# mem_bus_arbiter_flat

Figure 1. Pin map (mem_bus_arbiter_flat).
Pins as bars across the die edge, other pins in gray.
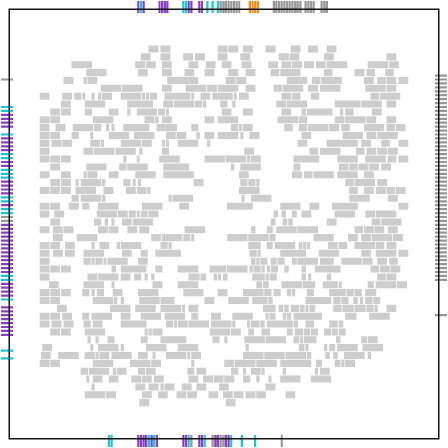
Figure 2. Wiring by layer (mem_bus_arbiter_flat).
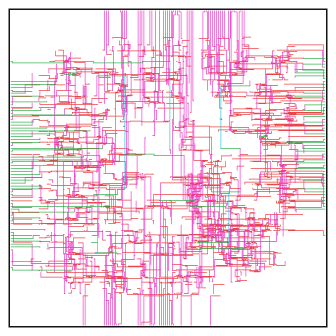
**src/rtl/mem_bus_arbiter_if.sv**
```systemverilog
// Requester and memory-side bus of the shared memory port.
// The arbiter connects through the slave modport; requesters and memory use master.
interface mem_bus_arbiter_if #(
  parameter int NUM_REQ = 2,
  parameter int ADDR_W  = 4,
  parameter int DATA_W  = 32,
  parameter int TAG_W   = 2
);
  logic [NUM_REQ-1:0]        req_valid;
  logic [NUM_REQ-1:0]        req_write;
  logic [NUM_REQ*ADDR_W-1:0] req_addr;
  logic [NUM_REQ*DATA_W-1:0] req_wdata;
  logic [NUM_REQ-1:0]        req_ready;
  logic [NUM_REQ-1:0]        resp_valid;
  logic                      resp_err;
  logic [DATA_W-1:0]         resp_rdata;
  logic [TAG_W-1:0]          resp_tag;
  logic                      mem_read;
  logic                      mem_write;
  logic [ADDR_W-1:0]         mem_addr;
  logic [DATA_W-1:0]         mem_wdata;
  logic                      mem_rvalid;
  logic [DATA_W-1:0]         mem_rdata;

  modport slave (
    input  req_valid, req_write, req_addr, req_wdata, mem_rvalid, mem_rdata,
    output req_ready, resp_valid, resp_err, resp_rdata, resp_tag,
           mem_read, mem_write, mem_addr, mem_wdata
  );

  modport master (
    output req_valid, req_write, req_addr, req_wdata, mem_rvalid, mem_rdata,
    input  req_ready, resp_valid, resp_err, resp_rdata, resp_tag,
           mem_read, mem_write, mem_addr, mem_wdata
  );
endinterface

```
**src/rtl/mem_bus_arbiter.sv**
```systemverilog
// Round-robin arbiter sharing one memory port among NUM_REQ requesters,
// one transaction in flight, with a bounded wait for read data.
module mem_bus_arbiter #(
  parameter int NUM_REQ = 2,
  parameter int ADDR_W  = 4,
  parameter int DATA_W  = 32,
  parameter int TAG_W   = 2,
  parameter int TIMEOUT = 15
) (
  input  logic               clk,
  input  logic               rst_n,
  mem_bus_arbiter_if.slave   bus
);
  localparam int OWN_W = (NUM_REQ > 1) ? $clog2(NUM_REQ) : 1;

  typedef enum logic [1:0] {IDLE, ISSUE, WAIT_RD, RESP} state_t;

  state_t              state_reg, state_next;
  logic [OWN_W-1:0]    rr_ptr_reg, rr_ptr_next;
  logic [OWN_W-1:0]    owner_reg, owner_next;
  logic                write_reg, write_next;
  logic [ADDR_W-1:0]   addr_reg, addr_next;
  logic [DATA_W-1:0]   wdata_reg, wdata_next;
  logic [7:0]          wait_cnt_reg, wait_cnt_next;

  logic [NUM_REQ-1:0]  req_ready_reg, req_ready_next;
  logic [NUM_REQ-1:0]  resp_valid_reg, resp_valid_next;
  logic                resp_err_reg, resp_err_next;
  logic [DATA_W-1:0]   resp_rdata_reg, resp_rdata_next;
  logic [TAG_W-1:0]    resp_tag_reg, resp_tag_next;
  logic                mem_read_reg, mem_read_next;
  logic                mem_write_reg, mem_write_next;
  logic [ADDR_W-1:0]   mem_addr_reg, mem_addr_next;
  logic [DATA_W-1:0]   mem_wdata_reg, mem_wdata_next;

  logic [ADDR_W-1:0]   addr_arr  [NUM_REQ];
  logic [DATA_W-1:0]   wdata_arr [NUM_REQ];
  logic [2*NUM_REQ-1:0] req_dbl;
  logic [NUM_REQ-1:0]  req_rot;
  logic                grant_found;
  logic [OWN_W-1:0]    grant_idx;
  logic [NUM_REQ-1:0]  owner_onehot;
  logic                timed_out;

  for (genvar gi = 0; gi < NUM_REQ; gi++) begin : g_unpack
    assign addr_arr[gi]  = bus.req_addr[gi*ADDR_W +: ADDR_W];
    assign wdata_arr[gi] = bus.req_wdata[gi*DATA_W +: DATA_W];
  end

  // Rotating the doubled request vector puts rr_ptr at bit 0, so the lowest
  // set bit of req_rot is the round-robin winner.
  assign req_dbl = {bus.req_valid, bus.req_valid};
  assign req_rot = req_dbl[rr_ptr_reg +: NUM_REQ];

  always_comb begin
    int s;
    s           = 0;
    grant_found = 1'b0;
    grant_idx   = '0;
    for (int i = NUM_REQ - 1; i >= 0; i--) begin
      if (req_rot[i]) begin
        s = int'(rr_ptr_reg) + i;
        if (s >= NUM_REQ) s = s - NUM_REQ;
        grant_found = 1'b1;
        grant_idx   = OWN_W'(s);
      end
    end
  end

  assign owner_onehot = NUM_REQ'(1) << owner_reg;
  assign timed_out    = (wait_cnt_reg == 8'(TIMEOUT - 1));

  always_comb begin
    state_next      = state_reg;
    rr_ptr_next     = rr_ptr_reg;
    owner_next      = owner_reg;
    write_next      = write_reg;
    addr_next       = addr_reg;
    wdata_next      = wdata_reg;
    wait_cnt_next   = wait_cnt_reg;
    req_ready_next  = '0;
    resp_valid_next = '0;
    resp_err_next   = resp_err_reg;
    resp_rdata_next = resp_rdata_reg;
    resp_tag_next   = resp_tag_reg;
    mem_read_next   = 1'b0;
    mem_write_next  = 1'b0;
    mem_addr_next   = mem_addr_reg;
    mem_wdata_next  = mem_wdata_reg;

    case (state_reg)
      IDLE: begin
        if (grant_found) begin
          owner_next     = grant_idx;
          write_next     = bus.req_write[grant_idx];
          addr_next      = addr_arr[grant_idx];
          wdata_next     = wdata_arr[grant_idx];
          req_ready_next = NUM_REQ'(1) << grant_idx;
          state_next     = ISSUE;
        end
      end

      ISSUE: begin
        mem_addr_next  = addr_reg;
        mem_wdata_next = wdata_reg;
        if (write_reg) begin
          mem_write_next = 1'b1;
          state_next     = RESP;
        end else begin
          mem_read_next  = 1'b1;
          wait_cnt_next  = '0;
          state_next     = WAIT_RD;
        end
      end

      // Read completion is registered on the way into RESP so that a
      // 1-cycle memory gives resp_valid two cycles after mem_read.
      WAIT_RD: begin
        if (bus.mem_rvalid) begin
          resp_valid_next = owner_onehot;
          resp_err_next   = 1'b0;
          resp_rdata_next = bus.mem_rdata;
          resp_tag_next   = addr_reg[ADDR_W-1 -: TAG_W];
          state_next      = RESP;
        end else if (timed_out) begin
          resp_valid_next = owner_onehot;
          resp_err_next   = 1'b1;
          resp_rdata_next = '0;
          resp_tag_next   = addr_reg[ADDR_W-1 -: TAG_W];
          state_next      = RESP;
        end else begin
          wait_cnt_next = wait_cnt_reg + 8'd1;
        end
      end

      RESP: begin
        if (write_reg) begin
          resp_valid_next = owner_onehot;
          resp_err_next   = 1'b0;
          resp_tag_next   = addr_reg[ADDR_W-1 -: TAG_W];
        end
        rr_ptr_next = (owner_reg == OWN_W'(NUM_REQ - 1)) ? '0 : owner_reg + 1'b1;
        state_next  = IDLE;
      end

      default: state_next = IDLE;
    endcase
  end

  always_ff @(posedge clk) begin
    if (!rst_n) begin
      state_reg      <= IDLE;
      rr_ptr_reg     <= '0;
      owner_reg      <= '0;
      write_reg      <= 1'b0;
      addr_reg       <= '0;
      wdata_reg      <= '0;
      wait_cnt_reg   <= '0;
      req_ready_reg  <= '0;
      resp_valid_reg <= '0;
      resp_err_reg   <= 1'b0;
      resp_rdata_reg <= '0;
      resp_tag_reg   <= '0;
      mem_read_reg   <= 1'b0;
      mem_write_reg  <= 1'b0;
      mem_addr_reg   <= '0;
      mem_wdata_reg  <= '0;
    end else begin
      state_reg      <= state_next;
      rr_ptr_reg     <= rr_ptr_next;
      owner_reg      <= owner_next;
      write_reg      <= write_next;
      addr_reg       <= addr_next;
      wdata_reg      <= wdata_next;
      wait_cnt_reg   <= wait_cnt_next;
      req_ready_reg  <= req_ready_next;
      resp_valid_reg <= resp_valid_next;
      resp_err_reg   <= resp_err_next;
      resp_rdata_reg <= resp_rdata_next;
      resp_tag_reg   <= resp_tag_next;
      mem_read_reg   <= mem_read_next;
      mem_write_reg  <= mem_write_next;
      mem_addr_reg   <= mem_addr_next;
      mem_wdata_reg  <= mem_wdata_next;
    end
  end

  assign bus.req_ready  = req_ready_reg;
  assign bus.resp_valid = resp_valid_reg;
  assign bus.resp_err   = resp_err_reg;
  assign bus.resp_rdata = resp_rdata_reg;
  assign bus.resp_tag   = resp_tag_reg;
  assign bus.mem_read   = mem_read_reg;
  assign bus.mem_write  = mem_write_reg;
  assign bus.mem_addr   = mem_addr_reg;
  assign bus.mem_wdata  = mem_wdata_reg;
endmodule
```
**src/flat_wrapper.sv**
```systemverilog
// flat-port wrapper written by rule: the top's interface ports become plain ports
module mem_bus_arbiter_flat 
#(
  parameter int NUM_REQ = 2,
  parameter int ADDR_W  = 4,
  parameter int DATA_W  = 32,
  parameter int TAG_W   = 2,
  parameter int TIMEOUT = 15
)
  (clk, rst_n, bus_req_valid, bus_req_write, bus_req_addr, bus_req_wdata, bus_mem_rvalid, bus_mem_rdata, bus_req_ready, bus_resp_valid, bus_resp_err, bus_resp_rdata, bus_resp_tag, bus_mem_read, bus_mem_write, bus_mem_addr, bus_mem_wdata);
  mem_bus_arbiter_if #(.NUM_REQ(NUM_REQ), .ADDR_W(ADDR_W), .DATA_W(DATA_W), .TAG_W(TAG_W)) bus_i ();
  input  logic clk;
  input  logic rst_n;
  input wire logic [$bits(bus_i.req_valid)-1:0] bus_req_valid;
  input wire logic [$bits(bus_i.req_write)-1:0] bus_req_write;
  input wire logic [$bits(bus_i.req_addr)-1:0] bus_req_addr;
  input wire logic [$bits(bus_i.req_wdata)-1:0] bus_req_wdata;
  input wire logic [$bits(bus_i.mem_rvalid)-1:0] bus_mem_rvalid;
  input wire logic [$bits(bus_i.mem_rdata)-1:0] bus_mem_rdata;
  output wire logic [$bits(bus_i.req_ready)-1:0] bus_req_ready;
  output wire logic [$bits(bus_i.resp_valid)-1:0] bus_resp_valid;
  output wire logic [$bits(bus_i.resp_err)-1:0] bus_resp_err;
  output wire logic [$bits(bus_i.resp_rdata)-1:0] bus_resp_rdata;
  output wire logic [$bits(bus_i.resp_tag)-1:0] bus_resp_tag;
  output wire logic [$bits(bus_i.mem_read)-1:0] bus_mem_read;
  output wire logic [$bits(bus_i.mem_write)-1:0] bus_mem_write;
  output wire logic [$bits(bus_i.mem_addr)-1:0] bus_mem_addr;
  output wire logic [$bits(bus_i.mem_wdata)-1:0] bus_mem_wdata;
  assign bus_i.req_valid = bus_req_valid;
  assign bus_i.req_write = bus_req_write;
  assign bus_i.req_addr = bus_req_addr;
  assign bus_i.req_wdata = bus_req_wdata;
  assign bus_i.mem_rvalid = bus_mem_rvalid;
  assign bus_i.mem_rdata = bus_mem_rdata;
  assign bus_req_ready = bus_i.req_ready;
  assign bus_resp_valid = bus_i.resp_valid;
  assign bus_resp_err = bus_i.resp_err;
  assign bus_resp_rdata = bus_i.resp_rdata;
  assign bus_resp_tag = bus_i.resp_tag;
  assign bus_mem_read = bus_i.mem_read;
  assign bus_mem_write = bus_i.mem_write;
  assign bus_mem_addr = bus_i.mem_addr;
  assign bus_mem_wdata = bus_i.mem_wdata;
  mem_bus_arbiter #(.NUM_REQ(NUM_REQ), .ADDR_W(ADDR_W), .DATA_W(DATA_W), .TAG_W(TAG_W), .TIMEOUT(TIMEOUT)) u_core (.clk(clk), .rst_n(rst_n), .bus(bus_i));
endmodule
```
**config.mk**
```make
export PLATFORM = sky130hd
export DESIGN_NAME = mem_bus_arbiter_flat
export DESIGN_NICKNAME = d
export VERILOG_FILES = /design/src/rtl/mem_bus_arbiter_if.sv /design/src/rtl/mem_bus_arbiter.sv /design/src/flat_wrapper.sv
export SDC_FILE = /design/constraint.sdc
export NUM_CORES = 1
export LEC_CHECK = 0
export CORE_MARGIN = 10
export CORE_UTILIZATION = 30
export DETAILED_ROUTE_END_ITERATION = 16
export PLACE_DENSITY_LB_ADDON = 0.1
export SYNTH_ARGS = -nofsm -noshare
export SYNTH_HDL_FRONTEND = slang
export SYNTH_SLANG_ARGS = --single-unit
```
**constraint.sdc**
```tcl
create_clock -name clk -period 2.1 [get_ports clk]
set_input_delay 0.525 -clock clk [delete_from_list [all_inputs] [get_ports clk]]
set_output_delay 0.525 -clock clk [all_outputs]
set_load 0.005 [all_outputs]
```
==> metrics.yaml <==
yosys.cell_types.count: 41
hold-path-cell-count: 1
clkTransAtPathRegs_ps: 50
status: "finished, final reports clean"
crit_family: "buffers and inverters"
htree_levels: 4
routabilityCongestion: 0.731
worstSetupEndpointType: "output port"
place_area_um2: 7160
r2r_slack_ps: 290
synth_cells: 484
area.growth.synth_to_final_pct: 58.2
crit_chain: "clkdlybuf4s50_1"
slew_violations: 0
syn_area_um2: 4930
ctsLongestPathBuffers: 2
cts_tree: "yes"
fp_nets: 601
yosysWarnings: 0
flops: 126
cts-buffers-inserted: 17
fillCellCount: 1506
fp.dieH_um: 148
ys_sh_aoi_pct: 16.0
flop_area_um2: 2520
powerClk_mw: 3.09
buffers: 205
io_pins: 188
antenna_found_initial: 0
Notes on Figure 1 above:
| port | color | pins | direction | edge |
|---|---|---|---|---|
| bus_mem_addr | orange | 4 | output | top |
| bus_req_wdata | purple | 64 | input | 40 left, 14 bottom, 10 top |
| bus_mem_wdata | cyan | 32 | output | 17 left, 9 bottom, 6 top |
all pins by edge: 60 left, 54 right, 46 top, 28 bottom

Notes on Figure 2 above:
| layer | color | wire length |
|---|---|---|
| M2 | magenta | 6,640 um |
| M3 | green | 1,470 um |
| M4 | cyan | 176 um |
| M1 | red | 6,310 um |
DRT Wirelength: 14.6 mm
vias: 4,176
Avg WL per Cell: 16.2 um

## timing repair
action	4_1_cts	5_1_grt
endpoints found under the setup margin	32	0
buffers inserted	0	0
gates resized	1	0
## layer usage
metal  wire length, um  GRT usage (%)  up-vias
li1                  -              -     2122
met1              6310           15.2     1887
met2              6640           20.8      152
met3              1470           6.92       15
met4               175           4.61        0
met5                 0              0        -
## metrics by stage
stage | util [%] | total power, mW
floorplan | - | 4.72
global placement | 44.8 | 5.91
detailed placement | 44.8 | 5.98
CTS | 48.7 | 9.10
global route | 48.7 | 9.52
finish | 48.7 | 8.98

# control_pipeline

$ cat src/rtl/control_pipeline.sv
`default_nettype none
// ============================================================================
//  Module   : control_pipeline
//  Purpose  : Carries decoded control bundles through ID/EX, EX/MEM, MEM/WB and
//             generates hazard stall, IF/ID flush and operand forwarding selects.
//  Options  : CTRL_PIPE_FWD_EN - forwarding + load-use stall; undefined gives
//             a stall-until-written interlock with fwd selects tied to 00.
//  Revision : 1.0 - initial release
// ============================================================================
module control_pipeline #(
    parameter int RA_W    = 5,
    parameter int ALUOP_W = 3
) (
    input  logic               clk_i,
    input  logic               rst_n_i,
    input  logic               id_valid_i,
    input  logic [1:0]         pc_ctrl_i,
    input  logic [ALUOP_W+1:0] ex_ctrl_i,
    input  logic [1:0]         mem_ctrl_i,
    input  logic [1:0]         wb_ctrl_i,
    input  logic [RA_W-1:0]    rs_i,
    input  logic [RA_W-1:0]    rt_i,
    input  logic [RA_W-1:0]    rd_i,
    input  logic               flush_i,
    output logic [ALUOP_W-1:0] alu_op_o,
    output logic               alu_src_o,
    output logic [1:0]         fwd_a_o,
    output logic [1:0]         fwd_b_o,
    output logic               mem_cs_o,
    output logic               mem_we_o,
    output logic               wb_mux_o,
    output logic               reg_we_o,
    output logic [RA_W-1:0]    wb_dst_o,
    output logic               stall_o,
    output logic               pc_write_o,
    output logic               flush_if_o
);

    localparam logic [RA_W-1:0] c_reg_zero = '0;
    localparam logic [1:0]      c_fwd_rf   = 2'b00;

    // ------------------------------------------------------------------
    // ID stage decode
    // ------------------------------------------------------------------
    logic [ALUOP_W-1:0] w_id_alu_op;
    logic               w_id_alu_src;
    logic               w_id_reg_dst;
    logic [RA_W-1:0]    w_id_dst;
    logic               w_id_bubble;
    logic               w_hazard;
    logic               w_stall;
    logic               w_unused;

    assign w_id_alu_op  = ex_ctrl_i[ALUOP_W+1:2];
    assign w_id_alu_src = ex_ctrl_i[1];
    assign w_id_reg_dst = ex_ctrl_i[0];
    assign w_id_dst     = w_id_reg_dst ? rd_i : rt_i;
    assign w_id_bubble  = w_stall | flush_i | ~id_valid_i;

    // Branch/jump qualifier is consumed by the PC unit, not here.
    assign w_unused = pc_ctrl_i[0];

    // ------------------------------------------------------------------
    // ID/EX register
    // ------------------------------------------------------------------
    logic               r_ex_valid;
    logic [ALUOP_W-1:0] r_ex_alu_op;
    logic               r_ex_alu_src;
    logic               r_ex_mem_cs;
    logic               r_ex_mem_we;
    logic               r_ex_wb_mux;
    logic               r_ex_reg_we;
    logic [RA_W-1:0]    r_ex_dst;

    always_ff @(posedge clk_i) begin
        if (!rst_n_i || w_id_bubble) begin
            r_ex_valid   <= 1'b0;
            r_ex_alu_op  <= '0;
            r_ex_alu_src <= 1'b0;
            r_ex_mem_cs  <= 1'b0;
            r_ex_mem_we  <= 1'b0;
            r_ex_wb_mux  <= 1'b0;
            r_ex_reg_we  <= 1'b0;
            r_ex_dst     <= '0;
        end else begin
            r_ex_valid   <= 1'b1;
            r_ex_alu_op  <= w_id_alu_op;
            r_ex_alu_src <= w_id_alu_src;
            r_ex_mem_cs  <= mem_ctrl_i[1];
            r_ex_mem_we  <= mem_ctrl_i[0];
            r_ex_wb_mux  <= wb_ctrl_i[1];
            r_ex_reg_we  <= wb_ctrl_i[0];
            r_ex_dst     <= w_id_dst;
        end
    end

    // ------------------------------------------------------------------
    // EX/MEM register (never stalled)
    // ------------------------------------------------------------------
    logic            r_mem_valid;
    logic            r_mem_cs;
    logic            r_mem_we;
    logic            r_mem_wb_mux;
    logic            r_mem_reg_we;
    logic [RA_W-1:0] r_mem_dst;

    always_ff @(posedge clk_i) begin
        if (!rst_n_i) begin
            r_mem_valid  <= 1'b0;
            r_mem_cs     <= 1'b0;
            r_mem_we     <= 1'b0;
            r_mem_wb_mux <= 1'b0;
            r_mem_reg_we <= 1'b0;
            r_mem_dst    <= '0;
        end else begin
            r_mem_valid  <= r_ex_valid;
            r_mem_cs     <= r_ex_mem_cs;
            r_mem_we     <= r_ex_mem_we;
            r_mem_wb_mux <= r_ex_wb_mux;
            r_mem_reg_we <= r_ex_reg_we;
            r_mem_dst    <= r_ex_dst;
        end
    end

    // ------------------------------------------------------------------
    // MEM/WB register (never stalled)
    // ------------------------------------------------------------------
    logic            r_wb_valid;
    logic            r_wb_mux;
    logic            r_wb_reg_we;
    logic [RA_W-1:0] r_wb_dst;

    always_ff @(posedge clk_i) begin
        if (!rst_n_i) begin
            r_wb_valid  <= 1'b0;
            r_wb_mux    <= 1'b0;
            r_wb_reg_we <= 1'b0;
            r_wb_dst    <= '0;
        end else begin
            r_wb_valid  <= r_mem_valid;
            r_wb_mux    <= r_mem_wb_mux;
            r_wb_reg_we <= r_mem_reg_we;
            r_wb_dst    <= r_mem_dst;
        end
    end

`ifdef CTRL_PIPE_FWD_EN
    localparam logic [1:0] c_fwd_exmem = 2'b10;
    localparam logic [1:0] c_fwd_memwb = 2'b01;

    logic [RA_W-1:0] r_ex_rs;
    logic [RA_W-1:0] r_ex_rt;
    logic            w_ex_load;
    logic            w_exmem_src;
    logic            w_memwb_src;

    always_ff @(posedge clk_i) begin
        if (!rst_n_i || w_id_bubble) begin
            r_ex_rs <= '0;
            r_ex_rt <= '0;
        end else begin
            r_ex_rs <= rs_i;
            r_ex_rt <= rt_i;
        end
    end

    // Only a load in EX cannot be forwarded in time; rt is compared even for I-type.
    assign w_ex_load = r_ex_valid & r_ex_mem_cs & ~r_ex_mem_we & r_ex_reg_we
                     & (r_ex_dst != c_reg_zero);
    assign w_hazard  = w_ex_load & ((r_ex_dst == rs_i) | (r_ex_dst == rt_i));

    // Loads sitting in EX/MEM are excluded: their data only exists from MEM/WB.
    assign w_exmem_src = r_mem_valid & r_mem_reg_we & r_mem_wb_mux & (r_mem_dst != c_reg_zero);
    assign w_memwb_src = r_wb_valid & r_wb_reg_we & (r_wb_dst != c_reg_zero);

    always_comb begin
        fwd_a_o = c_fwd_rf;
        fwd_b_o = c_fwd_rf;
        if (w_exmem_src && (r_mem_dst == r_ex_rs)) begin
            fwd_a_o = c_fwd_exmem;
        end else if (w_memwb_src && (r_wb_dst == r_ex_rs)) begin
            fwd_a_o = c_fwd_memwb;
        end
        if (w_exmem_src && (r_mem_dst == r_ex_rt)) begin
            fwd_b_o = c_fwd_exmem;
        end else if (w_memwb_src && (r_wb_dst == r_ex_rt)) begin
            fwd_b_o = c_fwd_memwb;
        end
    end
`else
    logic w_ex_writes;
    logic w_mem_writes;
    logic w_rs_busy;
    logic w_rt_busy;

    // Without bypass paths, hold ID until producers reach WB (write-before-read regfile).
    assign w_ex_writes  = r_ex_valid & r_ex_reg_we;
    assign w_mem_writes = r_mem_valid & r_mem_reg_we;
    assign w_rs_busy    = (rs_i != c_reg_zero)
                        & ((w_ex_writes & (r_ex_dst == rs_i)) | (w_mem_writes & (r_mem_dst == rs_i)));
    assign w_rt_busy    = (rt_i != c_reg_zero)
                        & ((w_ex_writes & (r_ex_dst == rt_i)) | (w_mem_writes & (r_mem_dst == rt_i)));
    assign w_hazard     = w_rs_busy | w_rt_busy;

    assign fwd_a_o = c_fwd_rf;
    assign fwd_b_o = c_fwd_rf;
`endif

    // ------------------------------------------------------------------
    // Outputs
    // ------------------------------------------------------------------
    assign w_stall    = rst_n_i & id_valid_i & w_hazard;
    assign stall_o    = w_stall;
    assign pc_write_o = ~w_stall;
    // A redirect seen during a stall is acted on when the ID cycle replays.
    assign flush_if_o = rst_n_i & id_valid_i & pc_ctrl_i[1] & ~w_stall;

    assign alu_op_o  = r_ex_alu_op;
    assign alu_src_o = r_ex_alu_src;
    assign mem_cs_o  = r_mem_valid & r_mem_cs;
    assign mem_we_o  = r_mem_valid & r_mem_we;
    assign wb_mux_o  = r_wb_valid & r_wb_mux;
    assign reg_we_o  = r_wb_valid & r_wb_reg_we & (r_wb_dst != c_reg_zero);
    assign wb_dst_o  = r_wb_dst;

endmodule
`default_nettype wire

$ cat config.mk
export PLATFORM = sky130hd
export DESIGN_NAME = control_pipeline
export DESIGN_NICKNAME = d
export VERILOG_FILES = /design/src/rtl/control_pipeline.sv
export SDC_FILE = /design/constraint.sdc
export NUM_CORES = 1
export LEC_CHECK = 0
export CAP_MARGIN = 20
export CORE_ASPECT_RATIO = 1.1
export CORE_UTILIZATION = 43
export CTS_CLUSTER_SIZE = 30
export DETAILED_ROUTE_END_ITERATION = 10
export PLACE_DENSITY_LB_ADDON = 0.25
export RECOVER_POWER = 25
export SYNTH_ARGS = -nofsm -noshare
export SYNTH_HDL_FRONTEND = slang
export SYNTH_SLANG_ARGS = --single-unit
$ cat constraint.sdc
create_clock -name clk_i -period 3.5 [get_ports clk_i]
set_input_delay 0.7 -clock clk_i [delete_from_list [all_inputs] [get_ports clk_i]]
set_output_delay 0.7 -clock clk_i [all_outputs]
set_load 0.005 [all_outputs]
Figure 3. Cell placement (control_pipeline).
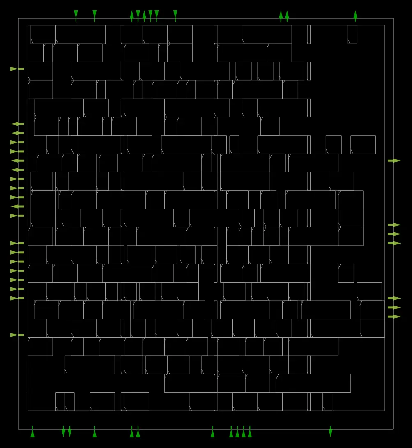
fillers: 251
final core occ: 64.5%
sequential portion of the cell area: 32.9%

==> metrics.yaml <==
status: "finished, final reports clean"
cp-start-kind: "primary input"
top_logic_kind: "simple AND/OR/NAND/NOR gates"
top_cells_by_area: "dfxtp_1 (47%), xnor2_1 (12%), and2_1 (9.7%), nor3_2 (4.4%), mux2i_1 (3.7%)"
comb_cells: 87
slew_violations: 0
fin_nets: 219
worst_hold_path_type: "flip-flop to flip-flop"
tool_warnings: 27
ys_sh_aoi_pct: 0.739
busiest_layer: "met2"
worst_pin_slew_ps: 732
critPathKind: "primary input to output port"
ctsLongestPathBuffers: 2
antenna_found_initial: 0
ys_sh_simple_pct: 27.2
placed_cells: 216
final_layout_top_logic_cell: "clkdlybuf4s50_1"
min_period_ps: 3440
finalWorstSetupSlack_ps: 57.5
p_leak_nw: 0.781
nWellTaps: 34
cts-resized-gates: 15
fin_hold_ws_ps: 442
cp.required_ps: 2800
die_area_um2: 3380
final_cell_area_um2: 1950
reg2reg_depth: 6
Figure 4. Pin map (control_pipeline).
Pins as bars across the die edge, other pins in gray.
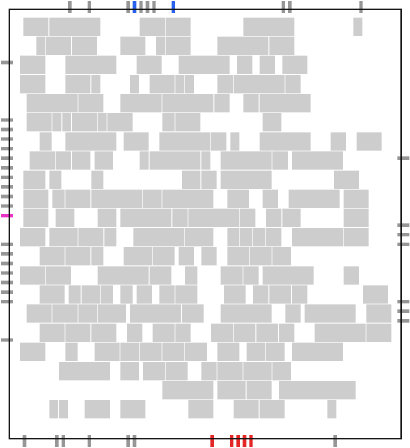
| port | color | pins | direction | edge |
|---|---|---|---|---|
| rs_i | red | 5 | input | bottom |
| flush_i | magenta | 1 | input | left |
| wb_ctrl_i | blue | 2 | input | top |
width of the die: 55.5 um
Die Span Y: 60.9 um
Buffers on Ports: 44

==> state kept, by name, summed over array words and instances, names as in the netlist, 3 cells and up <==
register	flops
wb_dst_o	5
alu_op_o	3
r_mem_dst	5
r_ex_dst	5
==> critical path: stages <==
cell	delay, ps
clkdlybuf4s50_1	420
or4_4	550
nor2_4	100
nor3_1	60
or4_4	580
nand3_1	100
dlygate4sd2_1	230
==> power breakdown <==
part	switching, mW	leakage, nW	total [mW]	internal, mW
clock	0.118	0.0422	0.268	0.150
sequential	0.00482	0.260	0.377	0.372
combinational	0.0332	0.480	0.0892	0.0560

# mdu_seq

Figure 5. Routed clock nets over the placement (mdu_seq).
The bar under the picture is 50 um long.
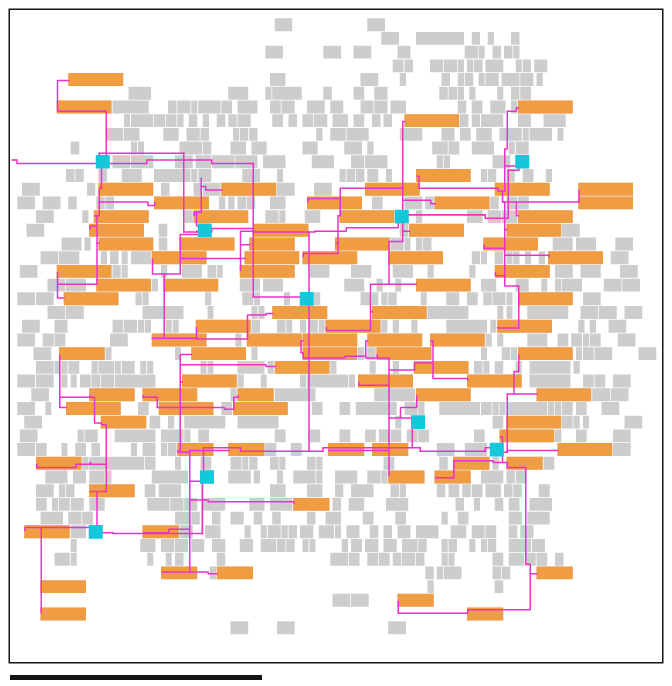
Figure 6. Wiring by layer (mdu_seq).
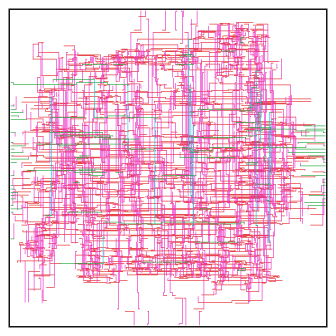
<file path="config.mk">
export PLATFORM = sky130hd
export DESIGN_NAME = mdu_seq
export DESIGN_NICKNAME = d
export VERILOG_FILES = /design/src/rtl/mdu_seq.sv
export SDC_FILE = /design/constraint.sdc
export NUM_CORES = 1
export LEC_CHECK = 0
export CAP_MARGIN = 20
export CELL_PAD_IN_SITES_DETAIL_PLACEMENT = 0
export CELL_PAD_IN_SITES_GLOBAL_PLACEMENT = 1
export CORE_UTILIZATION = 39
export CTS_BUF_LIST = sky130_fd_sc_hd__clkbuf_4
export DETAILED_ROUTE_END_ITERATION = 10
export GPL_TIMING_DRIVEN = 1
export PLACE_DENSITY = 0.76
export SLEW_MARGIN = 10
export SYNTH_ARGS = -nofsm -noshare
export SYNTH_HDL_FRONTEND = slang
export SYNTH_SLANG_ARGS = --single-unit
</file>
<file path="constraint.sdc">
create_clock -name clk -period 6.3 [get_ports clk]
set_clock_uncertainty 0.15 [all_clocks]
set_input_delay 1.89 -clock clk [delete_from_list [all_inputs] [get_ports clk]]
set_output_delay 1.89 -clock clk [all_outputs]
set_load 0.01 [all_outputs]
</file>
<file path="src/rtl/mdu_seq.sv">
// Sequential multiply/divide unit: shift-add MUL/MULH and restoring DIVU/REMU,
// one bit per cycle, with a valid/ack result handshake.
module mdu_seq #(
   parameter int WIDTH = 16
) (
   input  logic             clk,
   input  logic             rst,
   input  logic             start,
   input  logic [1:0]       opcode,
   input  logic [WIDTH-1:0] arg1,
   input  logic [WIDTH-1:0] arg2,
   output logic             ready,
   output logic [WIDTH-1:0] result,
   output logic             result_valid,
   input  logic             result_ack,
   output logic             overflow,
   output logic             div_zero
);

   localparam int CNT_W = $clog2(WIDTH + 1);

   localparam logic [1:0] S_IDLE = 2'd0;
   localparam logic [1:0] S_BUSY = 2'd1;
   localparam logic [1:0] S_DONE = 2'd2;

   localparam logic [1:0] OP_MUL  = 2'd0;
   localparam logic [1:0] OP_MULH = 2'd1;
   localparam logic [1:0] OP_DIVU = 2'd2;

   logic [1:0]         r_state;
   logic [CNT_W-1:0]   r_cnt;
   logic               r_valid;
   logic               r_dz;
   logic [1:0]         r_op;
   logic [WIDTH-1:0]   r_a;
   logic [2*WIDTH-1:0] r_prod;
   logic [WIDTH-1:0]   r_quo;
   logic [WIDTH:0]     r_rem;

   logic               w_accept;
   logic               w_dz_req;
   logic [WIDTH:0]     w_sum;
   logic [WIDTH+1:0]   w_shift;
   logic               w_ge;
   logic [WIDTH:0]     w_diff;

   assign w_accept = start && (r_state == S_IDLE);
   assign w_dz_req = opcode[1] && (arg2 == '0);

   // Shift-add step: add multiplicand when the current multiplier bit is set.
   assign w_sum = {1'b0, r_prod[2*WIDTH-1:WIDTH]} + ({1'b0, r_a} & {(WIDTH+1){r_prod[0]}});

   // Restoring step: bring in the next dividend bit, subtract if it fits.
   assign w_shift = {r_rem, r_quo[WIDTH-1]};
   assign w_ge    = (w_shift >= {2'b00, r_a});
   assign w_diff  = w_shift[WIDTH:0] - {1'b0, r_a};

   always_ff @(posedge clk or posedge rst) begin
      if (rst) begin
         r_state <= S_IDLE;
         r_cnt   <= '0;
         r_valid <= 1'b0;
         r_dz    <= 1'b0;
      end else begin
         case (r_state)
            S_IDLE: begin
               r_valid <= 1'b0;
               if (start) begin
                  r_dz <= w_dz_req;
                  if (w_dz_req) begin
                     r_state <= S_DONE;
                  end else begin
                     r_state <= S_BUSY;
                     r_cnt   <= CNT_W'(WIDTH);
                  end
               end
            end
            S_BUSY: begin
               r_cnt <= r_cnt - CNT_W'(1);
               if (r_cnt == CNT_W'(1)) r_state <= S_DONE;
            end
            S_DONE: begin
               // result_valid is registered one edge after entering DONE.
               if (result_ack && r_valid) begin
                  r_state <= S_IDLE;
                  r_valid <= 1'b0;
               end else begin
                  r_valid <= 1'b1;
               end
            end
            default: begin
               r_state <= S_IDLE;
               r_valid <= 1'b0;
            end
         endcase
      end
   end

   always_ff @(posedge clk) begin
      if (w_accept) begin
         r_op   <= opcode;
         r_a    <= opcode[1] ? arg2 : arg1;
         r_prod <= {{WIDTH{1'b0}}, arg2};
         // A zero divisor preloads the defined quotient/remainder directly.
         r_quo  <= w_dz_req ? {WIDTH{1'b1}} : arg1;
         r_rem  <= w_dz_req ? {1'b0, arg1} : '0;
      end else if (r_state == S_BUSY) begin
         if (!r_op[1]) begin
            r_prod <= {w_sum, r_prod[WIDTH-1:1]};
         end else begin
            r_rem <= w_ge ? w_diff : w_shift[WIDTH:0];
            r_quo <= {r_quo[WIDTH-2:0], w_ge};
         end
      end
   end

   assign ready        = (r_state == S_IDLE);
   assign result_valid = r_valid;
   assign overflow     = r_valid && (r_op == OP_MUL) && (r_prod[2*WIDTH-1:WIDTH] != '0);
   assign div_zero     = r_valid && r_dz;

   always_comb begin
      result = '0;
      if (r_valid) begin
         case (r_op)
            OP_MUL:  result = r_prod[WIDTH-1:0];
            OP_MULH: result = r_prod[2*WIDTH-1:WIDTH];
            OP_DIVU: result = r_quo;
            default: result = r_rem[WIDTH-1:0];
         endcase
      end
   end

endmodule

</file>
==> metrics.yaml <==
status: "finished, final reports clean"
hold_end: "r_prod[20]$_SDFFE_PP0P_"
final-clk-cell-share_pct: 1.88
total_power_mw: 3.52
ys_sh_simple_pct: 18.8
enable_flop_cells: 67
yosysCellCount: 661
top_area_cell: "edfxtp_1"
nWellTaps: 216
ys_ff: 92
grt_pass1_wl_mm: 27.8
via_per_inst: 5.72
tool_warnings: 27
ctsLongestPathBuffers: 2
port_buffers: 57
place_area_um2: 7100
finalSetupViolCount: 0
dominant_cells: "multi-input combinational cells"
final-nonclk-buf-share_pct: 8.97
grt_max_degree: 54
xor_area_share_pct: 2.77
fp.dieH_um: 129
yosys.cell_types.count: 61
layout.area.comb_um2: 3540
drt_iter0_drc: 618
Notes on Figure 5 above:
[clock-net drivers] cyan | count: 9
[flip-flops] orange | count: 92
[clock wires] magenta | length: 1,250 um
routed clock nets: 10
clk latency of the worst-skew pair: 490 ps
clock share of power: 9.7%
clk pwr: 0.342 mW

Notes on Figure 6 above:
| layer | color | wire length |
|---|---|---|
| M2 | magenta | 8,570 um |
| M1 | red | 7,970 um |
| M3 | green | 890 um |
| M4 | cyan | 443 um |

[report_power, final]
| part | total (mW) | internal, mW | switching [mW] |
|---|---|---|---|
| Clock | 0.342 | 0.137 | 0.204 |
| Sequential | 1.29 | 1.02 | 0.265 |
| Combinational | 1.89 | 0.849 | 1.04 |
[metal layers]
metal  vias up  routed length [um]  track usage, %
met5         -                   0               0
met4         0                 443            6.64
met3        31                 890            4.09
met2       187                8570            37.1
met1      2564                7970            29.9
li1       2502                   -               -
[worst max-delay path, cell delays in order, from the launching register on]
cell	delay [ps]
edfxtp_1	720
buf_8	240
mux4_2	540
and2_1	180
clkdlybuf4s50_1	470

# nrow_game_ctrl

**config.mk**
```make
export PLATFORM = sky130hd
export DESIGN_NAME = nrow_game_ctrl
export DESIGN_NICKNAME = d
export VERILOG_FILES = /design/src/rtl/nrow_game_ctrl.sv
export SDC_FILE = /design/constraint.sdc
export NUM_CORES = 1
export LEC_CHECK = 0
export CAP_MARGIN = 20
export CORE_UTILIZATION = 55
export CTS_CLUSTER_DIAMETER = 80
export DETAILED_ROUTE_END_ITERATION = 7
export PLACE_DENSITY = 0.76
export SYNTH_ARGS = -nofsm -noshare
export SYNTH_HDL_FRONTEND = slang
export SYNTH_SLANG_ARGS = --single-unit
```
**constraint.sdc**
```tcl
create_clock -name clk -period 5.2 [get_ports clk]
set_input_delay 1.3 -clock clk [delete_from_list [all_inputs] [get_ports clk]]
set_output_delay 1.3 -clock clk [all_outputs]
set_load 0.05 [all_outputs]
```
**src/rtl/nrow_game_ctrl.sv**
```systemverilog
// N-in-a-row board game controller.
// Holds a BOARD_N x BOARD_N board, validates moves, and after each legal move
// walks the four line directions around the new stone one neighbour per cycle.
// Every game outcome therefore resolves after the same number of cycles.
module nrow_game_ctrl #(
  parameter int BOARD_N = 3,
  parameter int WIN_LEN = 3,
  localparam int IDX_W = $clog2(BOARD_N * BOARD_N)
) (
  input  logic             clk,
  input  logic             rst,
  input  logic             new_game,
  input  logic             move_valid,
  input  logic [IDX_W-1:0] move_idx,
  output logic             move_ready,
  output logic             move_err,
  output logic             move_done,
  output logic             turn_o,
  output logic [1:0]       result,
  input  logic [IDX_W-1:0] rd_idx,
  output logic [1:0]       rd_cell
);

  localparam int CELLS = BOARD_N * BOARD_N;
  localparam logic [IDX_W:0] CELLS_W = (IDX_W+1)'(CELLS);
  localparam logic [3:0] K_LAST = 4'(WIN_LEN - 1);
  localparam logic [4:0] RUN_NEED = 5'(WIN_LEN - 1);
  localparam logic signed [6:0] N_S = 7'(BOARD_N);

  localparam logic [1:0] S_IDLE  = 2'd0;
  localparam logic [1:0] S_CHECK = 2'd1;
  localparam logic [1:0] S_OVER  = 2'd2;

  localparam logic [1:0] C_EMPTY = 2'b00;
  localparam logic [1:0] C_X     = 2'b01;
  localparam logic [1:0] C_O     = 2'b10;

  logic [1:0]       board [CELLS];
  logic [1:0]       state;
  logic [IDX_W:0]   move_cnt;

  // Scan context: position of the stone being evaluated and walk counters.
  logic [3:0]       mv_r;
  logic [3:0]       mv_c;
  logic [1:0]       dir;
  logic             side;       // 0 = negative side, 1 = positive side
  logic [3:0]       step_k;     // neighbour distance 1..WIN_LEN-1
  logic             run;        // current side still matching
  logic [4:0]       dir_cnt;    // matches found in current direction
  logic             win;
  logic             scan_done;

  logic             clear;
  logic             accept;
  logic             idx_oob;
  logic [1:0]       tgt_cell;
  logic             legal;
  logic [1:0]       mover;

  logic signed [6:0] k_s;
  logic signed [6:0] dr;
  logic signed [6:0] dc;
  logic signed [6:0] tr;
  logic signed [6:0] tc;
  logic              in_b;
  int                nb_lin;
  logic [IDX_W-1:0]  nb_idx;
  logic [1:0]        nb_cell;
  logic              hit;
  logic [4:0]        dir_cnt_nx;

  assign clear      = rst | new_game;
  assign move_ready = (state == S_IDLE) && (result == 2'b00);
  assign accept     = move_valid & move_ready & ~new_game;
  assign idx_oob    = {1'b0, move_idx} >= CELLS_W;
  assign tgt_cell   = idx_oob ? C_EMPTY : board[move_idx];
  assign legal      = ~idx_oob & (tgt_cell == C_EMPTY);
  assign mover      = turn_o ? C_O : C_X;
  assign rd_cell    = ({1'b0, rd_idx} < CELLS_W) ? board[rd_idx] : C_EMPTY;

  // Neighbour address for the current scan step and whether it extends the run.
  always_comb begin
    k_s = {3'b000, step_k};
    dr  = '0;
    dc  = '0;
    case (dir)
      2'd0:    begin dr = '0;  dc = k_s;  end
      2'd1:    begin dr = k_s; dc = '0;   end
      2'd2:    begin dr = k_s; dc = k_s;  end
      default: begin dr = k_s; dc = -k_s; end
    endcase
    if (!side) begin
      dr = -dr;
      dc = -dc;
    end
    tr = $signed({3'b000, mv_r}) + dr;
    tc = $signed({3'b000, mv_c}) + dc;
    in_b = (tr >= 7'sd0) && (tr < N_S) && (tc >= 7'sd0) && (tc < N_S);
    nb_lin = int'(tr) * BOARD_N + int'(tc);
    nb_idx = IDX_W'(nb_lin);
    nb_cell = in_b ? board[nb_idx] : C_EMPTY;
    hit = run & in_b & (nb_cell == mover);
    dir_cnt_nx = dir_cnt + {4'b0000, hit};
  end

  // Board storage: cleared on reset/new game, written at the accept edge.
  always_ff @(posedge clk) begin
    if (clear) begin
      for (int i = 0; i < CELLS; i++) begin
        board[i] <= C_EMPTY;
      end
    end else if (accept && legal) begin
      board[move_idx] <= mover;
    end
  end

  // Game FSM: move acceptance, fixed-length line scan, and result resolution.
  always_ff @(posedge clk) begin
    if (clear) begin
      state     <= S_IDLE;
      turn_o    <= 1'b0;
      result    <= 2'b00;
      move_cnt  <= '0;
      move_err  <= 1'b0;
      move_done <= 1'b0;
      mv_r      <= '0;
      mv_c      <= '0;
      dir       <= '0;
      side      <= 1'b0;
      step_k    <= 4'd1;
      run       <= 1'b1;
      dir_cnt   <= '0;
      win       <= 1'b0;
      scan_done <= 1'b0;
    end else begin
      move_err  <= 1'b0;
      move_done <= 1'b0;
      case (state)
        S_IDLE: begin
          if (accept) begin
            if (!legal) begin
              move_err <= 1'b1;
            end else begin
              state     <= S_CHECK;
              move_cnt  <= move_cnt + (IDX_W+1)'(1);
              mv_r      <= 4'(int'(move_idx) / BOARD_N);
              mv_c      <= 4'(int'(move_idx) % BOARD_N);
              dir       <= '0;
              side      <= 1'b0;
              step_k    <= 4'd1;
              run       <= 1'b1;
              dir_cnt   <= '0;
              win       <= 1'b0;
              scan_done <= 1'b0;
            end
          end
        end
        S_CHECK: begin
          if (!scan_done) begin
            if (step_k == K_LAST) begin
              step_k <= 4'd1;
              run    <= 1'b1;
              if (!side) begin
                side    <= 1'b1;
                dir_cnt <= dir_cnt_nx;
              end else begin
                side    <= 1'b0;
                dir_cnt <= '0;
                if (dir_cnt_nx >= RUN_NEED) begin
                  win <= 1'b1;
                end
                if (dir == 2'd3) begin
                  scan_done <= 1'b1;
                end else begin
                  dir <= dir + 2'd1;
                end
              end
            end else begin
              step_k  <= step_k + 4'd1;
              dir_cnt <= dir_cnt_nx;
              if (!hit) begin
                run <= 1'b0;
              end
            end
          end else begin
            move_done <= 1'b1;
            scan_done <= 1'b0;
            if (win) begin
              result <= turn_o ? 2'b10 : 2'b01;
              state  <= S_OVER;
            end else if (move_cnt == CELLS_W) begin
              result <= 2'b11;
              state  <= S_OVER;
            end else begin
              turn_o <= ~turn_o;
              state  <= S_IDLE;
            end
          end
        end
        S_OVER: begin
          state <= S_OVER;
        end
        default: begin
          state <= S_IDLE;
        end
      endcase
    end
  end

endmodule
```
Figure 7. Wiring by layer (nrow_game_ctrl).
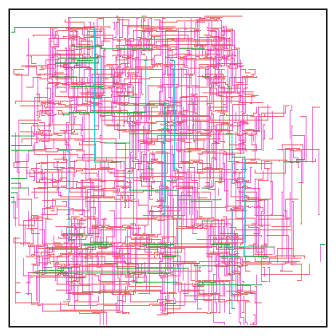
| layer | color | wire length |
|---|---|---|
| M4 | cyan | 335 um |
| M1 | red | 4,780 um |
| M3 | green | 582 um |
| M2 | magenta | 5,400 um |

==> metrics.yaml <==
n_antenna_cell: 0
ff_type: "dfxtp_1"
finalWorstSetupSlack_ps: -169
met3_length_um: 582
top_area_cell: "edfxtp_1"
tns_ps: -413
slew_violations: 0
largest_register_ffs: 32
status: "complete, but fails checks"
synth_cells: 462
finalSetupViolCount: 3
fillCellCount: 546
layout.area.comb_um2: 2830
intPower_mw: 0.916
hold-path-cell-count: 2
fin_util_pct: 71.3
cts_tree: "yes"
comb_cells: 359
violations: "setup timing"
io_pins: 20
flop_area_um2: 1650
wl_met1_mm: 4.78
fa_ha_area_share_pct: 10.7
cp_slowest_cell: "fa_1"
power.group.top: "sequential cells"
fin_hold_ws_ps: 463
dp_slack_ps: -404
crit_cells: 26
cell usage in the layout, fill, tap and decap left out, types with 5 or more instances in the layout:
cell type,n
a21oi_1,31
ha_4,10
inv_1,17
nor3_1,17
nand3_1,13
a21oi_2,5
inv_2,8
buf_4,44
nor4_1,8
or2_2,5
ha_1,21
dfxtp_1,31
clkdlybuf4s50_1,19
nand2b_1,9
or3_1,8
xnor2_1,14
a31oi_1,5
edfxtp_1,32
conb_1,14
a21o_1,7
mux4_2,12
clkbuf_8,12
nand2_1,24
nor2_1,46
o21ai_0,17

# key_debouncer

Figure 8. Wiring by layer (key_debouncer).
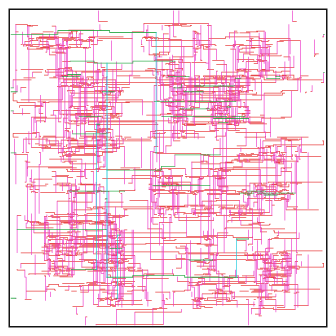
Figure 9. Routed clock nets over the placement (key_debouncer).
The bar under the picture is 20 um long.
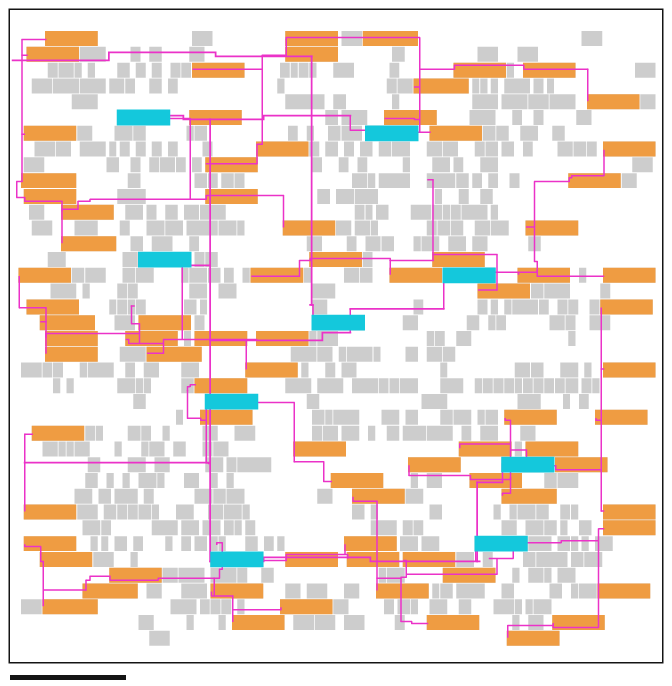
`src/rtl/key_pkg.sv`:
```
// Shared FSM state encodings and the counter-width helper for the key debouncer.
// Latency: none, types and constant functions only.
// Backpressure: not applicable.
package key_pkg;

  typedef enum logic [1:0] {
    IDLE         = 2'd0,
    PRESS_PEND   = 2'd1,
    HELD         = 2'd2,
    RELEASE_PEND = 2'd3
  } key_state_t;

  // Bits needed to represent the values 0..v-1, never fewer than one.
  function automatic int clog2(input int v);
    int r;
    r = 1;
    while ((1 << r) < v) r++;
    return r;
  endfunction

endpackage

```
`src/rtl/ms_tick_gen.sv`:
```
// Free-running 1 ms strobe shared by every key FSM.
// Latency: tick is high for exactly one cycle out of every CLKS_PER_MS.
// Backpressure: none, the strobe is free-running.
module ms_tick_gen
  import key_pkg::*;
#(
  parameter int CLKS_PER_MS = 50000
) (
  input  logic CLOCK_50,
  input  logic reset,
  output logic tick
);

  localparam int            TW   = clog2(CLKS_PER_MS);
  localparam logic [TW-1:0] LAST = TW'(CLKS_PER_MS - 1);

  logic [TW-1:0] cnt;

  // Count 0..CLKS_PER_MS-1 and wrap.
  always_ff @(posedge CLOCK_50 or posedge reset) begin
    if (reset) begin
      cnt <= '0;
    end else if (cnt == LAST) begin
      cnt <= '0;
    end else begin
      cnt <= cnt + 1'b1;
    end
  end

  assign tick = (cnt == LAST);

endmodule

```
`src/rtl/key_debouncer.sv`:
```
// Synchronises and debounces active-low keys; emits level, press/auto-repeat and release pulses.
// Latency: 2 sync cycles + (DEBOUNCE_MS-1..DEBOUNCE_MS) ms + 1 output register per edge.
// Backpressure: none; pulses are one-cycle strobes the consumer must take as they come.
module key_debouncer
  import key_pkg::*;
#(
  parameter int NUM_KEYS        = 4,
  parameter int CLKS_PER_MS     = 50000,
  parameter int DEBOUNCE_MS     = 20,
  parameter int REPEAT_DELAY_MS = 500,
  parameter int REPEAT_RATE_MS  = 100
) (
  input  logic                CLOCK_50,
  input  logic                reset,
  input  logic [NUM_KEYS-1:0] key_n,
  output logic [NUM_KEYS-1:0] key_down,
  output logic [NUM_KEYS-1:0] key_press,
  output logic [NUM_KEYS-1:0] key_release
);

  // The same counter times both debounce and repeat delay, so it must hold the larger.
  localparam int CNT_MAX = (DEBOUNCE_MS > REPEAT_DELAY_MS) ? DEBOUNCE_MS : REPEAT_DELAY_MS;
  localparam int CW      = clog2(CNT_MAX + 1);

  localparam logic [CW-1:0] DEB_LAST   = CW'(DEBOUNCE_MS - 1);
  localparam logic [CW-1:0] REP_LAST   = CW'(REPEAT_DELAY_MS - 1);
  localparam logic [CW-1:0] REP_RELOAD = CW'(REPEAT_DELAY_MS - REPEAT_RATE_MS);

  if (DEBOUNCE_MS < 1) begin : g_bad_debounce
    $error("key_debouncer: DEBOUNCE_MS must be >= 1");
  end
  if (REPEAT_RATE_MS > REPEAT_DELAY_MS) begin : g_bad_repeat
    $error("key_debouncer: REPEAT_RATE_MS must not exceed REPEAT_DELAY_MS");
  end
  if (REPEAT_RATE_MS < 1) begin : g_bad_rate
    $error("key_debouncer: REPEAT_RATE_MS must be >= 1");
  end
  if (CLKS_PER_MS < 2) begin : g_bad_clks
    $error("key_debouncer: CLKS_PER_MS must be >= 2");
  end

  logic tick;

  ms_tick_gen #(
    .CLKS_PER_MS(CLKS_PER_MS)
  ) u_tick (
    .CLOCK_50(CLOCK_50),
    .reset   (reset),
    .tick    (tick)
  );

  for (genvar k = 0; k < NUM_KEYS; k++) begin : g_key
    logic          sync1;
    logic          sync2;
    logic          key_s;
    key_state_t    state;
    logic [CW-1:0] cnt;
    logic          down_q;
    logic          press_q;
    logic          rel_q;

    // Two-flop synchroniser; resets to the released level.
    always_ff @(posedge CLOCK_50 or posedge reset) begin
      if (reset) begin
        sync1 <= 1'b1;
        sync2 <= 1'b1;
      end else begin
        sync1 <= key_n[k];
        sync2 <= sync1;
      end
    end

    assign key_s = ~sync2;

    // Debounce/auto-repeat FSM: a new level is accepted only after DEBOUNCE_MS ticks stable.
    always_ff @(posedge CLOCK_50 or posedge reset) begin
      if (reset) begin
        state   <= IDLE;
        cnt     <= '0;
        down_q  <= 1'b0;
        press_q <= 1'b0;
        rel_q   <= 1'b0;
      end else begin
        press_q <= 1'b0;
        rel_q   <= 1'b0;
        case (state)
          IDLE: begin
            if (key_s) begin
              cnt   <= '0;
              state <= PRESS_PEND;
            end
          end
          PRESS_PEND: begin
            if (!key_s) begin
              state <= IDLE;
            end else if (tick) begin
              if (cnt == DEB_LAST) begin
                state   <= HELD;
                cnt     <= '0;
                press_q <= 1'b1;
                down_q  <= 1'b1;
              end else begin
                cnt <= cnt + 1'b1;
              end
            end
          end
          HELD: begin
            if (!key_s) begin
              cnt   <= '0;
              state <= RELEASE_PEND;
            end else if (tick) begin
              // Reloading below the delay makes later repeats come every REPEAT_RATE_MS.
              if (cnt == REP_LAST) begin
                press_q <= 1'b1;
                cnt     <= REP_RELOAD;
              end else begin
                cnt <= cnt + 1'b1;
              end
            end
          end
          RELEASE_PEND: begin
            if (key_s) begin
              // Bounce while held: no pulse, and the repeat delay starts over.
              cnt   <= '0;
              state <= HELD;
            end else if (tick) begin
              if (cnt == DEB_LAST) begin
                state  <= IDLE;
                cnt    <= '0;
                down_q <= 1'b0;
                rel_q  <= 1'b1;
              end else begin
                cnt <= cnt + 1'b1;
              end
            end
          end
        endcase
      end
    end

    assign key_down[k]    = down_q;
    assign key_press[k]   = press_q;
    assign key_release[k] = rel_q;
  end

endmodule

```
`config.mk`:
```
export PLATFORM = sky130hd
export DESIGN_NAME = key_debouncer
export DESIGN_NICKNAME = d
export VERILOG_FILES = /design/src/rtl/key_pkg.sv /design/src/rtl/ms_tick_gen.sv /design/src/rtl/key_debouncer.sv
export SDC_FILE = /design/constraint.sdc
export NUM_CORES = 1
export LEC_CHECK = 0
export CAP_MARGIN = 0
export CELL_PAD_IN_SITES_DETAIL_PLACEMENT = 0
export CELL_PAD_IN_SITES_GLOBAL_PLACEMENT = 2
export CORE_UTILIZATION = 40
export DETAILED_ROUTE_END_ITERATION = 10
export GPL_TIMING_DRIVEN = 0
export HOLD_SLACK_MARGIN = 0.05
export PLACE_DENSITY_LB_ADDON = 0.1
export RECOVER_POWER = 100
export SETUP_SLACK_MARGIN = 0.3
export SLEW_MARGIN = 0
export SYNTH_ARGS = -nofsm -noshare
export SYNTH_HDL_FRONTEND = slang
export SYNTH_HIERARCHICAL = 1
export SYNTH_SLANG_ARGS = --single-unit
```
`constraint.sdc`:
```
create_clock -name CLOCK_50 -period 3.3 [get_ports CLOCK_50]
set_clock_uncertainty 0.2 [all_clocks]
set_input_delay 0.66 -clock CLOCK_50 [delete_from_list [all_inputs] [get_ports CLOCK_50]]
set_output_delay 0.66 -clock CLOCK_50 [all_outputs]
set_load 0.02 [all_outputs]
```
==> metrics.yaml <==
finalWorstSetupSlack_ps: 299
place_area_um2: 5220
clock_buffers: 14
total_power_mw: 3.54
n_antenna_cell: 0
yosysCellCount: 519
power.density_nw_per_um2: 635
async_reset_ff_share_pct: 100
track_usage_pct: 20.3
hold_viol_final: 0
antenna_found_initial: 0
top_logic_kind: "simple AND/OR/NAND/NOR gates"
ys_ff: 80
seq_share_pct: 36.1
dr.max_layer_used: "met4"
status: "finished, final reports clean"
min_period_ps: 3000
largest_register_ffs: 36
worstSetupEndpointType: "flip-flop"
finalSetupViolCount: 0
first_pass_iters: 5
ctsLongestPathBuffers: 2
## Picture notes: Figure 8
| layer | color | wire length |
|---|---|---|
| M4 | cyan | 207 um |
| M2 | magenta | 5,020 um |
| M3 | green | 476 um |
| M1 | red | 5,820 um |

## Picture notes: Figure 9
[clock-net drivers] cyan | count: 9
[clock wires] magenta | length: 1,240 um
[flip-flops] orange | count: 80
routed clock nets: 10
flops lie: spread over the die

## synth_stat cells, types with 6 or more instances
master / n
a21o_1: 6
a21oi_1: 38
a31oi_1: 16
and3_1: 14
and4_1: 11
buf_4: 13
clkbuf_1: 6
dfrtp_1: 72
dfstp_2: 8
ha_1: 26
inv_1: 25
mux2i_1: 8
nand2_1: 33
nand2b_1: 11
nand3_1: 17
nand4_1: 13
nor2_1: 31
nor2b_1: 8
nor3_1: 9
nor4_1: 6
o21a_1: 6
o21ai_0: 38
xor2_1: 7

# alu_arbiter

**src/rtl/core_pkg.sv**
```systemverilog
// ============================================================================
//  Module      : core_pkg
//  Description : Shared RV32I core types: ALU opcodes, XLEN, ALU response.
//  Revision    : 1.0 - initial release
// ============================================================================
`default_nettype none

package core_pkg;

    localparam int XLEN         = 32;
    localparam int C_ALU_TAG_W  = 4;

    typedef enum logic [3:0] {
        ALU_ADD  = 4'd0,
        ALU_SUB  = 4'd1,
        ALU_SLL  = 4'd2,
        ALU_SLT  = 4'd3,
        ALU_SLTU = 4'd4,
        ALU_XOR  = 4'd5,
        ALU_SRL  = 4'd6,
        ALU_SRA  = 4'd7,
        ALU_OR   = 4'd8,
        ALU_AND  = 4'd9
    } alu_op_t;

    typedef struct packed {
        logic [XLEN-1:0]        data;
        logic                   id;
        logic [C_ALU_TAG_W-1:0] tag;
    } alu_rsp_t;

endpackage

`default_nettype wire

```
**src/rtl/alu.sv**
```systemverilog
// ============================================================================
//  Module      : alu
//  Description : RV32I combinational ALU; unknown opcodes produce zero.
//  Revision    : 1.0 - initial release
// ============================================================================
`default_nettype none

module alu
    import core_pkg::*;
(
    input  logic [3:0]      alu_op,
    input  logic [XLEN-1:0] operand_a,
    input  logic [XLEN-1:0] operand_b,
    output logic [XLEN-1:0] alu_data
);

    logic [4:0] w_shamt;
    logic       w_lt_signed;
    logic       w_lt_unsigned;

    assign w_shamt       = operand_b[4:0];
    assign w_lt_signed   = $signed(operand_a) < $signed(operand_b);
    assign w_lt_unsigned = operand_a < operand_b;

    always_comb begin
        alu_data = '0;
        case (alu_op_t'(alu_op))
            ALU_ADD:  alu_data = operand_a + operand_b;
            ALU_SUB:  alu_data = operand_a - operand_b;
            ALU_SLL:  alu_data = operand_a << w_shamt;
            ALU_SLT:  alu_data = {{(XLEN-1){1'b0}}, w_lt_signed};
            ALU_SLTU: alu_data = {{(XLEN-1){1'b0}}, w_lt_unsigned};
            ALU_XOR:  alu_data = operand_a ^ operand_b;
            ALU_SRL:  alu_data = operand_a >> w_shamt;
            ALU_SRA:  alu_data = $unsigned($signed(operand_a) >>> w_shamt);
            ALU_OR:   alu_data = operand_a | operand_b;
            ALU_AND:  alu_data = operand_a & operand_b;
            default:  alu_data = '0;
        endcase
    end

endmodule

`default_nettype wire

```
**src/rtl/rsp_fifo2.sv**
```systemverilog
// ============================================================================
//  Module      : rsp_fifo2
//  Description : Two-entry synchronous FIFO with push/pop and occupancy count.
//  Revision    : 1.0 - initial release
// ============================================================================
`default_nettype none

module rsp_fifo2 #(
    parameter int WIDTH = 8
) (
    input  logic             clk,
    input  logic             rst,
    input  logic             i_push,
    input  logic [WIDTH-1:0] i_push_data,
    input  logic             i_pop,
    output logic [WIDTH-1:0] o_head,
    output logic             o_valid,
    output logic [1:0]       o_count
);

    logic [WIDTH-1:0] r_mem [0:1];
    logic             r_rd_ptr;
    logic             r_wr_ptr;
    logic [1:0]       r_count;

    // Storage is cleared on reset so the head reads zero until first push.
    always_ff @(posedge clk) begin
        if (rst) begin
            r_mem[0] <= '0;
            r_mem[1] <= '0;
            r_rd_ptr <= 1'b0;
            r_wr_ptr <= 1'b0;
            r_count  <= 2'd0;
        end else begin
            if (i_push) begin
                r_mem[r_wr_ptr] <= i_push_data;
                r_wr_ptr        <= ~r_wr_ptr;
            end
            if (i_pop) begin
                r_rd_ptr <= ~r_rd_ptr;
            end
            case ({i_push, i_pop})
                2'b10:   r_count <= r_count + 2'd1;
                2'b01:   r_count <= r_count - 2'd1;
                default: r_count <= r_count;
            endcase
        end
    end

    assign o_head  = r_mem[r_rd_ptr];
    assign o_valid = (r_count != 2'd0);
    assign o_count = r_count;

endmodule

`default_nettype wire

```
**src/rtl/alu_arbiter.sv**
```systemverilog
// ============================================================================
//  Module      : alu_arbiter
//  Description : Round-robin sharing of one ALU between two valid/ready ports,
//                results queued in issue order in a 2-entry response FIFO.
//  Revision    : 1.0 - initial release
// ============================================================================
`default_nettype none

module alu_arbiter
    import core_pkg::*;
#(
    parameter int TAG_W = 4
) (
    input  logic                  clk,
    input  logic                  rst,
    input  logic [1:0]            req_valid,
    output logic [1:0]            req_ready,
    input  logic [1:0][3:0]       req_op,
    input  logic [1:0][XLEN-1:0]  req_a,
    input  logic [1:0][XLEN-1:0]  req_b,
    input  logic [1:0][TAG_W-1:0] req_tag,
    output logic                  rsp_valid,
    input  logic                  rsp_ready,
    output logic [XLEN-1:0]       rsp_data,
    output logic                  rsp_id,
    output logic [TAG_W-1:0]      rsp_tag
);

    typedef struct packed {
        logic [XLEN-1:0]  data;
        logic             id;
        logic [TAG_W-1:0] tag;
    } rsp_entry_t;

    localparam int C_ENTRY_W = $bits(rsp_entry_t);

    logic             r_rr_ptr;
    logic [1:0]       w_grant;
    logic             w_sel;
    logic             w_can_issue;
    logic             w_fire;
    logic             w_pop;
    logic [1:0]       w_count;
    logic [XLEN-1:0]  w_alu_data;
    rsp_entry_t       w_push_entry;
    rsp_entry_t       w_head;

    // A lone requester always wins; under contention the pointer decides.
    always_comb begin
        w_grant = req_valid;
        if (req_valid == 2'b11) begin
            w_grant = r_rr_ptr ? 2'b10 : 2'b01;
        end
    end

    assign w_sel       = w_grant[1];
    assign w_pop       = rsp_valid & rsp_ready;
    assign w_can_issue = (w_count < 2'd2) | ((w_count == 2'd2) & w_pop);
    assign req_ready   = rst ? 2'b00 : (w_grant & {2{w_can_issue}});
    assign w_fire      = |(req_valid & req_ready);

    always_ff @(posedge clk) begin
        if (rst) begin
            r_rr_ptr <= 1'b0;
        end else if (w_fire) begin
            r_rr_ptr <= ~w_sel;
        end
    end

    alu u_alu (
        .alu_op    (req_op[w_sel]),
        .operand_a (req_a[w_sel]),
        .operand_b (req_b[w_sel]),
        .alu_data  (w_alu_data)
    );

    assign w_push_entry.data = w_alu_data;
    assign w_push_entry.id   = w_sel;
    assign w_push_entry.tag  = req_tag[w_sel];

    rsp_fifo2 #(
        .WIDTH (C_ENTRY_W)
    ) u_rsp_fifo2 (
        .clk         (clk),
        .rst         (rst),
        .i_push      (w_fire),
        .i_push_data (w_push_entry),
        .i_pop       (w_pop),
        .o_head      (w_head),
        .o_valid     (rsp_valid),
        .o_count     (w_count)
    );

    assign rsp_data = w_head.data;
    assign rsp_id   = w_head.id;
    assign rsp_tag  = w_head.tag;

endmodule

`default_nettype wire

```
**config.mk**
```make
export PLATFORM = sky130hd
export DESIGN_NAME = alu_arbiter
export DESIGN_NICKNAME = d
export VERILOG_FILES = /design/src/rtl/core_pkg.sv /design/src/rtl/alu.sv /design/src/rtl/rsp_fifo2.sv /design/src/rtl/alu_arbiter.sv
export SDC_FILE = /design/constraint.sdc
export NUM_CORES = 1
export LEC_CHECK = 0
export ABC_AREA = 1
export CORE_UTILIZATION = 45
export CTS_CLUSTER_DIAMETER = 120
export DETAILED_ROUTE_END_ITERATION = 7
export PLACE_DENSITY = 0.67
export SYNTH_ARGS = -nofsm -noshare
export SYNTH_HDL_FRONTEND = slang
export SYNTH_SLANG_ARGS = --single-unit
```
**constraint.sdc**
```tcl
create_clock -name clk -period 4.6 [get_ports clk]
set_clock_uncertainty 0.05 [all_clocks]
set_input_delay 1.15 -clock clk [delete_from_list [all_inputs] [get_ports clk]]
set_output_delay 1.15 -clock clk [all_outputs]
set_load 0.05 [all_outputs]
```
Figure 10. Cell placement (alu_arbiter).
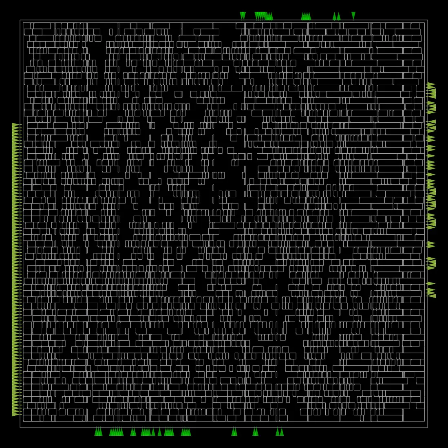
final core occ: 62.4%
flip-flops: 80
Non-Filler Instances: 3,218

==> metrics.yaml <==
status: "finished, final reports clean"
path_buffers: 2
crit_start: "req_valid[0]"
ctsLongestPathBuffers: 2
cts_tree: "yes"
seq_share_pct: 12.3
power.group.top: "combinational cells"
fin_nets: 3064
die_x_um: 178
top_area_share_pct: 17.7
crit_cells: 13
die_area_um2: 31700
nWellTaps: 396
io_pins: 189
slew_violations: 0
final-nonclk-buf-share_pct: 24.1
grt_pass1_wl_mm: 103
hold-path-cell-count: 1
tns_ps: 0
synth_cells: 2385
place.detailed.hpwl_mm: 59.3
wl_per_cell_um: 22.1
buffers: 529
clock_buffers: 9
cts-resized-gates: 14
relSlewSlack_pct: 50.4
Figure 11. Pin map (alu_arbiter).
Pins as bars across the die edge, other pins in gray.
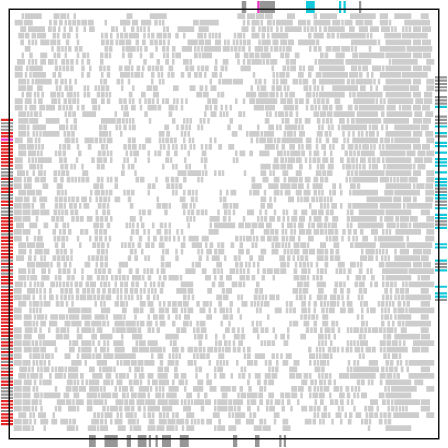
| port | color | pins | direction | edge |
|---|---|---|---|---|
| rsp_data | cyan | 32 | output | 26 right, 6 top |
| req_valid | magenta | 2 | input | 1 top, 1 left |
| req_a | red | 64 | input | left |
all pins by edge: 94 left, 47 right, 31 bottom, 17 top

cells by family (layout without fill, tap and decap cells):
| kind of cell | count (synthesis) | after routing | synth area share (%) |
|---|---|---|---|
| other | 0 | 1 | 0 |
| adder cells (fa/ha/maj) | 99 | 99 | 9.00 |
| flip-flops | 80 | 80 | 16.8 |
| multiplexers | 41 | 41 | 3.28 |
| AND-OR/OR-AND | 375 | 375 | 15.7 |
| XOR/XNOR | 5 | 5 | 0.314 |
| AND/OR/NAND/NOR | 1378 | 1378 | 42.9 |
| buffers and inverters | 407 | 843 | 12.0 |

# modadd_accum_seq

Figure 12. Routed clock nets over the placement (modadd_accum_seq).
The bar under the picture is 20 um long.
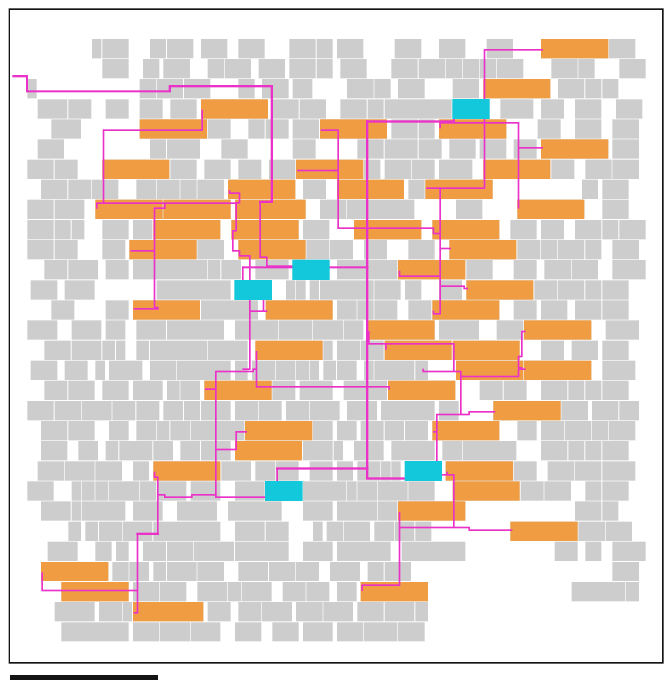
==> config.mk <==
export PLATFORM = sky130hd
export DESIGN_NAME = modadd_accum_seq
export DESIGN_NICKNAME = d
export VERILOG_FILES = /design/src/rtl/modadd_ctrl_pkg.sv /design/src/rtl/modadd_accum_seq.sv
export SDC_FILE = /design/constraint.sdc
export NUM_CORES = 1
export LEC_CHECK = 0
export ABC_CLOCK_PERIOD_IN_PS = 2000
export CORE_MARGIN = 2
export CORE_UTILIZATION = 38
export DETAILED_ROUTE_END_ITERATION = 8
export PLACE_DENSITY_LB_ADDON = 0.2
export SETUP_SLACK_MARGIN = 0.4
export SLEW_MARGIN = 20
export SYNTH_ARGS = -nofsm -noshare
export SYNTH_HDL_FRONTEND = slang
export SYNTH_SLANG_ARGS = --single-unit
==> constraint.sdc <==
create_clock -name clk -period 2 [get_ports clk]
set_input_delay 0.2 -clock clk [delete_from_list [all_inputs] [get_ports clk]]
set_output_delay 0.2 -clock clk [all_outputs]
set_load 0.005 [all_outputs]
==> src/rtl/modadd_ctrl_pkg.sv <==
// Shared types and helpers for the modular-accumulator sequencer.
// Latency: n/a (types, constants and a pure function only).
// Backpressure: n/a.
package modadd_ctrl_pkg;

  typedef enum logic [2:0] {
    IDLE  = 3'd0,
    ACCUM = 3'd1,
    FOLD  = 3'd2,
    CAPT  = 3'd3,
    DONE  = 3'd4
  } state_t;

  // Zero-operand passes run after the last beat so the partial form settles.
  localparam int FOLD_CYCLES_DEF = 2;

  // Fold counter must hold the largest legal fold count (15).
  localparam int FOLD_CNT_W = 4;

  // Widest operand zext2() can handle; callers cast down to DATA_WIDTH.
  localparam int ZEXT_MAX_W = 64;

  // Widens the adder's truncated sum back to operand width for the c input.
  function automatic logic [ZEXT_MAX_W-1:0] zext2(input logic [ZEXT_MAX_W-3:0] v);
    return {2'b00, v};
  endfunction

endpackage

==> src/rtl/modadd_accum_seq.sv <==
// Streams a burst of residues through an external 1-cycle 3-input partial-modular
// adder, feeding its lut/trunc outputs back, then folds and captures the result.
// Latency: last beat in cycle t -> res_valid in t+FOLD_CYCLES+2; len=0 -> result next cycle.
// Backpressure: in_ready is high for the whole burst (stalls add zero); the result is
// held stable on res_* until res_ready.
// Ports: clk/reset_n; start/len request; in_valid/in_ready/in_data operand stream;
// dp_a/dp_b/dp_c to the adder, dp_lut/dp_trunc from it; res_valid/res_ready/res_lut/
// res_trunc result; busy = not IDLE.
module modadd_accum_seq
  import modadd_ctrl_pkg::*;
#(
  parameter int DATA_WIDTH  = 18,
  parameter int CNT_WIDTH   = 8,
  parameter int FOLD_CYCLES = FOLD_CYCLES_DEF
) (
  input  logic                  clk,
  input  logic                  reset_n,
  input  logic                  start,
  input  logic [CNT_WIDTH-1:0]  len,
  input  logic                  in_valid,
  input  logic [DATA_WIDTH-1:0] in_data,
  output logic                  in_ready,
  output logic [DATA_WIDTH-1:0] dp_a,
  output logic [DATA_WIDTH-1:0] dp_b,
  output logic [DATA_WIDTH-1:0] dp_c,
  input  logic [DATA_WIDTH-1:0] dp_lut,
  input  logic [DATA_WIDTH-3:0] dp_trunc,
  output logic                  res_valid,
  input  logic                  res_ready,
  output logic [DATA_WIDTH-1:0] res_lut,
  output logic [DATA_WIDTH-3:0] res_trunc,
  output logic                  busy
);

  state_t                  state_q, state_d;
  logic [CNT_WIDTH-1:0]    cnt_q, cnt_d;
  logic [FOLD_CNT_W-1:0]   fold_cnt_q, fold_cnt_d;
  logic                    primed_q, primed_d;
  logic                    res_valid_q, res_valid_d;
  logic [DATA_WIDTH-1:0]   res_lut_q, res_lut_d;
  logic [DATA_WIDTH-3:0]   res_trunc_q, res_trunc_d;

  always_comb begin
    state_d     = state_q;
    cnt_d       = cnt_q;
    fold_cnt_d  = fold_cnt_q;
    primed_d    = primed_q;
    res_valid_d = res_valid_q;
    res_lut_d   = res_lut_q;
    res_trunc_d = res_trunc_q;
    dp_a        = '0;

    unique case (state_q)
      IDLE: begin
        if (start) begin
          if (len != '0) begin
            state_d  = ACCUM;
            cnt_d    = len;
            // Adder outputs still hold the previous burst; mask them until our first beat.
            primed_d = 1'b0;
          end else begin
            state_d     = DONE;
            res_lut_d   = '0;
            res_trunc_d = '0;
            res_valid_d = 1'b1;
          end
        end
      end
      ACCUM: begin
        // in_ready is constantly high here, so in_valid alone marks a beat.
        if (in_valid) begin
          dp_a     = in_data;
          cnt_d    = cnt_q - CNT_WIDTH'(1);
          primed_d = 1'b1;
          if (cnt_q == CNT_WIDTH'(1)) begin
            state_d    = FOLD;
            fold_cnt_d = FOLD_CNT_W'(FOLD_CYCLES);
          end
        end
      end
      FOLD: begin
        fold_cnt_d = fold_cnt_q - FOLD_CNT_W'(1);
        if (fold_cnt_q == FOLD_CNT_W'(1)) begin
          state_d = CAPT;
        end
      end
      CAPT: begin
        res_lut_d   = dp_lut;
        res_trunc_d = dp_trunc;
        res_valid_d = 1'b1;
        state_d     = DONE;
      end
      DONE: begin
        if (res_ready) begin
          res_valid_d = 1'b0;
          state_d     = IDLE;
        end
      end
      default: state_d = IDLE;
    endcase
  end

  // Feedback closes the accumulation loop through the adder's output register.
  assign dp_b = primed_q ? dp_lut : '0;
  assign dp_c = primed_q ? DATA_WIDTH'(zext2((ZEXT_MAX_W-2)'(dp_trunc))) : '0;

  always_ff @(posedge clk or negedge reset_n) begin
    if (!reset_n) begin
      state_q     <= IDLE;
      cnt_q       <= '0;
      fold_cnt_q  <= '0;
      primed_q    <= 1'b0;
      res_valid_q <= 1'b0;
      res_lut_q   <= '0;
      res_trunc_q <= '0;
    end else begin
      state_q     <= state_d;
      cnt_q       <= cnt_d;
      fold_cnt_q  <= fold_cnt_d;
      primed_q    <= primed_d;
      res_valid_q <= res_valid_d;
      res_lut_q   <= res_lut_d;
      res_trunc_q <= res_trunc_d;
    end
  end

  assign in_ready  = (state_q == ACCUM);
  assign busy      = (state_q != IDLE);
  assign res_valid = res_valid_q;
  assign res_lut   = res_lut_q;
  assign res_trunc = res_trunc_q;

endmodule

==> metrics.yaml <==
status: "finished, final reports clean"
ys_seq_share_pct: 47.4
async_reset_ff_share_pct: 100
ant_nets: 0
max_cap_viol_count: 0
yosysCellCount: 256
layout.area.comb_um2: 1530
top_logic_kind: "simple AND/OR/NAND/NOR gates"
avgSynthCellArea_um2: 10.5
fin_nets: 523
routabilityCongestion: 0.894
drt-total-wl_mm: 10.3
cp_slowest_cell: "dfrtp_1"
io_pins: 156
wl_per_cell_um: 18.7
ys_area_um2: 2690
place_area_um2: 4450
crit_fanout: 5
slew_violations: 0
dominant_cells: "non-clock buffers"
critPathMostFrequentCell: "buf_6"
tns_ps: 0
swShare_pct: 32.5
reg2reg_depth: 6
Notes on Figure 12 above:
[clock-net drivers] cyan | count: 5
[flip-flops] orange | count: 51
[clock wires] magenta | length: 620 um
routed clock nets: 6
Setup Skew: 8.71 ps
clock share of power: 18.3%
clk pwr: 0.611 mW
clk latency of the worst-skew pair: 320 ps

[how the worst max path moves through the flow]
stage | startpoint | endpoint | slack (ps) | depth (start not counted)
2_1_floorplan | cnt_q[0]$_DFFE_PN0P_ | cnt_q[6]$_DFFE_PN0P_ | 390 | 6
3_5_place_dp | in_valid | dp_a[7] | -2 | 5
5_1_grt | state_q[1]$_DFFE_PN0P_ | cnt_q[7]$_DFFE_PN0P_ | 80 | 6
4_1_cts | state_q[1]$_DFFE_PN0P_ | dp_a[8] | 250 | 6
6_report | state_q[1]$_DFFE_PN0P_ | dp_a[8] | 160 | 6
3_3_place_gp | in_valid | dp_a[4] | 30 | 5

# cmd_loader

===== src/rtl/cmd_loader.sv =====
// cmd_loader: parses a TRS-80 /CMD file arriving as a byte-write stream
// from the SPI download stage. Data records become RAM writes at their
// load addresses, and the transfer record's entry point is captured.
// Optional raw mode (macro CMD_LOADER_RAW_EN) bypasses the parser and
// writes every byte linearly from RAW_BASE.
module cmd_loader #(
    parameter int          MAX_SKIP = 9,
    parameter logic [15:0] RAW_BASE = 16'h4200
) (
    input  logic        clk,
    input  logic        reset,
    input  logic        downloading,
    input  logic        in_wr,
    input  logic [7:0]  in_data,
`ifdef CMD_LOADER_RAW_EN
    input  logic        raw_mode,
`endif
    output logic        mem_wr,
    output logic [15:0] mem_addr,
    output logic [7:0]  mem_data,
    output logic [15:0] exec_addr,
    output logic        exec_valid,
    output logic        load_err
);

    typedef enum logic [3:0] {
        S_IDLE, S_TYPE, S_LEN01, S_ADLO, S_ADHI, S_DATA,
        S_LEN02, S_XLO, S_XHI, S_LENSKIP, S_SKIP, S_DONE
    } state_t;

    state_t               state_q, state_d;
    logic                 dl_q;
    logic [MAX_SKIP-1:0]  cnt_q, cnt_d;
    logic [15:0]          ptr_q, ptr_d;
    logic [7:0]           xlo_q, xlo_d;
    logic [15:0]          exec_addr_q, exec_addr_d;
    logic                 exec_valid_q, exec_valid_d;
    logic                 load_err_q, load_err_d;
    logic                 mem_wr_q, mem_wr_d;
    logic [15:0]          mem_addr_q, mem_addr_d;
    logic [7:0]           mem_data_q, mem_data_d;
    logic                 dl_rise, dl_fall, end_dirty;
`ifdef CMD_LOADER_RAW_EN
    logic                 raw_q, raw_d;
`endif

    assign dl_rise = downloading & ~dl_q;
    assign dl_fall = ~downloading & dl_q;

    // State and datapath registers; reset clears everything, aborting any record.
    always_ff @(posedge clk or posedge reset) begin
        if (reset) begin
            state_q      <= S_IDLE;
            dl_q         <= 1'b0;
            cnt_q        <= '0;
            ptr_q        <= '0;
            xlo_q        <= '0;
            exec_addr_q  <= '0;
            exec_valid_q <= 1'b0;
            load_err_q   <= 1'b0;
            mem_wr_q     <= 1'b0;
            mem_addr_q   <= '0;
            mem_data_q   <= '0;
`ifdef CMD_LOADER_RAW_EN
            raw_q        <= 1'b0;
`endif
        end else begin
            state_q      <= state_d;
            dl_q         <= downloading;
            cnt_q        <= cnt_d;
            ptr_q        <= ptr_d;
            xlo_q        <= xlo_d;
            exec_addr_q  <= exec_addr_d;
            exec_valid_q <= exec_valid_d;
            load_err_q   <= load_err_d;
            mem_wr_q     <= mem_wr_d;
            mem_addr_q   <= mem_addr_d;
            mem_data_q   <= mem_data_d;
`ifdef CMD_LOADER_RAW_EN
            raw_q        <= raw_d;
`endif
        end
    end

    // Record parser: download edges take priority, otherwise advance one byte per in_wr.
    always_comb begin
        state_d      = state_q;
        cnt_d        = cnt_q;
        ptr_d        = ptr_q;
        xlo_d        = xlo_q;
        exec_addr_d  = exec_addr_q;
        exec_valid_d = exec_valid_q;
        load_err_d   = load_err_q;
        mem_wr_d     = 1'b0;
        mem_addr_d   = mem_addr_q;
        mem_data_d   = mem_data_q;
        end_dirty    = (state_q != S_TYPE) && (state_q != S_DONE);
`ifdef CMD_LOADER_RAW_EN
        raw_d        = raw_q;
        if (raw_q) end_dirty = 1'b0;
`endif
        if (dl_rise) begin
            // A byte coinciding with the start edge is dropped.
            state_d      = S_TYPE;
            exec_valid_d = 1'b0;
            load_err_d   = 1'b0;
            ptr_d        = RAW_BASE;
`ifdef CMD_LOADER_RAW_EN
            raw_d        = raw_mode;
            if (raw_mode) state_d = S_IDLE;
`endif
        end else if (dl_fall) begin
            if (end_dirty) load_err_d = 1'b1;
            state_d = S_IDLE;
`ifdef CMD_LOADER_RAW_EN
            raw_d   = 1'b0;
`endif
        end else if (in_wr) begin
`ifdef CMD_LOADER_RAW_EN
            if (raw_q) begin
                mem_wr_d   = 1'b1;
                mem_addr_d = ptr_q;
                mem_data_d = in_data;
                ptr_d      = ptr_q + 16'd1;
            end else
`endif
            case (state_q)
                S_TYPE: begin
                    if (in_data == 8'h01)      state_d = S_LEN01;
                    else if (in_data == 8'h02) state_d = S_LEN02;
                    else                       state_d = S_LENSKIP;
                end
                S_LEN01: begin
                    // Length includes the two address bytes; 0..2 wrap to 254..256.
                    if (in_data < 8'd3) cnt_d = MAX_SKIP'(in_data) + MAX_SKIP'(254);
                    else                cnt_d = MAX_SKIP'(in_data) - MAX_SKIP'(2);
                    state_d = S_ADLO;
                end
                S_ADLO: begin
                    ptr_d   = {ptr_q[15:8], in_data};
                    state_d = S_ADHI;
                end
                S_ADHI: begin
                    ptr_d   = {in_data, ptr_q[7:0]};
                    state_d = S_DATA;
                end
                S_DATA: begin
                    mem_wr_d   = 1'b1;
                    mem_addr_d = ptr_q;
                    mem_data_d = in_data;
                    ptr_d      = ptr_q + 16'd1;
                    cnt_d      = cnt_q - MAX_SKIP'(1);
                    if (cnt_q == MAX_SKIP'(1)) state_d = S_TYPE;
                end
                S_LEN02:   state_d = S_XLO;
                S_XLO: begin
                    xlo_d   = in_data;
                    state_d = S_XHI;
                end
                S_XHI: begin
                    exec_addr_d  = {in_data, xlo_q};
                    exec_valid_d = 1'b1;
                    state_d      = S_DONE;
                end
                S_LENSKIP: begin
                    cnt_d   = (in_data == 8'h00) ? MAX_SKIP'(256) : MAX_SKIP'(in_data);
                    state_d = S_SKIP;
                end
                S_SKIP: begin
                    cnt_d = cnt_q - MAX_SKIP'(1);
                    if (cnt_q == MAX_SKIP'(1)) state_d = S_TYPE;
                end
                default: state_d = state_q;
            endcase
        end
    end

    assign mem_wr     = mem_wr_q;
    assign mem_addr   = mem_addr_q;
    assign mem_data   = mem_data_q;
    assign exec_addr  = exec_addr_q;
    assign exec_valid = exec_valid_q;
    assign load_err   = load_err_q;

endmodule


===== config.mk =====
export PLATFORM = sky130hd
export DESIGN_NAME = cmd_loader
export DESIGN_NICKNAME = d
export VERILOG_FILES = /design/src/rtl/cmd_loader.sv
export SDC_FILE = /design/constraint.sdc
export NUM_CORES = 1
export LEC_CHECK = 0
export CORE_UTILIZATION = 50
export DETAILED_ROUTE_END_ITERATION = 8
export PLACE_DENSITY = 0.85
export SYNTH_ARGS = -nofsm -noshare
export SYNTH_HDL_FRONTEND = slang
export SYNTH_SLANG_ARGS = --single-unit

===== constraint.sdc =====
create_clock -name clk -period 6.3 [get_ports clk]
set_input_delay 0.945 -clock clk [delete_from_list [all_inputs] [get_ports clk]]
set_output_delay 0.945 -clock clk [all_outputs]
set_load 0.05 [all_outputs]

==> metrics.yaml <==
status: "finished, final reports clean"
fin_nets: 513
die_area_um2: 8800
seq_share_pct: 40.5
max_freq_ghz: 0.311
r2r-end: "state_q[0]$_DFFE_PP0P_"
cts-resized-gates: 0
rsz0062_at_grt: "no"
seqPwrFrac_pct: 38.3
pg_seq_mw: 0.855
layout.area.comb_um2: 2010
crit_start: "downloading"
fp.dieH_um: 93.8
top_logic_kind: "simple AND/OR/NAND/NOR gates"
ant_nets: 0
comb_cells: 330
tns_ps: 0
switchingPower_mw: 0.977
syn_area_um2: 4220
cp-start-kind: "primary input"
relSlewSlack_pct: 32.4
hold-path-cell-count: 2
crit_family: "buffers and inverters"
drc: 0
crit_cells: 9
tool_warnings: 28
per-layer routing:
| metal | global-route usage (%) | routed length, um | vias up |
|---|---|---|---|
| met5 | 0 | 0 | - |
| met4 | 7.95 | 216 | 0 |
| met3 | 4.94 | 608 | 20 |
| met2 | 38.9 | 4830 | 147 |
| met1 | 34.5 | 4510 | 1719 |
| li1 | - | - | 1696 |
flip-flops by register name, indices dropped and copies added, names as in the netlist:
signal and flops:
exec_addr 16, mem_addr 16, ptr_q 16, cnt_q 9
mem_data 8, xlo_q 8, state_q 4, dl_q 1
exec_valid 1, load_err 1, mem_wr 1
Figure 13. Wiring by layer (cmd_loader).
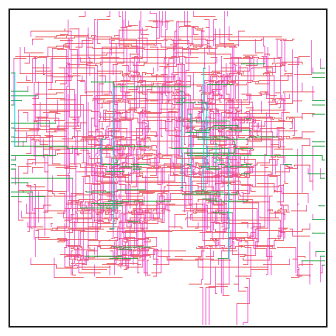
| layer | color | wire length |
|---|---|---|
| M2 | magenta | 4,830 um |
| M3 | green | 608 um |
| M4 | cyan | 217 um |
| M1 | red | 4,510 um |
DRT Wirelength: 10.2 mm
vias: 3,582

Figure 14. Routed clock nets over the placement (cmd_loader).
The bar under the picture is 20 um long.
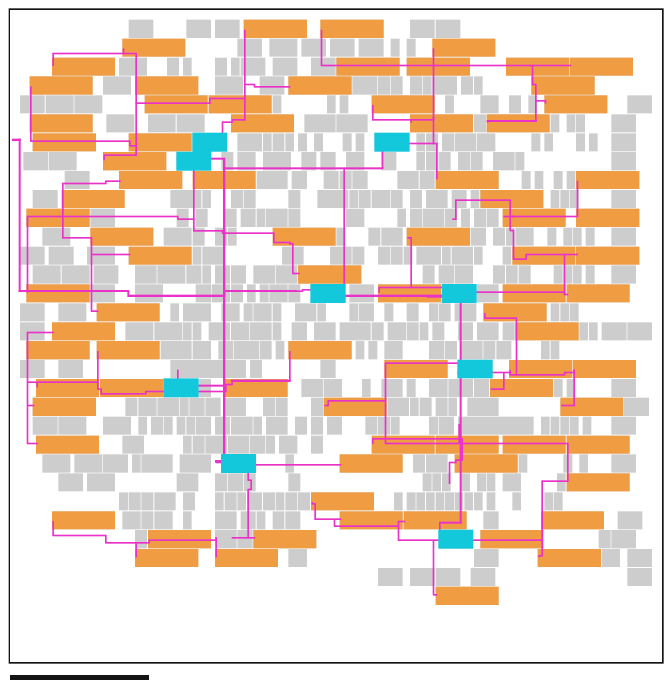
[clock wires] magenta | length: 953 um
[clock-net drivers] cyan | count: 9
[flip-flops] orange | count: 81
routed clock nets: 10


# sdm2_mod

--- config.mk ---
export PLATFORM = sky130hd
export DESIGN_NAME = sdm2_mod
export DESIGN_NICKNAME = d
export VERILOG_FILES = /design/src/rtl/sdm2_mod.sv
export SDC_FILE = /design/constraint.sdc
export NUM_CORES = 1
export LEC_CHECK = 0
export ABC_AREA = 1
export ABC_CLOCK_PERIOD_IN_PS = 6300
export CORE_MARGIN = 2
export CORE_UTILIZATION = 28
export CTS_CLUSTER_DIAMETER = 100
export DETAILED_ROUTE_END_ITERATION = 7
export HOLD_SLACK_MARGIN = 0.12
export PLACE_DENSITY = 0.51
export SLEW_MARGIN = 20
export SYNTH_ARGS = -nofsm -noshare
export SYNTH_HDL_FRONTEND = slang
export SYNTH_SLANG_ARGS = --single-unit
--- constraint.sdc ---
create_clock -name clk_Mfs -period 6.3 [get_ports clk_Mfs]
set_input_delay 1.89 -clock clk_Mfs [delete_from_list [all_inputs] [get_ports clk_Mfs]]
set_output_delay 1.89 -clock clk_Mfs [all_outputs]
set_load 0.01 [all_outputs]
--- src/rtl/sdm2_mod.sv ---
// sdm2_mod: second-order delta-sigma modulator, 16-bit unsigned
// samples in, 1-bit density stream out at the modulator clock.
module sdm2_mod #(
  parameter int OSR = 64,
  parameter int IW  = 24
) (
  input  logic        clk_Mfs,
  input  logic        rst,
  input  logic [15:0] din,
  input  logic        din_valid,
  output logic        din_ready,
  input  logic [1:0]  mode,
  output logic        binOut,
  output logic        fs_tick,
  output logic        underrun,
  output logic        ovf
);

  localparam int CW = $clog2(OSR);
  localparam int SW = IW + 2;
  localparam logic [CW-1:0] CMAX = CW'(OSR - 1);

  localparam logic signed [SW-1:0] FB_P = SW'(32768);
  localparam logic signed [SW-1:0] FB_N = -FB_P;
  localparam logic signed [SW-1:0] MAXV =
    {{3{1'b0}}, {(IW-1){1'b1}}};
  localparam logic signed [SW-1:0] MINV =
    {{3{1'b1}}, {(IW-1){1'b0}}};

  logic [CW-1:0]          cnt;
  logic                   tick;
  logic [15:0]            x;
  logic [15:0]            x_nrm;
  logic signed [16:0]     e;
  logic                   v;
  logic signed [SW-1:0]   fb;
  logic signed [SW-1:0]   s1;
  logic signed [SW-1:0]   s2;
  logic signed [IW-1:0]   i1;
  logic signed [IW-1:0]   i2;
  logic signed [IW-1:0]   i1_n;
  logic signed [IW-1:0]   i2_n;
  logic                   sat1;
  logic                   sat2;

  assign tick      = (cnt == CMAX);
  assign din_ready = tick;
  assign fs_tick   = tick;

  // Align the selected din field to full scale.
  always_comb begin
    x_nrm = din;
    unique case (1'b1)
      (mode == 2'd0): x_nrm = {din[11:0], 4'b0};
      (mode == 2'd1): x_nrm = {din[8:0], 7'b0};
      default:        x_nrm = din;
    endcase
  end

  // Loop filter: two saturating integrators, 1-bit quantizer.
  always_comb begin
    e  = $signed({1'b0, x}) - 17'sh08000;
    v  = ~i2[IW-1];
    fb = v ? FB_P : FB_N;
    s1 = {{2{i1[IW-1]}}, i1}
       + {{(SW-17){e[16]}}, e}
       - fb;
    sat1 = (s1 > MAXV) || (s1 < MINV);
    if (s1 > MAXV)
      i1_n = MAXV[IW-1:0];
    else if (s1 < MINV)
      i1_n = MINV[IW-1:0];
    else
      i1_n = s1[IW-1:0];
    s2 = {{2{i2[IW-1]}}, i2}
       + {{2{i1_n[IW-1]}}, i1_n}
       - fb;
    sat2 = (s2 > MAXV) || (s2 < MINV);
    if (s2 > MAXV)
      i2_n = MAXV[IW-1:0];
    else if (s2 < MINV)
      i2_n = MINV[IW-1:0];
    else
      i2_n = s2[IW-1:0];
  end

  // Sample-rate counter and sample hold with underrun flag.
  always_ff @(posedge clk_Mfs or negedge rst) begin
    if (!rst) begin
      cnt      <= '0;
      x        <= 16'h8000;
      underrun <= 1'b0;
    end else begin
      cnt      <= tick ? '0 : cnt + 1'b1;
      underrun <= tick & ~din_valid;
      if (tick && din_valid)
        x <= x_nrm;
    end
  end

  // Integrator state, registered output bit, sticky overflow.
  always_ff @(posedge clk_Mfs or negedge rst) begin
    if (!rst) begin
      i1     <= '0;
      i2     <= '0;
      binOut <= 1'b0;
      ovf    <= 1'b0;
    end else begin
      i1     <= i1_n;
      i2     <= i2_n;
      binOut <= v;
      ovf    <= ovf | sat1 | sat2;
    end
  end

endmodule

Figure 15. Pin map (sdm2_mod).
Pins as bars across the die edge, other pins in gray.
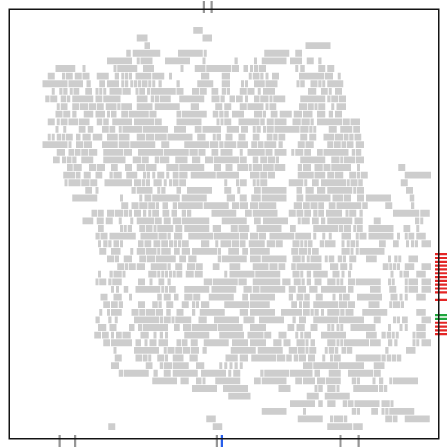
| port | color | pins | direction | edge |
|---|---|---|---|---|
| fs_tick | blue | 1 | output | bottom |
| din | red | 16 | input | right |
| mode | green | 2 | input | right |
all pins by edge: 18 right, 6 bottom, 2 top

Figure 16. Cell classes on the final placement (sdm2_mod).
Fill, decap, tap and diode cells in gray.
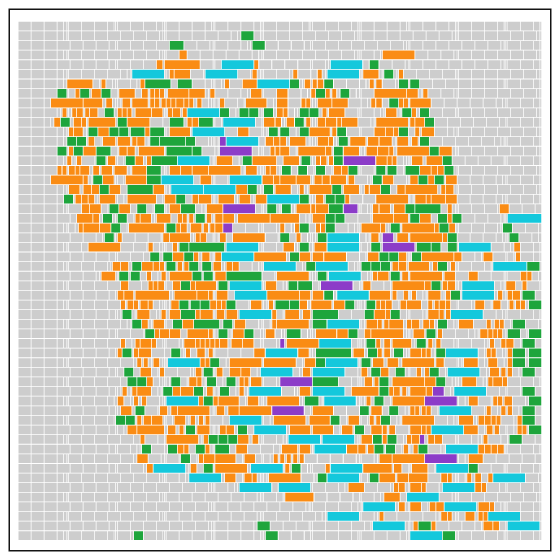
| class | color | cells | share of their area |
|---|---|---|---|
| remaining buffers and delay cells | green | 261 | 23% |
| clock drivers and dummy loads | purple | 16 | 2.8% |
| registers | cyan | 73 | 18% |
| remaining logic cells | orange | 710 | 56% |
final core occ: 47.2%
sequential portion of the cell area: 17.8%
Std-Cell Rows: 54
final instance area: 10,300 um2
Core ar.: 21,800 um2

Figure 17. Wiring by layer (sdm2_mod).
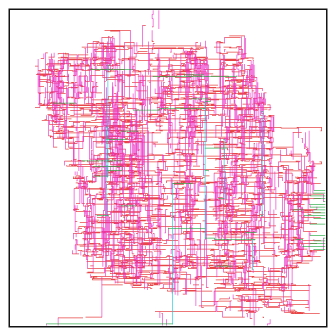
| layer | color | wire length |
|---|---|---|
| M3 | green | 465 um |
| M1 | red | 9,140 um |
| M2 | magenta | 9,320 um |
| M4 | cyan | 324 um |

==> metrics.yaml <==
relSlewSlack_pct: 36.1
finalWorstSetupSlack_ps: -282
finalSetupViolCount: 25
yosys.cell_types.count: 50
hold_viol_final: 0
yosysWarnings: 0
async_reset_ff_share_pct: 100
wl_per_cell_um: 14.4
crit_family: "simple AND/OR/NAND/NOR gates"
violations: "setup timing"
grt_pass1_wl_mm: 31.2
ys_seq_share_pct: 29.5
core_util_floorplan_pct: 28.5
status: "complete, but fails checks"
overflow: 0
cp.arrival_ps: 6800
final-nonclk-buf-share_pct: 22.1
ys_ff: 73
placed_cells: 1269
cts_tree: "yes"
use_met3_pct: 2.42
grtUsageMet2_pct: 26.9
vias: 6162
first_pass_iters: 4
final_layout_top_logic_cell: "buf_4"
max_cap_viol_count: 0
cp-start-kind: "flip-flop"
crit_cells: 45
clk_latency_ps: 340
[registers in the layout, summed over array words and instances, names as in the netlist]
signal	count
underrun	1
x	16
ovf	1
i1	24
i2	24
cnt	6
binOut	1
[logic make-up after synthesis]
group	count (synthesis)	synth area share [%]
and+or+nand+nor	309	22.3
AOI/OAI and AO/OA	176	17.5
buffers and inverters	104	7.14
DFF	73	29.5
adders and majority gates	71	14.8
xor gates and xnor gates	54	7.63
muxes	6	1.09
[timing repair]
item | CTS | global route
hold buffers | 0 | 0
setup endpoints to repair | 25 | 25
resized | 170 | 102
pin swaps | 36 | 58
buffers inserted | 34 | 17
cloned | 4 | 2

# dmem_loader

Figure 18. Cell placement (dmem_loader).
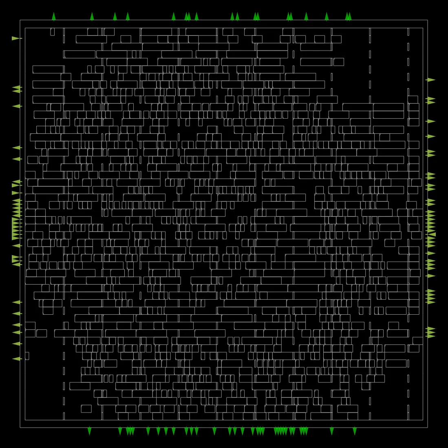
Figure 19. Wiring by layer (dmem_loader).
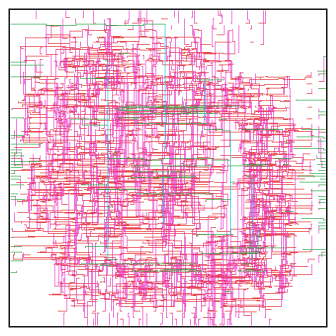
Figure 20. Cell classes on the final placement (dmem_loader).
Fill, decap, tap and diode cells in gray.
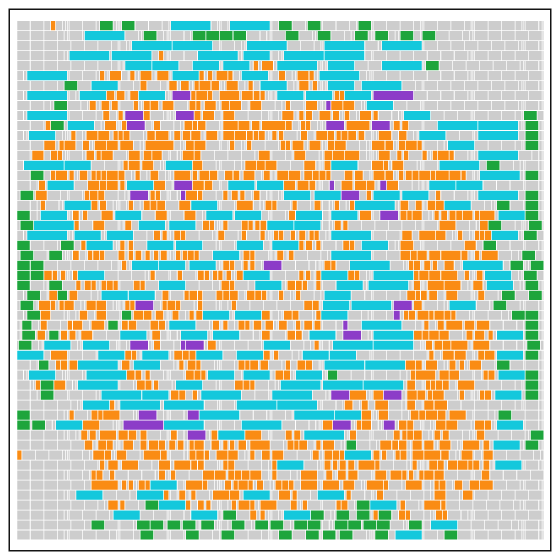
--- config.mk ---
export PLATFORM = sky130hd
export DESIGN_NAME = dmem_loader
export DESIGN_NICKNAME = d
export VERILOG_FILES = /design/src/rtl/dmem_loader.sv
export SDC_FILE = /design/constraint.sdc
export NUM_CORES = 1
export LEC_CHECK = 0
export CAP_MARGIN = 30
export CORE_MARGIN = 1.5
export CORE_UTILIZATION = 45
export CTS_BUF_LIST = sky130_fd_sc_hd__clkbuf_8
export DETAILED_ROUTE_END_ITERATION = 8
export GPL_ROUTABILITY_DRIVEN = 0
export PLACE_DENSITY_LB_ADDON = 0.15
export SETUP_SLACK_MARGIN = 0.2
export SYNTH_ARGS = -nofsm -noshare
export SYNTH_HDL_FRONTEND = slang
export SYNTH_SLANG_ARGS = --single-unit
--- constraint.sdc ---
create_clock -name i_clk -period 6.25 [get_ports i_clk]
set_clock_uncertainty 0.2 [all_clocks]
set_input_delay 1.25 -clock i_clk [delete_from_list [all_inputs] [get_ports i_clk]]
set_output_delay 1.25 -clock i_clk [all_outputs]
set_load 0.02 [all_outputs]
--- src/rtl/dmem_loader.sv ---
// ---------------------------------------------------------------------------
// dmem_loader
//
// Loads a data memory image from a byte stream into the init port of a
// (possibly cached) data memory. The stream begins with a 4-byte
// little-endian word count N, followed by N little-endian payload words.
// Each assembled word is presented as one full-word init write at
// BASE_ADDR + 4*index and held until the downstream memory accepts it
// (i_stall low). A running mod-2^32 checksum of accepted words is kept.
// A header with N == 0 finishes the load immediately; a header with
// N > MAX_WORDS aborts the load with o_error.
//
// Ports
//   i_clk        clock; every state change happens on its rising edge
//   i_rst        synchronous active-high reset
//   i_rx_valid   byte-stream valid
//   i_rx_data    byte-stream data
//   o_rx_ready   byte-stream ready (transfer when valid & ready)
//   i_stall      downstream stall; a write is accepted when wen!=0 & !stall
//   o_init_wen   init write byte enables (4'b1111 while writing)
//   o_init_addr  init write byte address
//   o_init_data  init write data
//   o_init_done  load complete, held until reset
//   o_error      header rejected, load aborted, held until reset
//   o_checksum   mod-2^32 sum of all words accepted downstream
// ---------------------------------------------------------------------------
module dmem_loader #(
    parameter logic [31:0] BASE_ADDR = 32'h0000_0000,
    parameter logic [31:0] MAX_WORDS = 32'h0010_0000
) (
    input  logic        i_clk,
    input  logic        i_rst,
    input  logic        i_rx_valid,
    input  logic [7:0]  i_rx_data,
    output logic        o_rx_ready,
    input  logic        i_stall,
    output logic [3:0]  o_init_wen,
    output logic [31:0] o_init_addr,
    output logic [31:0] o_init_data,
    output logic        o_init_done,
    output logic        o_error,
    output logic [31:0] o_checksum
);

    typedef enum logic [2:0] {
        S_HDR,
        S_DATA,
        S_WRITE,
        S_DONE,
        S_ERROR
    } state_t;

    state_t      state;
    state_t      state_next;

    logic [1:0]  byte_cnt;
    logic [31:0] word_buf;
    logic [31:0] word_full;
    logic [31:0] n_words;
    logic [31:0] word_idx;
    logic [31:0] idx_next;
    logic [31:0] init_addr;
    logic [31:0] init_data;
    logic [31:0] checksum;
    logic        rx_fire;
    logic        write_fire;
    logic        last_byte;

    // Bytes arrive least-significant first, so each new byte is shifted in
    // at the top; after four bytes the first one sits in bits 7:0.
    assign word_full  = {i_rx_data, word_buf[31:8]};
    assign last_byte  = (byte_cnt == 2'd3);
    assign idx_next   = word_idx + 32'd1;
    assign rx_fire    = i_rx_valid && o_rx_ready;
    assign write_fire = (state == S_WRITE) && !i_stall;

    // -----------------------------------------------------------------------
    // State register
    // -----------------------------------------------------------------------
    // NOTE: sequential state uses non-blocking assignments so every register
    // samples the values from before the edge, independent of block order.
    always_ff @(posedge i_clk) begin
        if (i_rst) begin
            state <= S_HDR;
        end else begin
            state <= state_next;
        end
    end

    // -----------------------------------------------------------------------
    // Next-state and output decode
    // -----------------------------------------------------------------------
    // NOTE: every output of this block is given a default first so that no
    // path through the case statement leaves one unassigned (no latches).
    always_comb begin
        state_next  = state;
        o_rx_ready  = 1'b0;
        o_init_wen  = 4'b0000;
        o_init_done = 1'b0;
        o_error     = 1'b0;

        case (state)
            S_HDR: begin
                o_rx_ready = 1'b1;
                if (i_rx_valid && last_byte) begin
                    if (word_full == 32'd0) begin
                        state_next = S_DONE;
                    end else if (word_full > MAX_WORDS) begin
                        state_next = S_ERROR;
                    end else begin
                        state_next = S_DATA;
                    end
                end
            end

            S_DATA: begin
                o_rx_ready = 1'b1;
                if (i_rx_valid && last_byte) begin
                    state_next = S_WRITE;
                end
            end

            S_WRITE: begin
                o_init_wen = 4'b1111;
                if (!i_stall) begin
                    state_next = (idx_next == n_words) ? S_DONE : S_DATA;
                end
            end

            S_DONE: begin
                o_init_done = 1'b1;
            end

            S_ERROR: begin
                o_error = 1'b1;
            end

            default: begin
                state_next = S_HDR;
            end
        endcase

        // While reset is asserted the block presents an idle interface, so a
        // write that was pending when reset arrived is never accepted.
        if (i_rst) begin
            o_rx_ready  = 1'b0;
            o_init_wen  = 4'b0000;
            o_init_done = 1'b0;
            o_error     = 1'b0;
        end
    end

    // -----------------------------------------------------------------------
    // Datapath: byte assembly, write address/data, index and checksum
    // -----------------------------------------------------------------------
    always_ff @(posedge i_clk) begin
        if (i_rst) begin
            byte_cnt <= 2'd0;
            word_buf <= 32'd0;
            n_words  <= 32'd0;
            word_idx <= 32'd0;
            checksum <= 32'd0;
        end else begin
            if (rx_fire) begin
                byte_cnt <= byte_cnt + 2'd1;
                word_buf <= word_full;
                if (last_byte && (state == S_HDR)) begin
                    n_words <= word_full;
                end
                if (last_byte && (state == S_DATA)) begin
                    init_data <= word_full;
                    init_addr <= BASE_ADDR + {word_idx[29:0], 2'b00};
                end
            end
            if (write_fire) begin
                word_idx <= idx_next;
                checksum <= checksum + init_data;
            end
        end
    end
    // NOTE: init_addr/init_data are deliberately left out of reset: they only
    // matter while o_init_wen is high and must change only on entry to WRITE.

    assign o_init_addr = init_addr;
    assign o_init_data = init_data;
    assign o_checksum  = checksum;

endmodule

==> metrics.yaml <==
switchingPower_mw: 0.463
grt_pass1_wl_mm: 36.4
top_cells_by_area: "dfxtp_1 (27%), edfxtp_1 (20%), nand2_1 (6.8%), xnor2_1 (5.1%), a21oi_1 (5.0%)"
seqPwrFrac_pct: 59.7
fillCellCount: 1937
most_common_cell: "nand2_1"
final-clk-cell-share_pct: 3.59
grt_pass1_vias: 6833
antenna_found_initial: 0
status: "finished, final reports clean"
pwr-share-comb_pct: 2.5
flop_area_um2: 4360
ant_nets: 0
inv_count: 14
r2r-start: "o_init_data[1]$_DFFE_PP_"
comb_cells: 769
top_area_share_pct: 26.8
worst_pin_slew_ps: 877
Notes on Figure 18 above:
Core ar.: 20,300 um2
Std-Cell Rows: 52
flip-flops: 187
sequential portion of the cell area: 39.6%
tap cells: 270

Notes on Figure 19 above:
| layer | color | wire length |
|---|---|---|
| M2 | magenta | 10,200 um |
| M4 | cyan | 287 um |
| M1 | red | 11,300 um |
| M3 | green | 1,260 um |
Avg WL per Cell: 16.5 um
DRT Wirelength: 23.0 mm
Tot GR Track Use: 21.4%
vias: 7,588

Notes on Figure 20 above:
| class | color | cells | share of their area |
|---|---|---|---|
| remaining logic cells | orange | 783 | 44% |
| clock drivers and dummy loads | purple | 32 | 3.7% |
| remaining buffers and delay cells | green | 119 | 11% |
| registers | cyan | 187 | 41% |

==> through the flow <==
step                      utilization [%]  worst slack (ps)  hold slack [ps]
final                                54.2              1970              276
after global routing                 54.2              1850              303
after CTS                            54.2              1920              280
after detailed placement             52.3              1970              266
after global placement               52.3              1980              261
after floorplan                         -              1890              203
==> power groups by stage <==
stage          Clock (mW)  Combinational, mW  Sequential, mW
2_1_floorplan           0             0.0344            1.29
3_3_place_gp            0             0.0524            1.30
3_5_place_dp            0             0.0528            1.30
4_1_cts             0.823             0.0530            1.27
5_1_grt             0.874             0.0585            1.27
6_report            0.805             0.0533            1.27

# encoder_scan_ctrl

Figure 21. Cell classes on the final placement (encoder_scan_ctrl).
Fill, decap, tap and diode cells in gray.
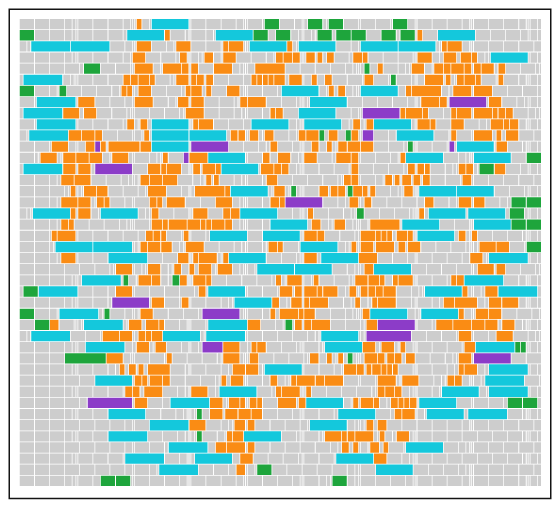
==> config.mk <==
export PLATFORM = sky130hd
export DESIGN_NAME = encoder_scan_ctrl
export DESIGN_NICKNAME = d
export VERILOG_FILES = /design/src/rtl/encoder_scan_ctrl.sv
export SDC_FILE = /design/constraint.sdc
export NUM_CORES = 1
export LEC_CHECK = 0
export ABC_CLOCK_PERIOD_IN_PS = 4900
export CORE_ASPECT_RATIO = 0.9
export CORE_MARGIN = 2
export CORE_UTILIZATION = 40
export CTS_CLUSTER_DIAMETER = 50
export DETAILED_ROUTE_END_ITERATION = 12
export GPL_TIMING_DRIVEN = 0
export PLACE_DENSITY_LB_ADDON = 0.12
export SYNTH_ARGS = -nofsm -noshare
export SYNTH_HDL_FRONTEND = slang
export SYNTH_SLANG_ARGS = --single-unit
==> constraint.sdc <==
create_clock -name clk -period 4.9 [get_ports clk]
set_input_delay 0.49 -clock clk [delete_from_list [all_inputs] [get_ports clk]]
set_output_delay 0.49 -clock clk [all_outputs]
set_load 0.03 [all_outputs]
==> src/rtl/encoder_scan_ctrl.sv <==
// Round-robin quadrature scanner: one shared debounce/decode engine visits each
// encoder channel per slot tick, counts detents and raises change flags for the host.
module encoder_scan_ctrl #(
  parameter int N_CH     = 4,
  parameter int TICK_DIV = 1000,
  parameter int DEB      = 2
) (
  input  logic            clk,
  input  logic            reset,
  input  logic [N_CH-1:0] enc_x,
  input  logic [N_CH-1:0] enc_y,
  input  logic            scan_en,
  input  logic            rd_en,
  input  logic            rd_clr,
  input  logic [3:0]      rd_addr,
  output logic [7:0]      rd_data,
  output logic            rd_valid,
  output logic [N_CH-1:0] chg,
  output logic            irq
);

  localparam int TW = $clog2(TICK_DIV);
  localparam int CW = (N_CH > 1) ? $clog2(N_CH) : 1;

  logic [N_CH-1:0] x_meta_q, x_sync_q, y_meta_q, y_sync_q;
  logic [TW-1:0]   tick_cnt_q, tick_cnt_d;
  logic [CW-1:0]   ch_sel_q, ch_sel_d;
  logic [1:0]      stable_q [N_CH];
  logic [1:0]      stable_d [N_CH];
  logic [1:0]      cand_q   [N_CH];
  logic [1:0]      cand_d   [N_CH];
  logic [2:0]      run_q    [N_CH];
  logic [2:0]      run_d    [N_CH];
  logic [7:0]      cnt_q    [N_CH];
  logic [7:0]      cnt_d    [N_CH];
  logic [N_CH-1:0] chg_q, chg_d;
  logic            irq_q, irq_d;
  logic [7:0]      rd_data_q, rd_data_d;
  logic            rd_valid_q, rd_valid_d;
  logic            tick;
  logic [1:0]      samp;
  logic [2:0]      run_nx;

  always_comb begin
    tick       = scan_en && (tick_cnt_q == TW'(TICK_DIV - 1));
    tick_cnt_d = tick_cnt_q;
    ch_sel_d   = ch_sel_q;
    stable_d   = stable_q;
    cand_d     = cand_q;
    run_d      = run_q;
    cnt_d      = cnt_q;
    chg_d      = chg_q;
    irq_d      = |chg_q;
    rd_valid_d = rd_en;
    rd_data_d  = rd_en ? 8'h00 : rd_data_q;
    samp       = 2'b11;
    run_nx     = 3'd0;

    if (scan_en) tick_cnt_d = tick ? '0 : tick_cnt_q + TW'(1);
    if (tick) ch_sel_d = (ch_sel_q == CW'(N_CH - 1)) ? '0 : ch_sel_q + CW'(1);

    for (int i = 0; i < N_CH; i++) begin
      // Read sees the pre-update counter and drops the flag before any new count re-arms it.
      if (rd_en && rd_addr == 4'(i)) begin
        rd_data_d = cnt_q[i];
        chg_d[i]  = 1'b0;
      end
      if (tick && ch_sel_q == CW'(i)) begin
        samp   = {x_sync_q[i], y_sync_q[i]};
        run_nx = 3'd0;
        if (samp == stable_q[i]) begin
          cand_d[i] = samp;
        end else if (samp == cand_q[i]) begin
          run_nx = run_q[i] + 3'd1;
        end else begin
          cand_d[i] = samp;
          run_nx    = 3'd1;
        end
        run_d[i] = run_nx;
        if (run_nx == 3'(DEB)) begin
          stable_d[i] = samp;
          run_d[i]    = 3'd0;
          // Only leaving the 11 detent counts; direction comes from which phase drops first.
          if (stable_q[i] == 2'b11 && samp == 2'b10) begin
            cnt_d[i] = cnt_q[i] + 8'd1;
            chg_d[i] = 1'b1;
          end else if (stable_q[i] == 2'b11 && samp == 2'b01) begin
            cnt_d[i] = cnt_q[i] - 8'd1;
            chg_d[i] = 1'b1;
          end
        end
      end
      if (rd_en && rd_clr && rd_addr == 4'(i)) begin
        cnt_d[i] = 8'd0;
        chg_d[i] = 1'b0;
      end
    end
  end

  always_ff @(posedge clk or posedge reset) begin
    if (reset) begin
      x_meta_q   <= '1;
      x_sync_q   <= '1;
      y_meta_q   <= '1;
      y_sync_q   <= '1;
      tick_cnt_q <= '0;
      ch_sel_q   <= '0;
      for (int i = 0; i < N_CH; i++) begin
        stable_q[i] <= 2'b11;
        cand_q[i]   <= 2'b11;
        run_q[i]    <= 3'd0;
        cnt_q[i]    <= 8'd0;
      end
      chg_q      <= '0;
      irq_q      <= 1'b0;
      rd_data_q  <= 8'h00;
      rd_valid_q <= 1'b0;
    end else begin
      x_meta_q   <= enc_x;
      x_sync_q   <= x_meta_q;
      y_meta_q   <= enc_y;
      y_sync_q   <= y_meta_q;
      tick_cnt_q <= tick_cnt_d;
      ch_sel_q   <= ch_sel_d;
      stable_q   <= stable_d;
      cand_q     <= cand_d;
      run_q      <= run_d;
      cnt_q      <= cnt_d;
      chg_q      <= chg_d;
      irq_q      <= irq_d;
      rd_data_q  <= rd_data_d;
      rd_valid_q <= rd_valid_d;
    end
  end

  assign rd_data  = rd_data_q;
  assign rd_valid = rd_valid_q;
  assign chg      = chg_q;
  assign irq      = irq_q;

endmodule
==> metrics.yaml <==
status: "finished, final reports clean"
crit_family: "AND-OR/OR-AND gates"
io_pins: 31
ys_sh_aoi_pct: 13.7
fp-row-count: 42
tool_warnings: 29
swShare_pct: 25.3
yosys.cell_types.count: 59
crit_cells: 9
fp.dieH_um: 119
final-nonclk-buf-share_pct: 6.07
n_antenna_cell: 0
htree_levels: 3
wl_met2_mm: 5.64
reg2reg_depth: 9
hold-path-cell-count: 0
fillCellCount: 1382
ys_sh_simple_pct: 15.4
place_area_um2: 6460
comb_area_share_pct: 45.6
About Figure 21:
| class | color | cells | share of their area |
|---|---|---|---|
| remaining logic cells | orange | 461 | 49% |
| clock drivers and dummy loads | purple | 16 | 4.9% |
| registers | cyan | 102 | 40% |
| remaining buffers and delay cells | green | 50 | 6.3% |

-- logic make-up after synthesis --
kind of cell | count (synthesis)
flops | 102
simple gates | 172
fa+ha+maj | 37
compound gates | 128
xor+xnor | 57
buf+inv | 50
mux | 36
-- registers in the layout, summed over array words and instances, names as in the netlist --
| register | cells |
|---|---|
| cnt_q | 32 |
| run_q | 12 |
| tick_cnt_q | 10 |
| cand_q | 8 |
| rd_data | 8 |
| stable_q | 8 |
| chg | 4 |
| x_meta_q | 4 |
| x_sync_q | 4 |
| y_meta_q | 4 |
| y_sync_q | 4 |
| ch_sel_q | 2 |
| irq | 1 |
| rd_valid | 1 |

# mem_arbiter

Figure 22. Routed clock nets over the placement (mem_arbiter).
The bar under the picture is 20 um long.
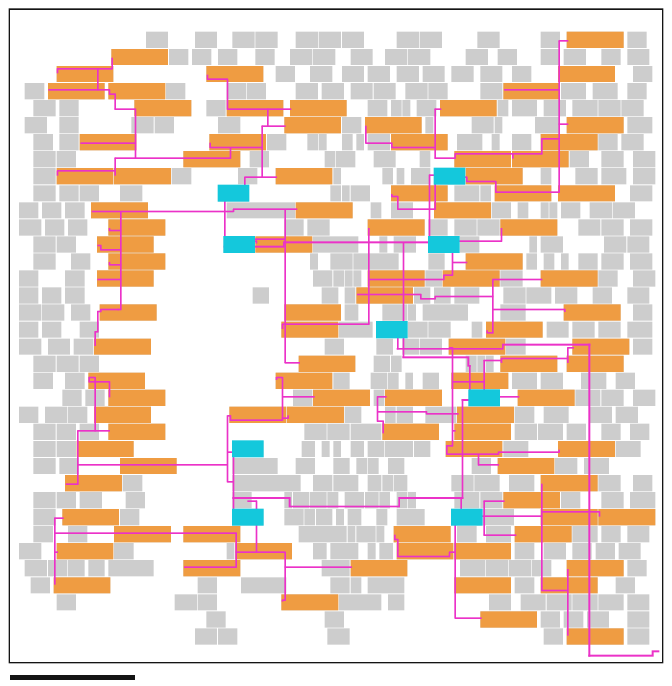
Figure 23. Wiring by layer (mem_arbiter).
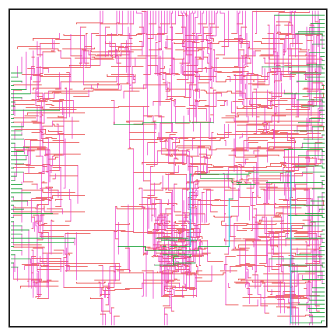
Figure 24. Pin map (mem_arbiter).
Pins as bars across the die edge, other pins in gray.
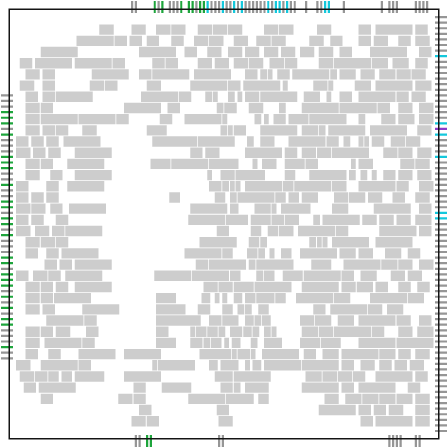
**src/rtl/mem_arbiter.sv**
```systemverilog
// Two-requester (fetch/data) memory arbiter with round-robin tie-break and a bounded wait for mem_ready.
// Every output is a flop; the next-state/next-output logic is one combinational block.
`timescale 1ns/1ps
module mem_arbiter #(
  parameter int unsigned ADDR_W  = 16,
  parameter int unsigned DATA_W  = 32,
  parameter int unsigned TIMEOUT = 15
) (
  input  logic              clk,
  input  logic              rst_n,
  input  logic              f_req,
  input  logic [ADDR_W-1:0] f_addr,
  output logic              f_ack,
  input  logic              d_req,
  input  logic              d_we,
  input  logic [ADDR_W-1:0] d_addr,
  input  logic [DATA_W-1:0] d_wdata,
  output logic              d_ack,
  output logic [DATA_W-1:0] rdata,
  output logic              err,
  output logic              mem_rd,
  output logic              mem_wr,
  output logic [ADDR_W-1:0] mem_addr,
  output logic [DATA_W-1:0] mem_wdata,
  input  logic [DATA_W-1:0] mem_rdata,
  input  logic              mem_ready
);

  localparam int unsigned CNT_W = 8;

  localparam logic [1:0] S_IDLE = 2'd0;
  localparam logic [1:0] S_BUSY = 2'd1;
  localparam logic [1:0] S_ACK  = 2'd2;

  logic [1:0]        state_q, state_d;
  logic [CNT_W-1:0]  cnt_q, cnt_d;
  logic              last_data_q, last_data_d;
  logic              gnt_data_q, gnt_data_d;
  logic              pick_data;

  logic              mem_rd_d, mem_wr_d;
  logic [ADDR_W-1:0] mem_addr_d;
  logic [DATA_W-1:0] mem_wdata_d;
  logic [DATA_W-1:0] rdata_d;
  logic              f_ack_d, d_ack_d, err_d;

  // State and output registers
  always_ff @(posedge clk or negedge rst_n) begin
    if (!rst_n) begin
      state_q     <= S_IDLE;
      cnt_q       <= '0;
      last_data_q <= 1'b0;
      gnt_data_q  <= 1'b0;
      mem_rd      <= 1'b0;
      mem_wr      <= 1'b0;
      mem_addr    <= '0;
      mem_wdata   <= '0;
      rdata       <= '0;
      f_ack       <= 1'b0;
      d_ack       <= 1'b0;
      err         <= 1'b0;
    end else begin
      state_q     <= state_d;
      cnt_q       <= cnt_d;
      last_data_q <= last_data_d;
      gnt_data_q  <= gnt_data_d;
      mem_rd      <= mem_rd_d;
      mem_wr      <= mem_wr_d;
      mem_addr    <= mem_addr_d;
      mem_wdata   <= mem_wdata_d;
      rdata       <= rdata_d;
      f_ack       <= f_ack_d;
      d_ack       <= d_ack_d;
      err         <= err_d;
    end
  end

  // Next state and next output values
  always_comb begin
    state_d     = state_q;
    cnt_d       = cnt_q;
    last_data_d = last_data_q;
    gnt_data_d  = gnt_data_q;
    pick_data   = 1'b0;
    mem_rd_d    = mem_rd;
    mem_wr_d    = mem_wr;
    mem_addr_d  = mem_addr;
    mem_wdata_d = mem_wdata;
    rdata_d     = rdata;
    f_ack_d     = 1'b0;
    d_ack_d     = 1'b0;
    err_d       = 1'b0;

    case (state_q)
      S_IDLE: begin
        if (f_req || d_req) begin
          // On a tie, data wins unless data was the previous grant
          pick_data   = d_req && (!f_req || !last_data_q);
          gnt_data_d  = pick_data;
          mem_addr_d  = pick_data ? d_addr : f_addr;
          mem_rd_d    = !(pick_data && d_we);
          mem_wr_d    = pick_data && d_we;
          if (pick_data) begin
            mem_wdata_d = d_wdata;
          end
          cnt_d       = '0;
          state_d     = S_BUSY;
        end
      end

      S_BUSY: begin
        if (mem_ready) begin
          rdata_d     = mem_wr ? '0 : mem_rdata;
          mem_rd_d    = 1'b0;
          mem_wr_d    = 1'b0;
          f_ack_d     = !gnt_data_q;
          d_ack_d     = gnt_data_q;
          last_data_d = gnt_data_q;
          state_d     = S_ACK;
        end else if (cnt_q == CNT_W'(TIMEOUT - 1)) begin
          rdata_d     = '0;
          mem_rd_d    = 1'b0;
          mem_wr_d    = 1'b0;
          f_ack_d     = !gnt_data_q;
          d_ack_d     = gnt_data_q;
          err_d       = 1'b1;
          last_data_d = gnt_data_q;
          state_d     = S_ACK;
        end else begin
          cnt_d = cnt_q + CNT_W'(1);
        end
      end

      S_ACK: begin
        state_d = S_IDLE;
      end

      default: begin
        state_d = S_IDLE;
      end
    endcase
  end

endmodule
```
**config.mk**
```make
export PLATFORM = sky130hd
export DESIGN_NAME = mem_arbiter
export DESIGN_NICKNAME = d
export VERILOG_FILES = /design/src/rtl/mem_arbiter.sv
export SDC_FILE = /design/constraint.sdc
export NUM_CORES = 1
export LEC_CHECK = 0
export CORE_UTILIZATION = 37
export DETAILED_ROUTE_END_ITERATION = 10
export PLACE_DENSITY = 0.76
export SETUP_SLACK_MARGIN = 0.1
export SLEW_MARGIN = 20
export SYNTH_ARGS = -nofsm -noshare
export SYNTH_HDL_FRONTEND = slang
export SYNTH_SLANG_ARGS = --single-unit
```
**constraint.sdc**
```tcl
create_clock -name clk -period 1.85 [get_ports clk]
set_input_delay 0.555 -clock clk [delete_from_list [all_inputs] [get_ports clk]]
set_output_delay 0.555 -clock clk [all_outputs]
set_load 0.03 [all_outputs]
```
==> metrics.yaml <==
status: "complete, but fails checks"
violations: "setup timing"
core_um2: 9950
crit_cells: 7
cts-buffers-inserted: 9
overflow: 0
fin_util_pct: 62.8
ys_ff: 97
htree_levels: 3
top_cells_by_area: "dfrtp_1 (63%), mux2_1 (9.6%), a22o_1 (7.3%), mux2i_1 (4.2%), o21ai_1 (2.6%)"
finalSetupViolCount: 36
cts_sinks: 97
clock_buffers: 11
final-clk-cell-share_pct: 3.64
slew_violations: 0
seqPwrFrac_pct: 34.1
xor_area_share_pct: 0
p_clk_share_pct: 14.6
powerClk_mw: 1.53
finalWorstSetupSlack_ps: -58.3
worstSetupEndpointType: "flip-flop"
comb_cells: 168
place_area_um2: 6060
## Picture notes: Figure 22
[flip-flops] orange | count: 97
[clock-net drivers] cyan | count: 9
[clock wires] magenta | length: 1,110 um
routed clock nets: 10

## Picture notes: Figure 23
| layer | color | wire length |
|---|---|---|
| M1 | red | 4,430 um |
| M4 | cyan | 89.1 um |
| M3 | green | 823 um |
| M2 | magenta | 5,030 um |
DRT Wirelength: 10.4 mm
Avg WL per Cell: 16.4 um
Tot GR Track Use: 20.0%
vias: 3,110

## Picture notes: Figure 24
| port | color | pins | direction | edge |
|---|---|---|---|---|
| rdata | green | 32 | output | 23 left, 7 top, 2 bottom |
| d_ack | purple | 1 | output | right |
| d_addr | cyan | 16 | input | 10 top, 6 right |
Die Span Y: 104 um
Buffers on Ports: 186

==> flip-flops by register name, summed over array words and instances (netlist names), 2 cells and up <==
name	cells
cnt_q	8
mem_addr	16
mem_wdata	32
rdata	32
state_q	2
==> cells in the mapped netlist, drive strengths merged <==
cell type and n:
and4 1, a31o 2, mux2 33, nand2b 1, nor4 1, a21oi 6
nand3 6, o31ai 1, o21ai 20, nor3b 2, nand2 20, a21boi 1
ha 2, o21a 2, or4b 1, a211o 3, mux2i 16, buf 9
and3 4, clkbuf 8, o21bai 1, nor3 4, and2 1, a22o 32
nor4b 1, inv 6, nand4 1, o22ai 2, nor2 4, dfrtp 97


==> notes/layouts.md <==
Pictures saved along the way, in no particular order.

Routed clock nets over the placement.
shot_01.png
The bar under the picture is 20 um long.
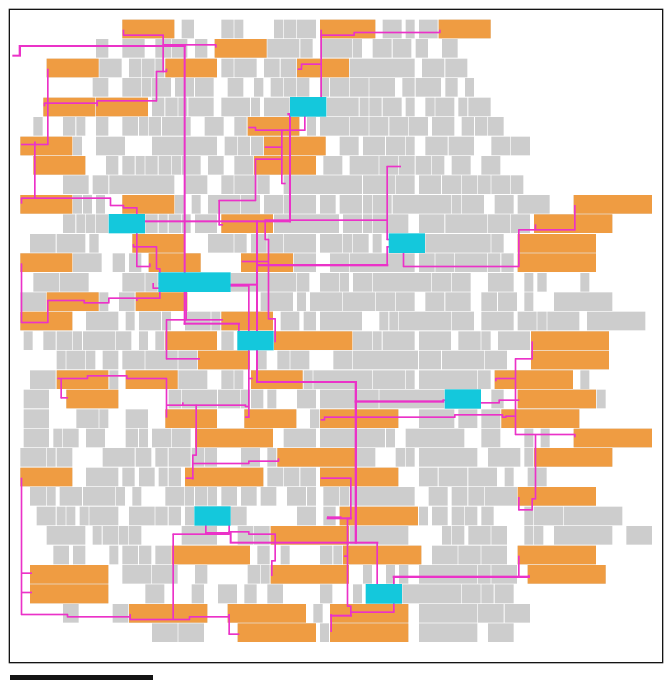
shot_02.png
The bar under the picture is 50 um long.
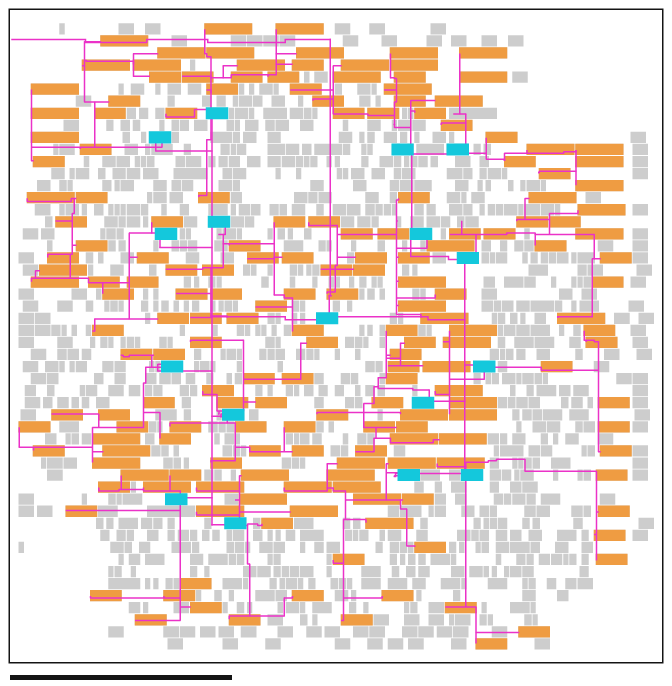
shot_03.png
The bar under the picture is 50 um long.
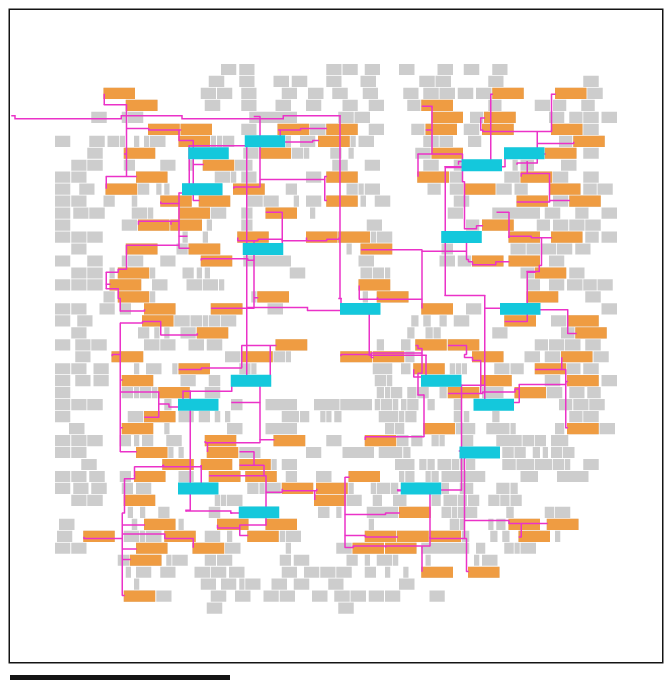
shot_04.png
The bar under the picture is 50 um long.
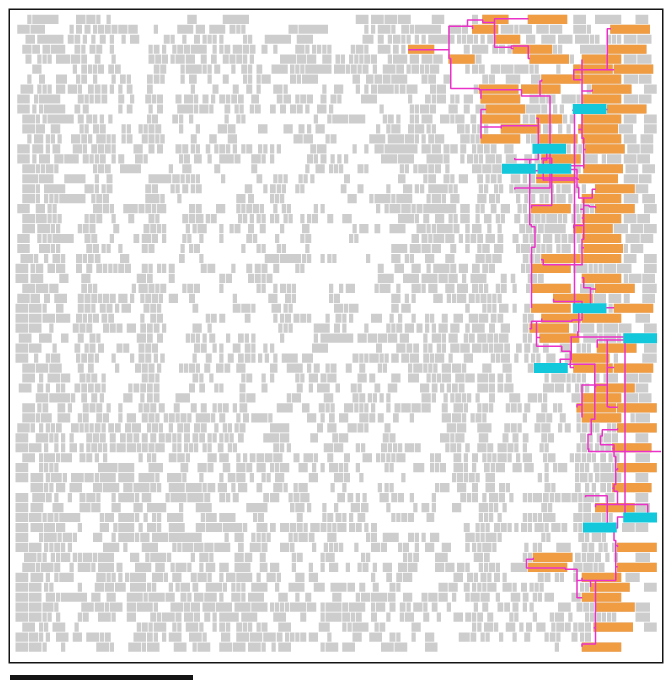
shot_05.png
The bar under the picture is 50 um long.
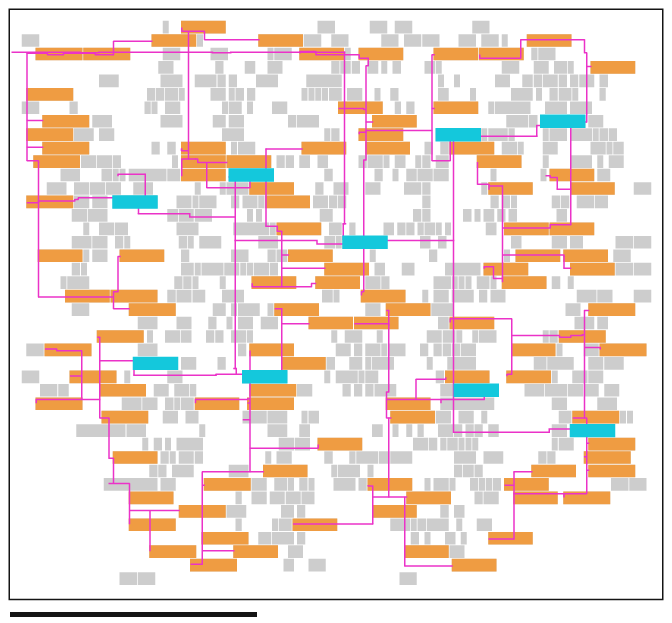
shot_06.png
The bar under the picture is 50 um long.
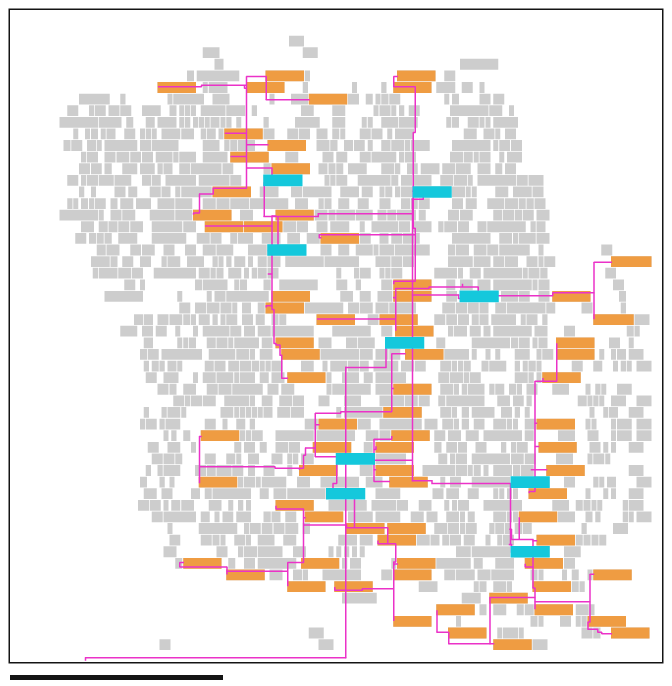
sdm2_mod -> shot_06.png
encoder_scan_ctrl -> shot_05.png
alu_arbiter -> shot_04.png
mem_bus_arbiter_flat -> shot_03.png
nrow_game_ctrl -> shot_01.png
dmem_loader -> shot_02.png
- largest die: shot_04.png
- smallest die: shot_01.png


==> notes/layouts.md <==
Pictures saved along the way, in no particular order.

Cell placement.
Plate I
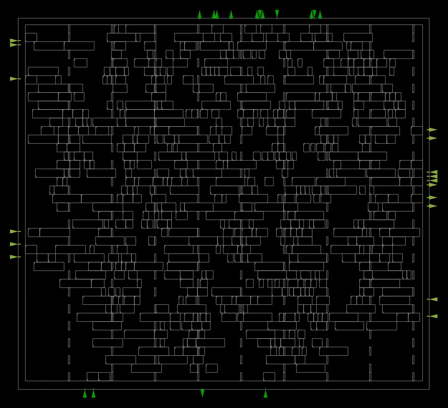
Plate II
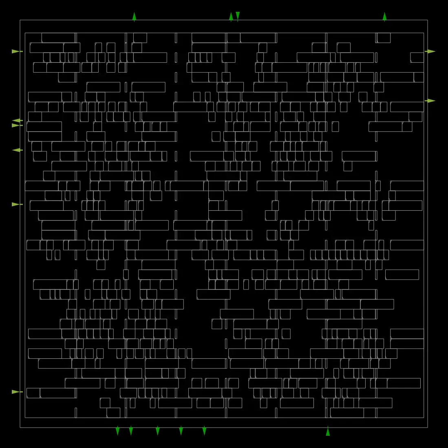
Plate III
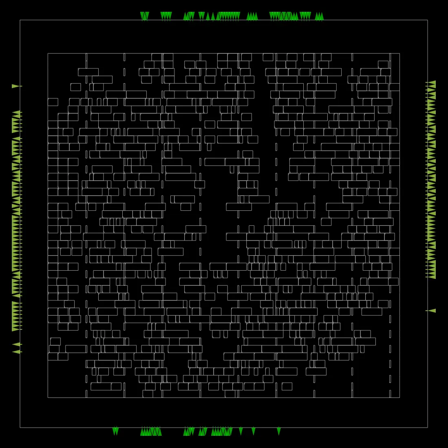
Plate IV
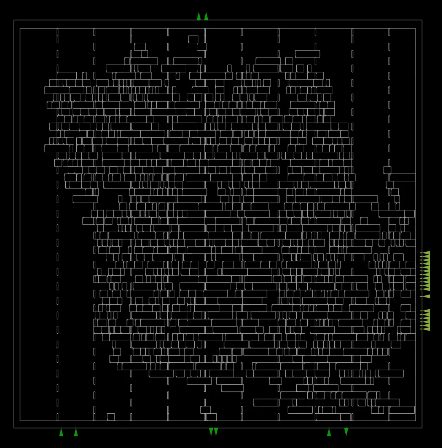
Plate V
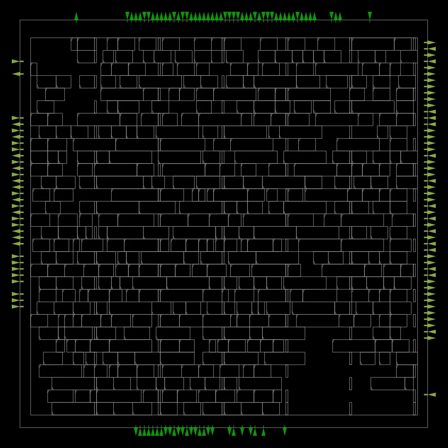
Plate VI
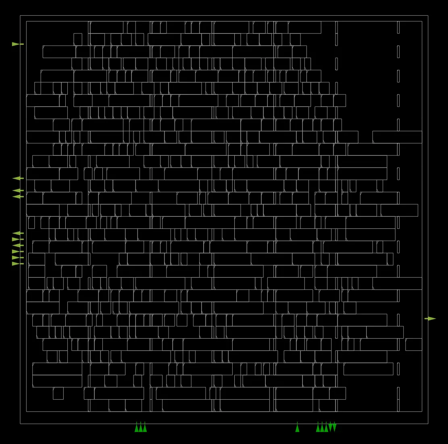
sdm2_mod: Plate IV
key_debouncer: Plate II
nrow_game_ctrl: Plate VI
encoder_scan_ctrl: Plate I
modadd_accum_seq: Plate V
mem_bus_arbiter_flat: Plate III

No activity file was given, so power comes from the tool's default toggle rates.
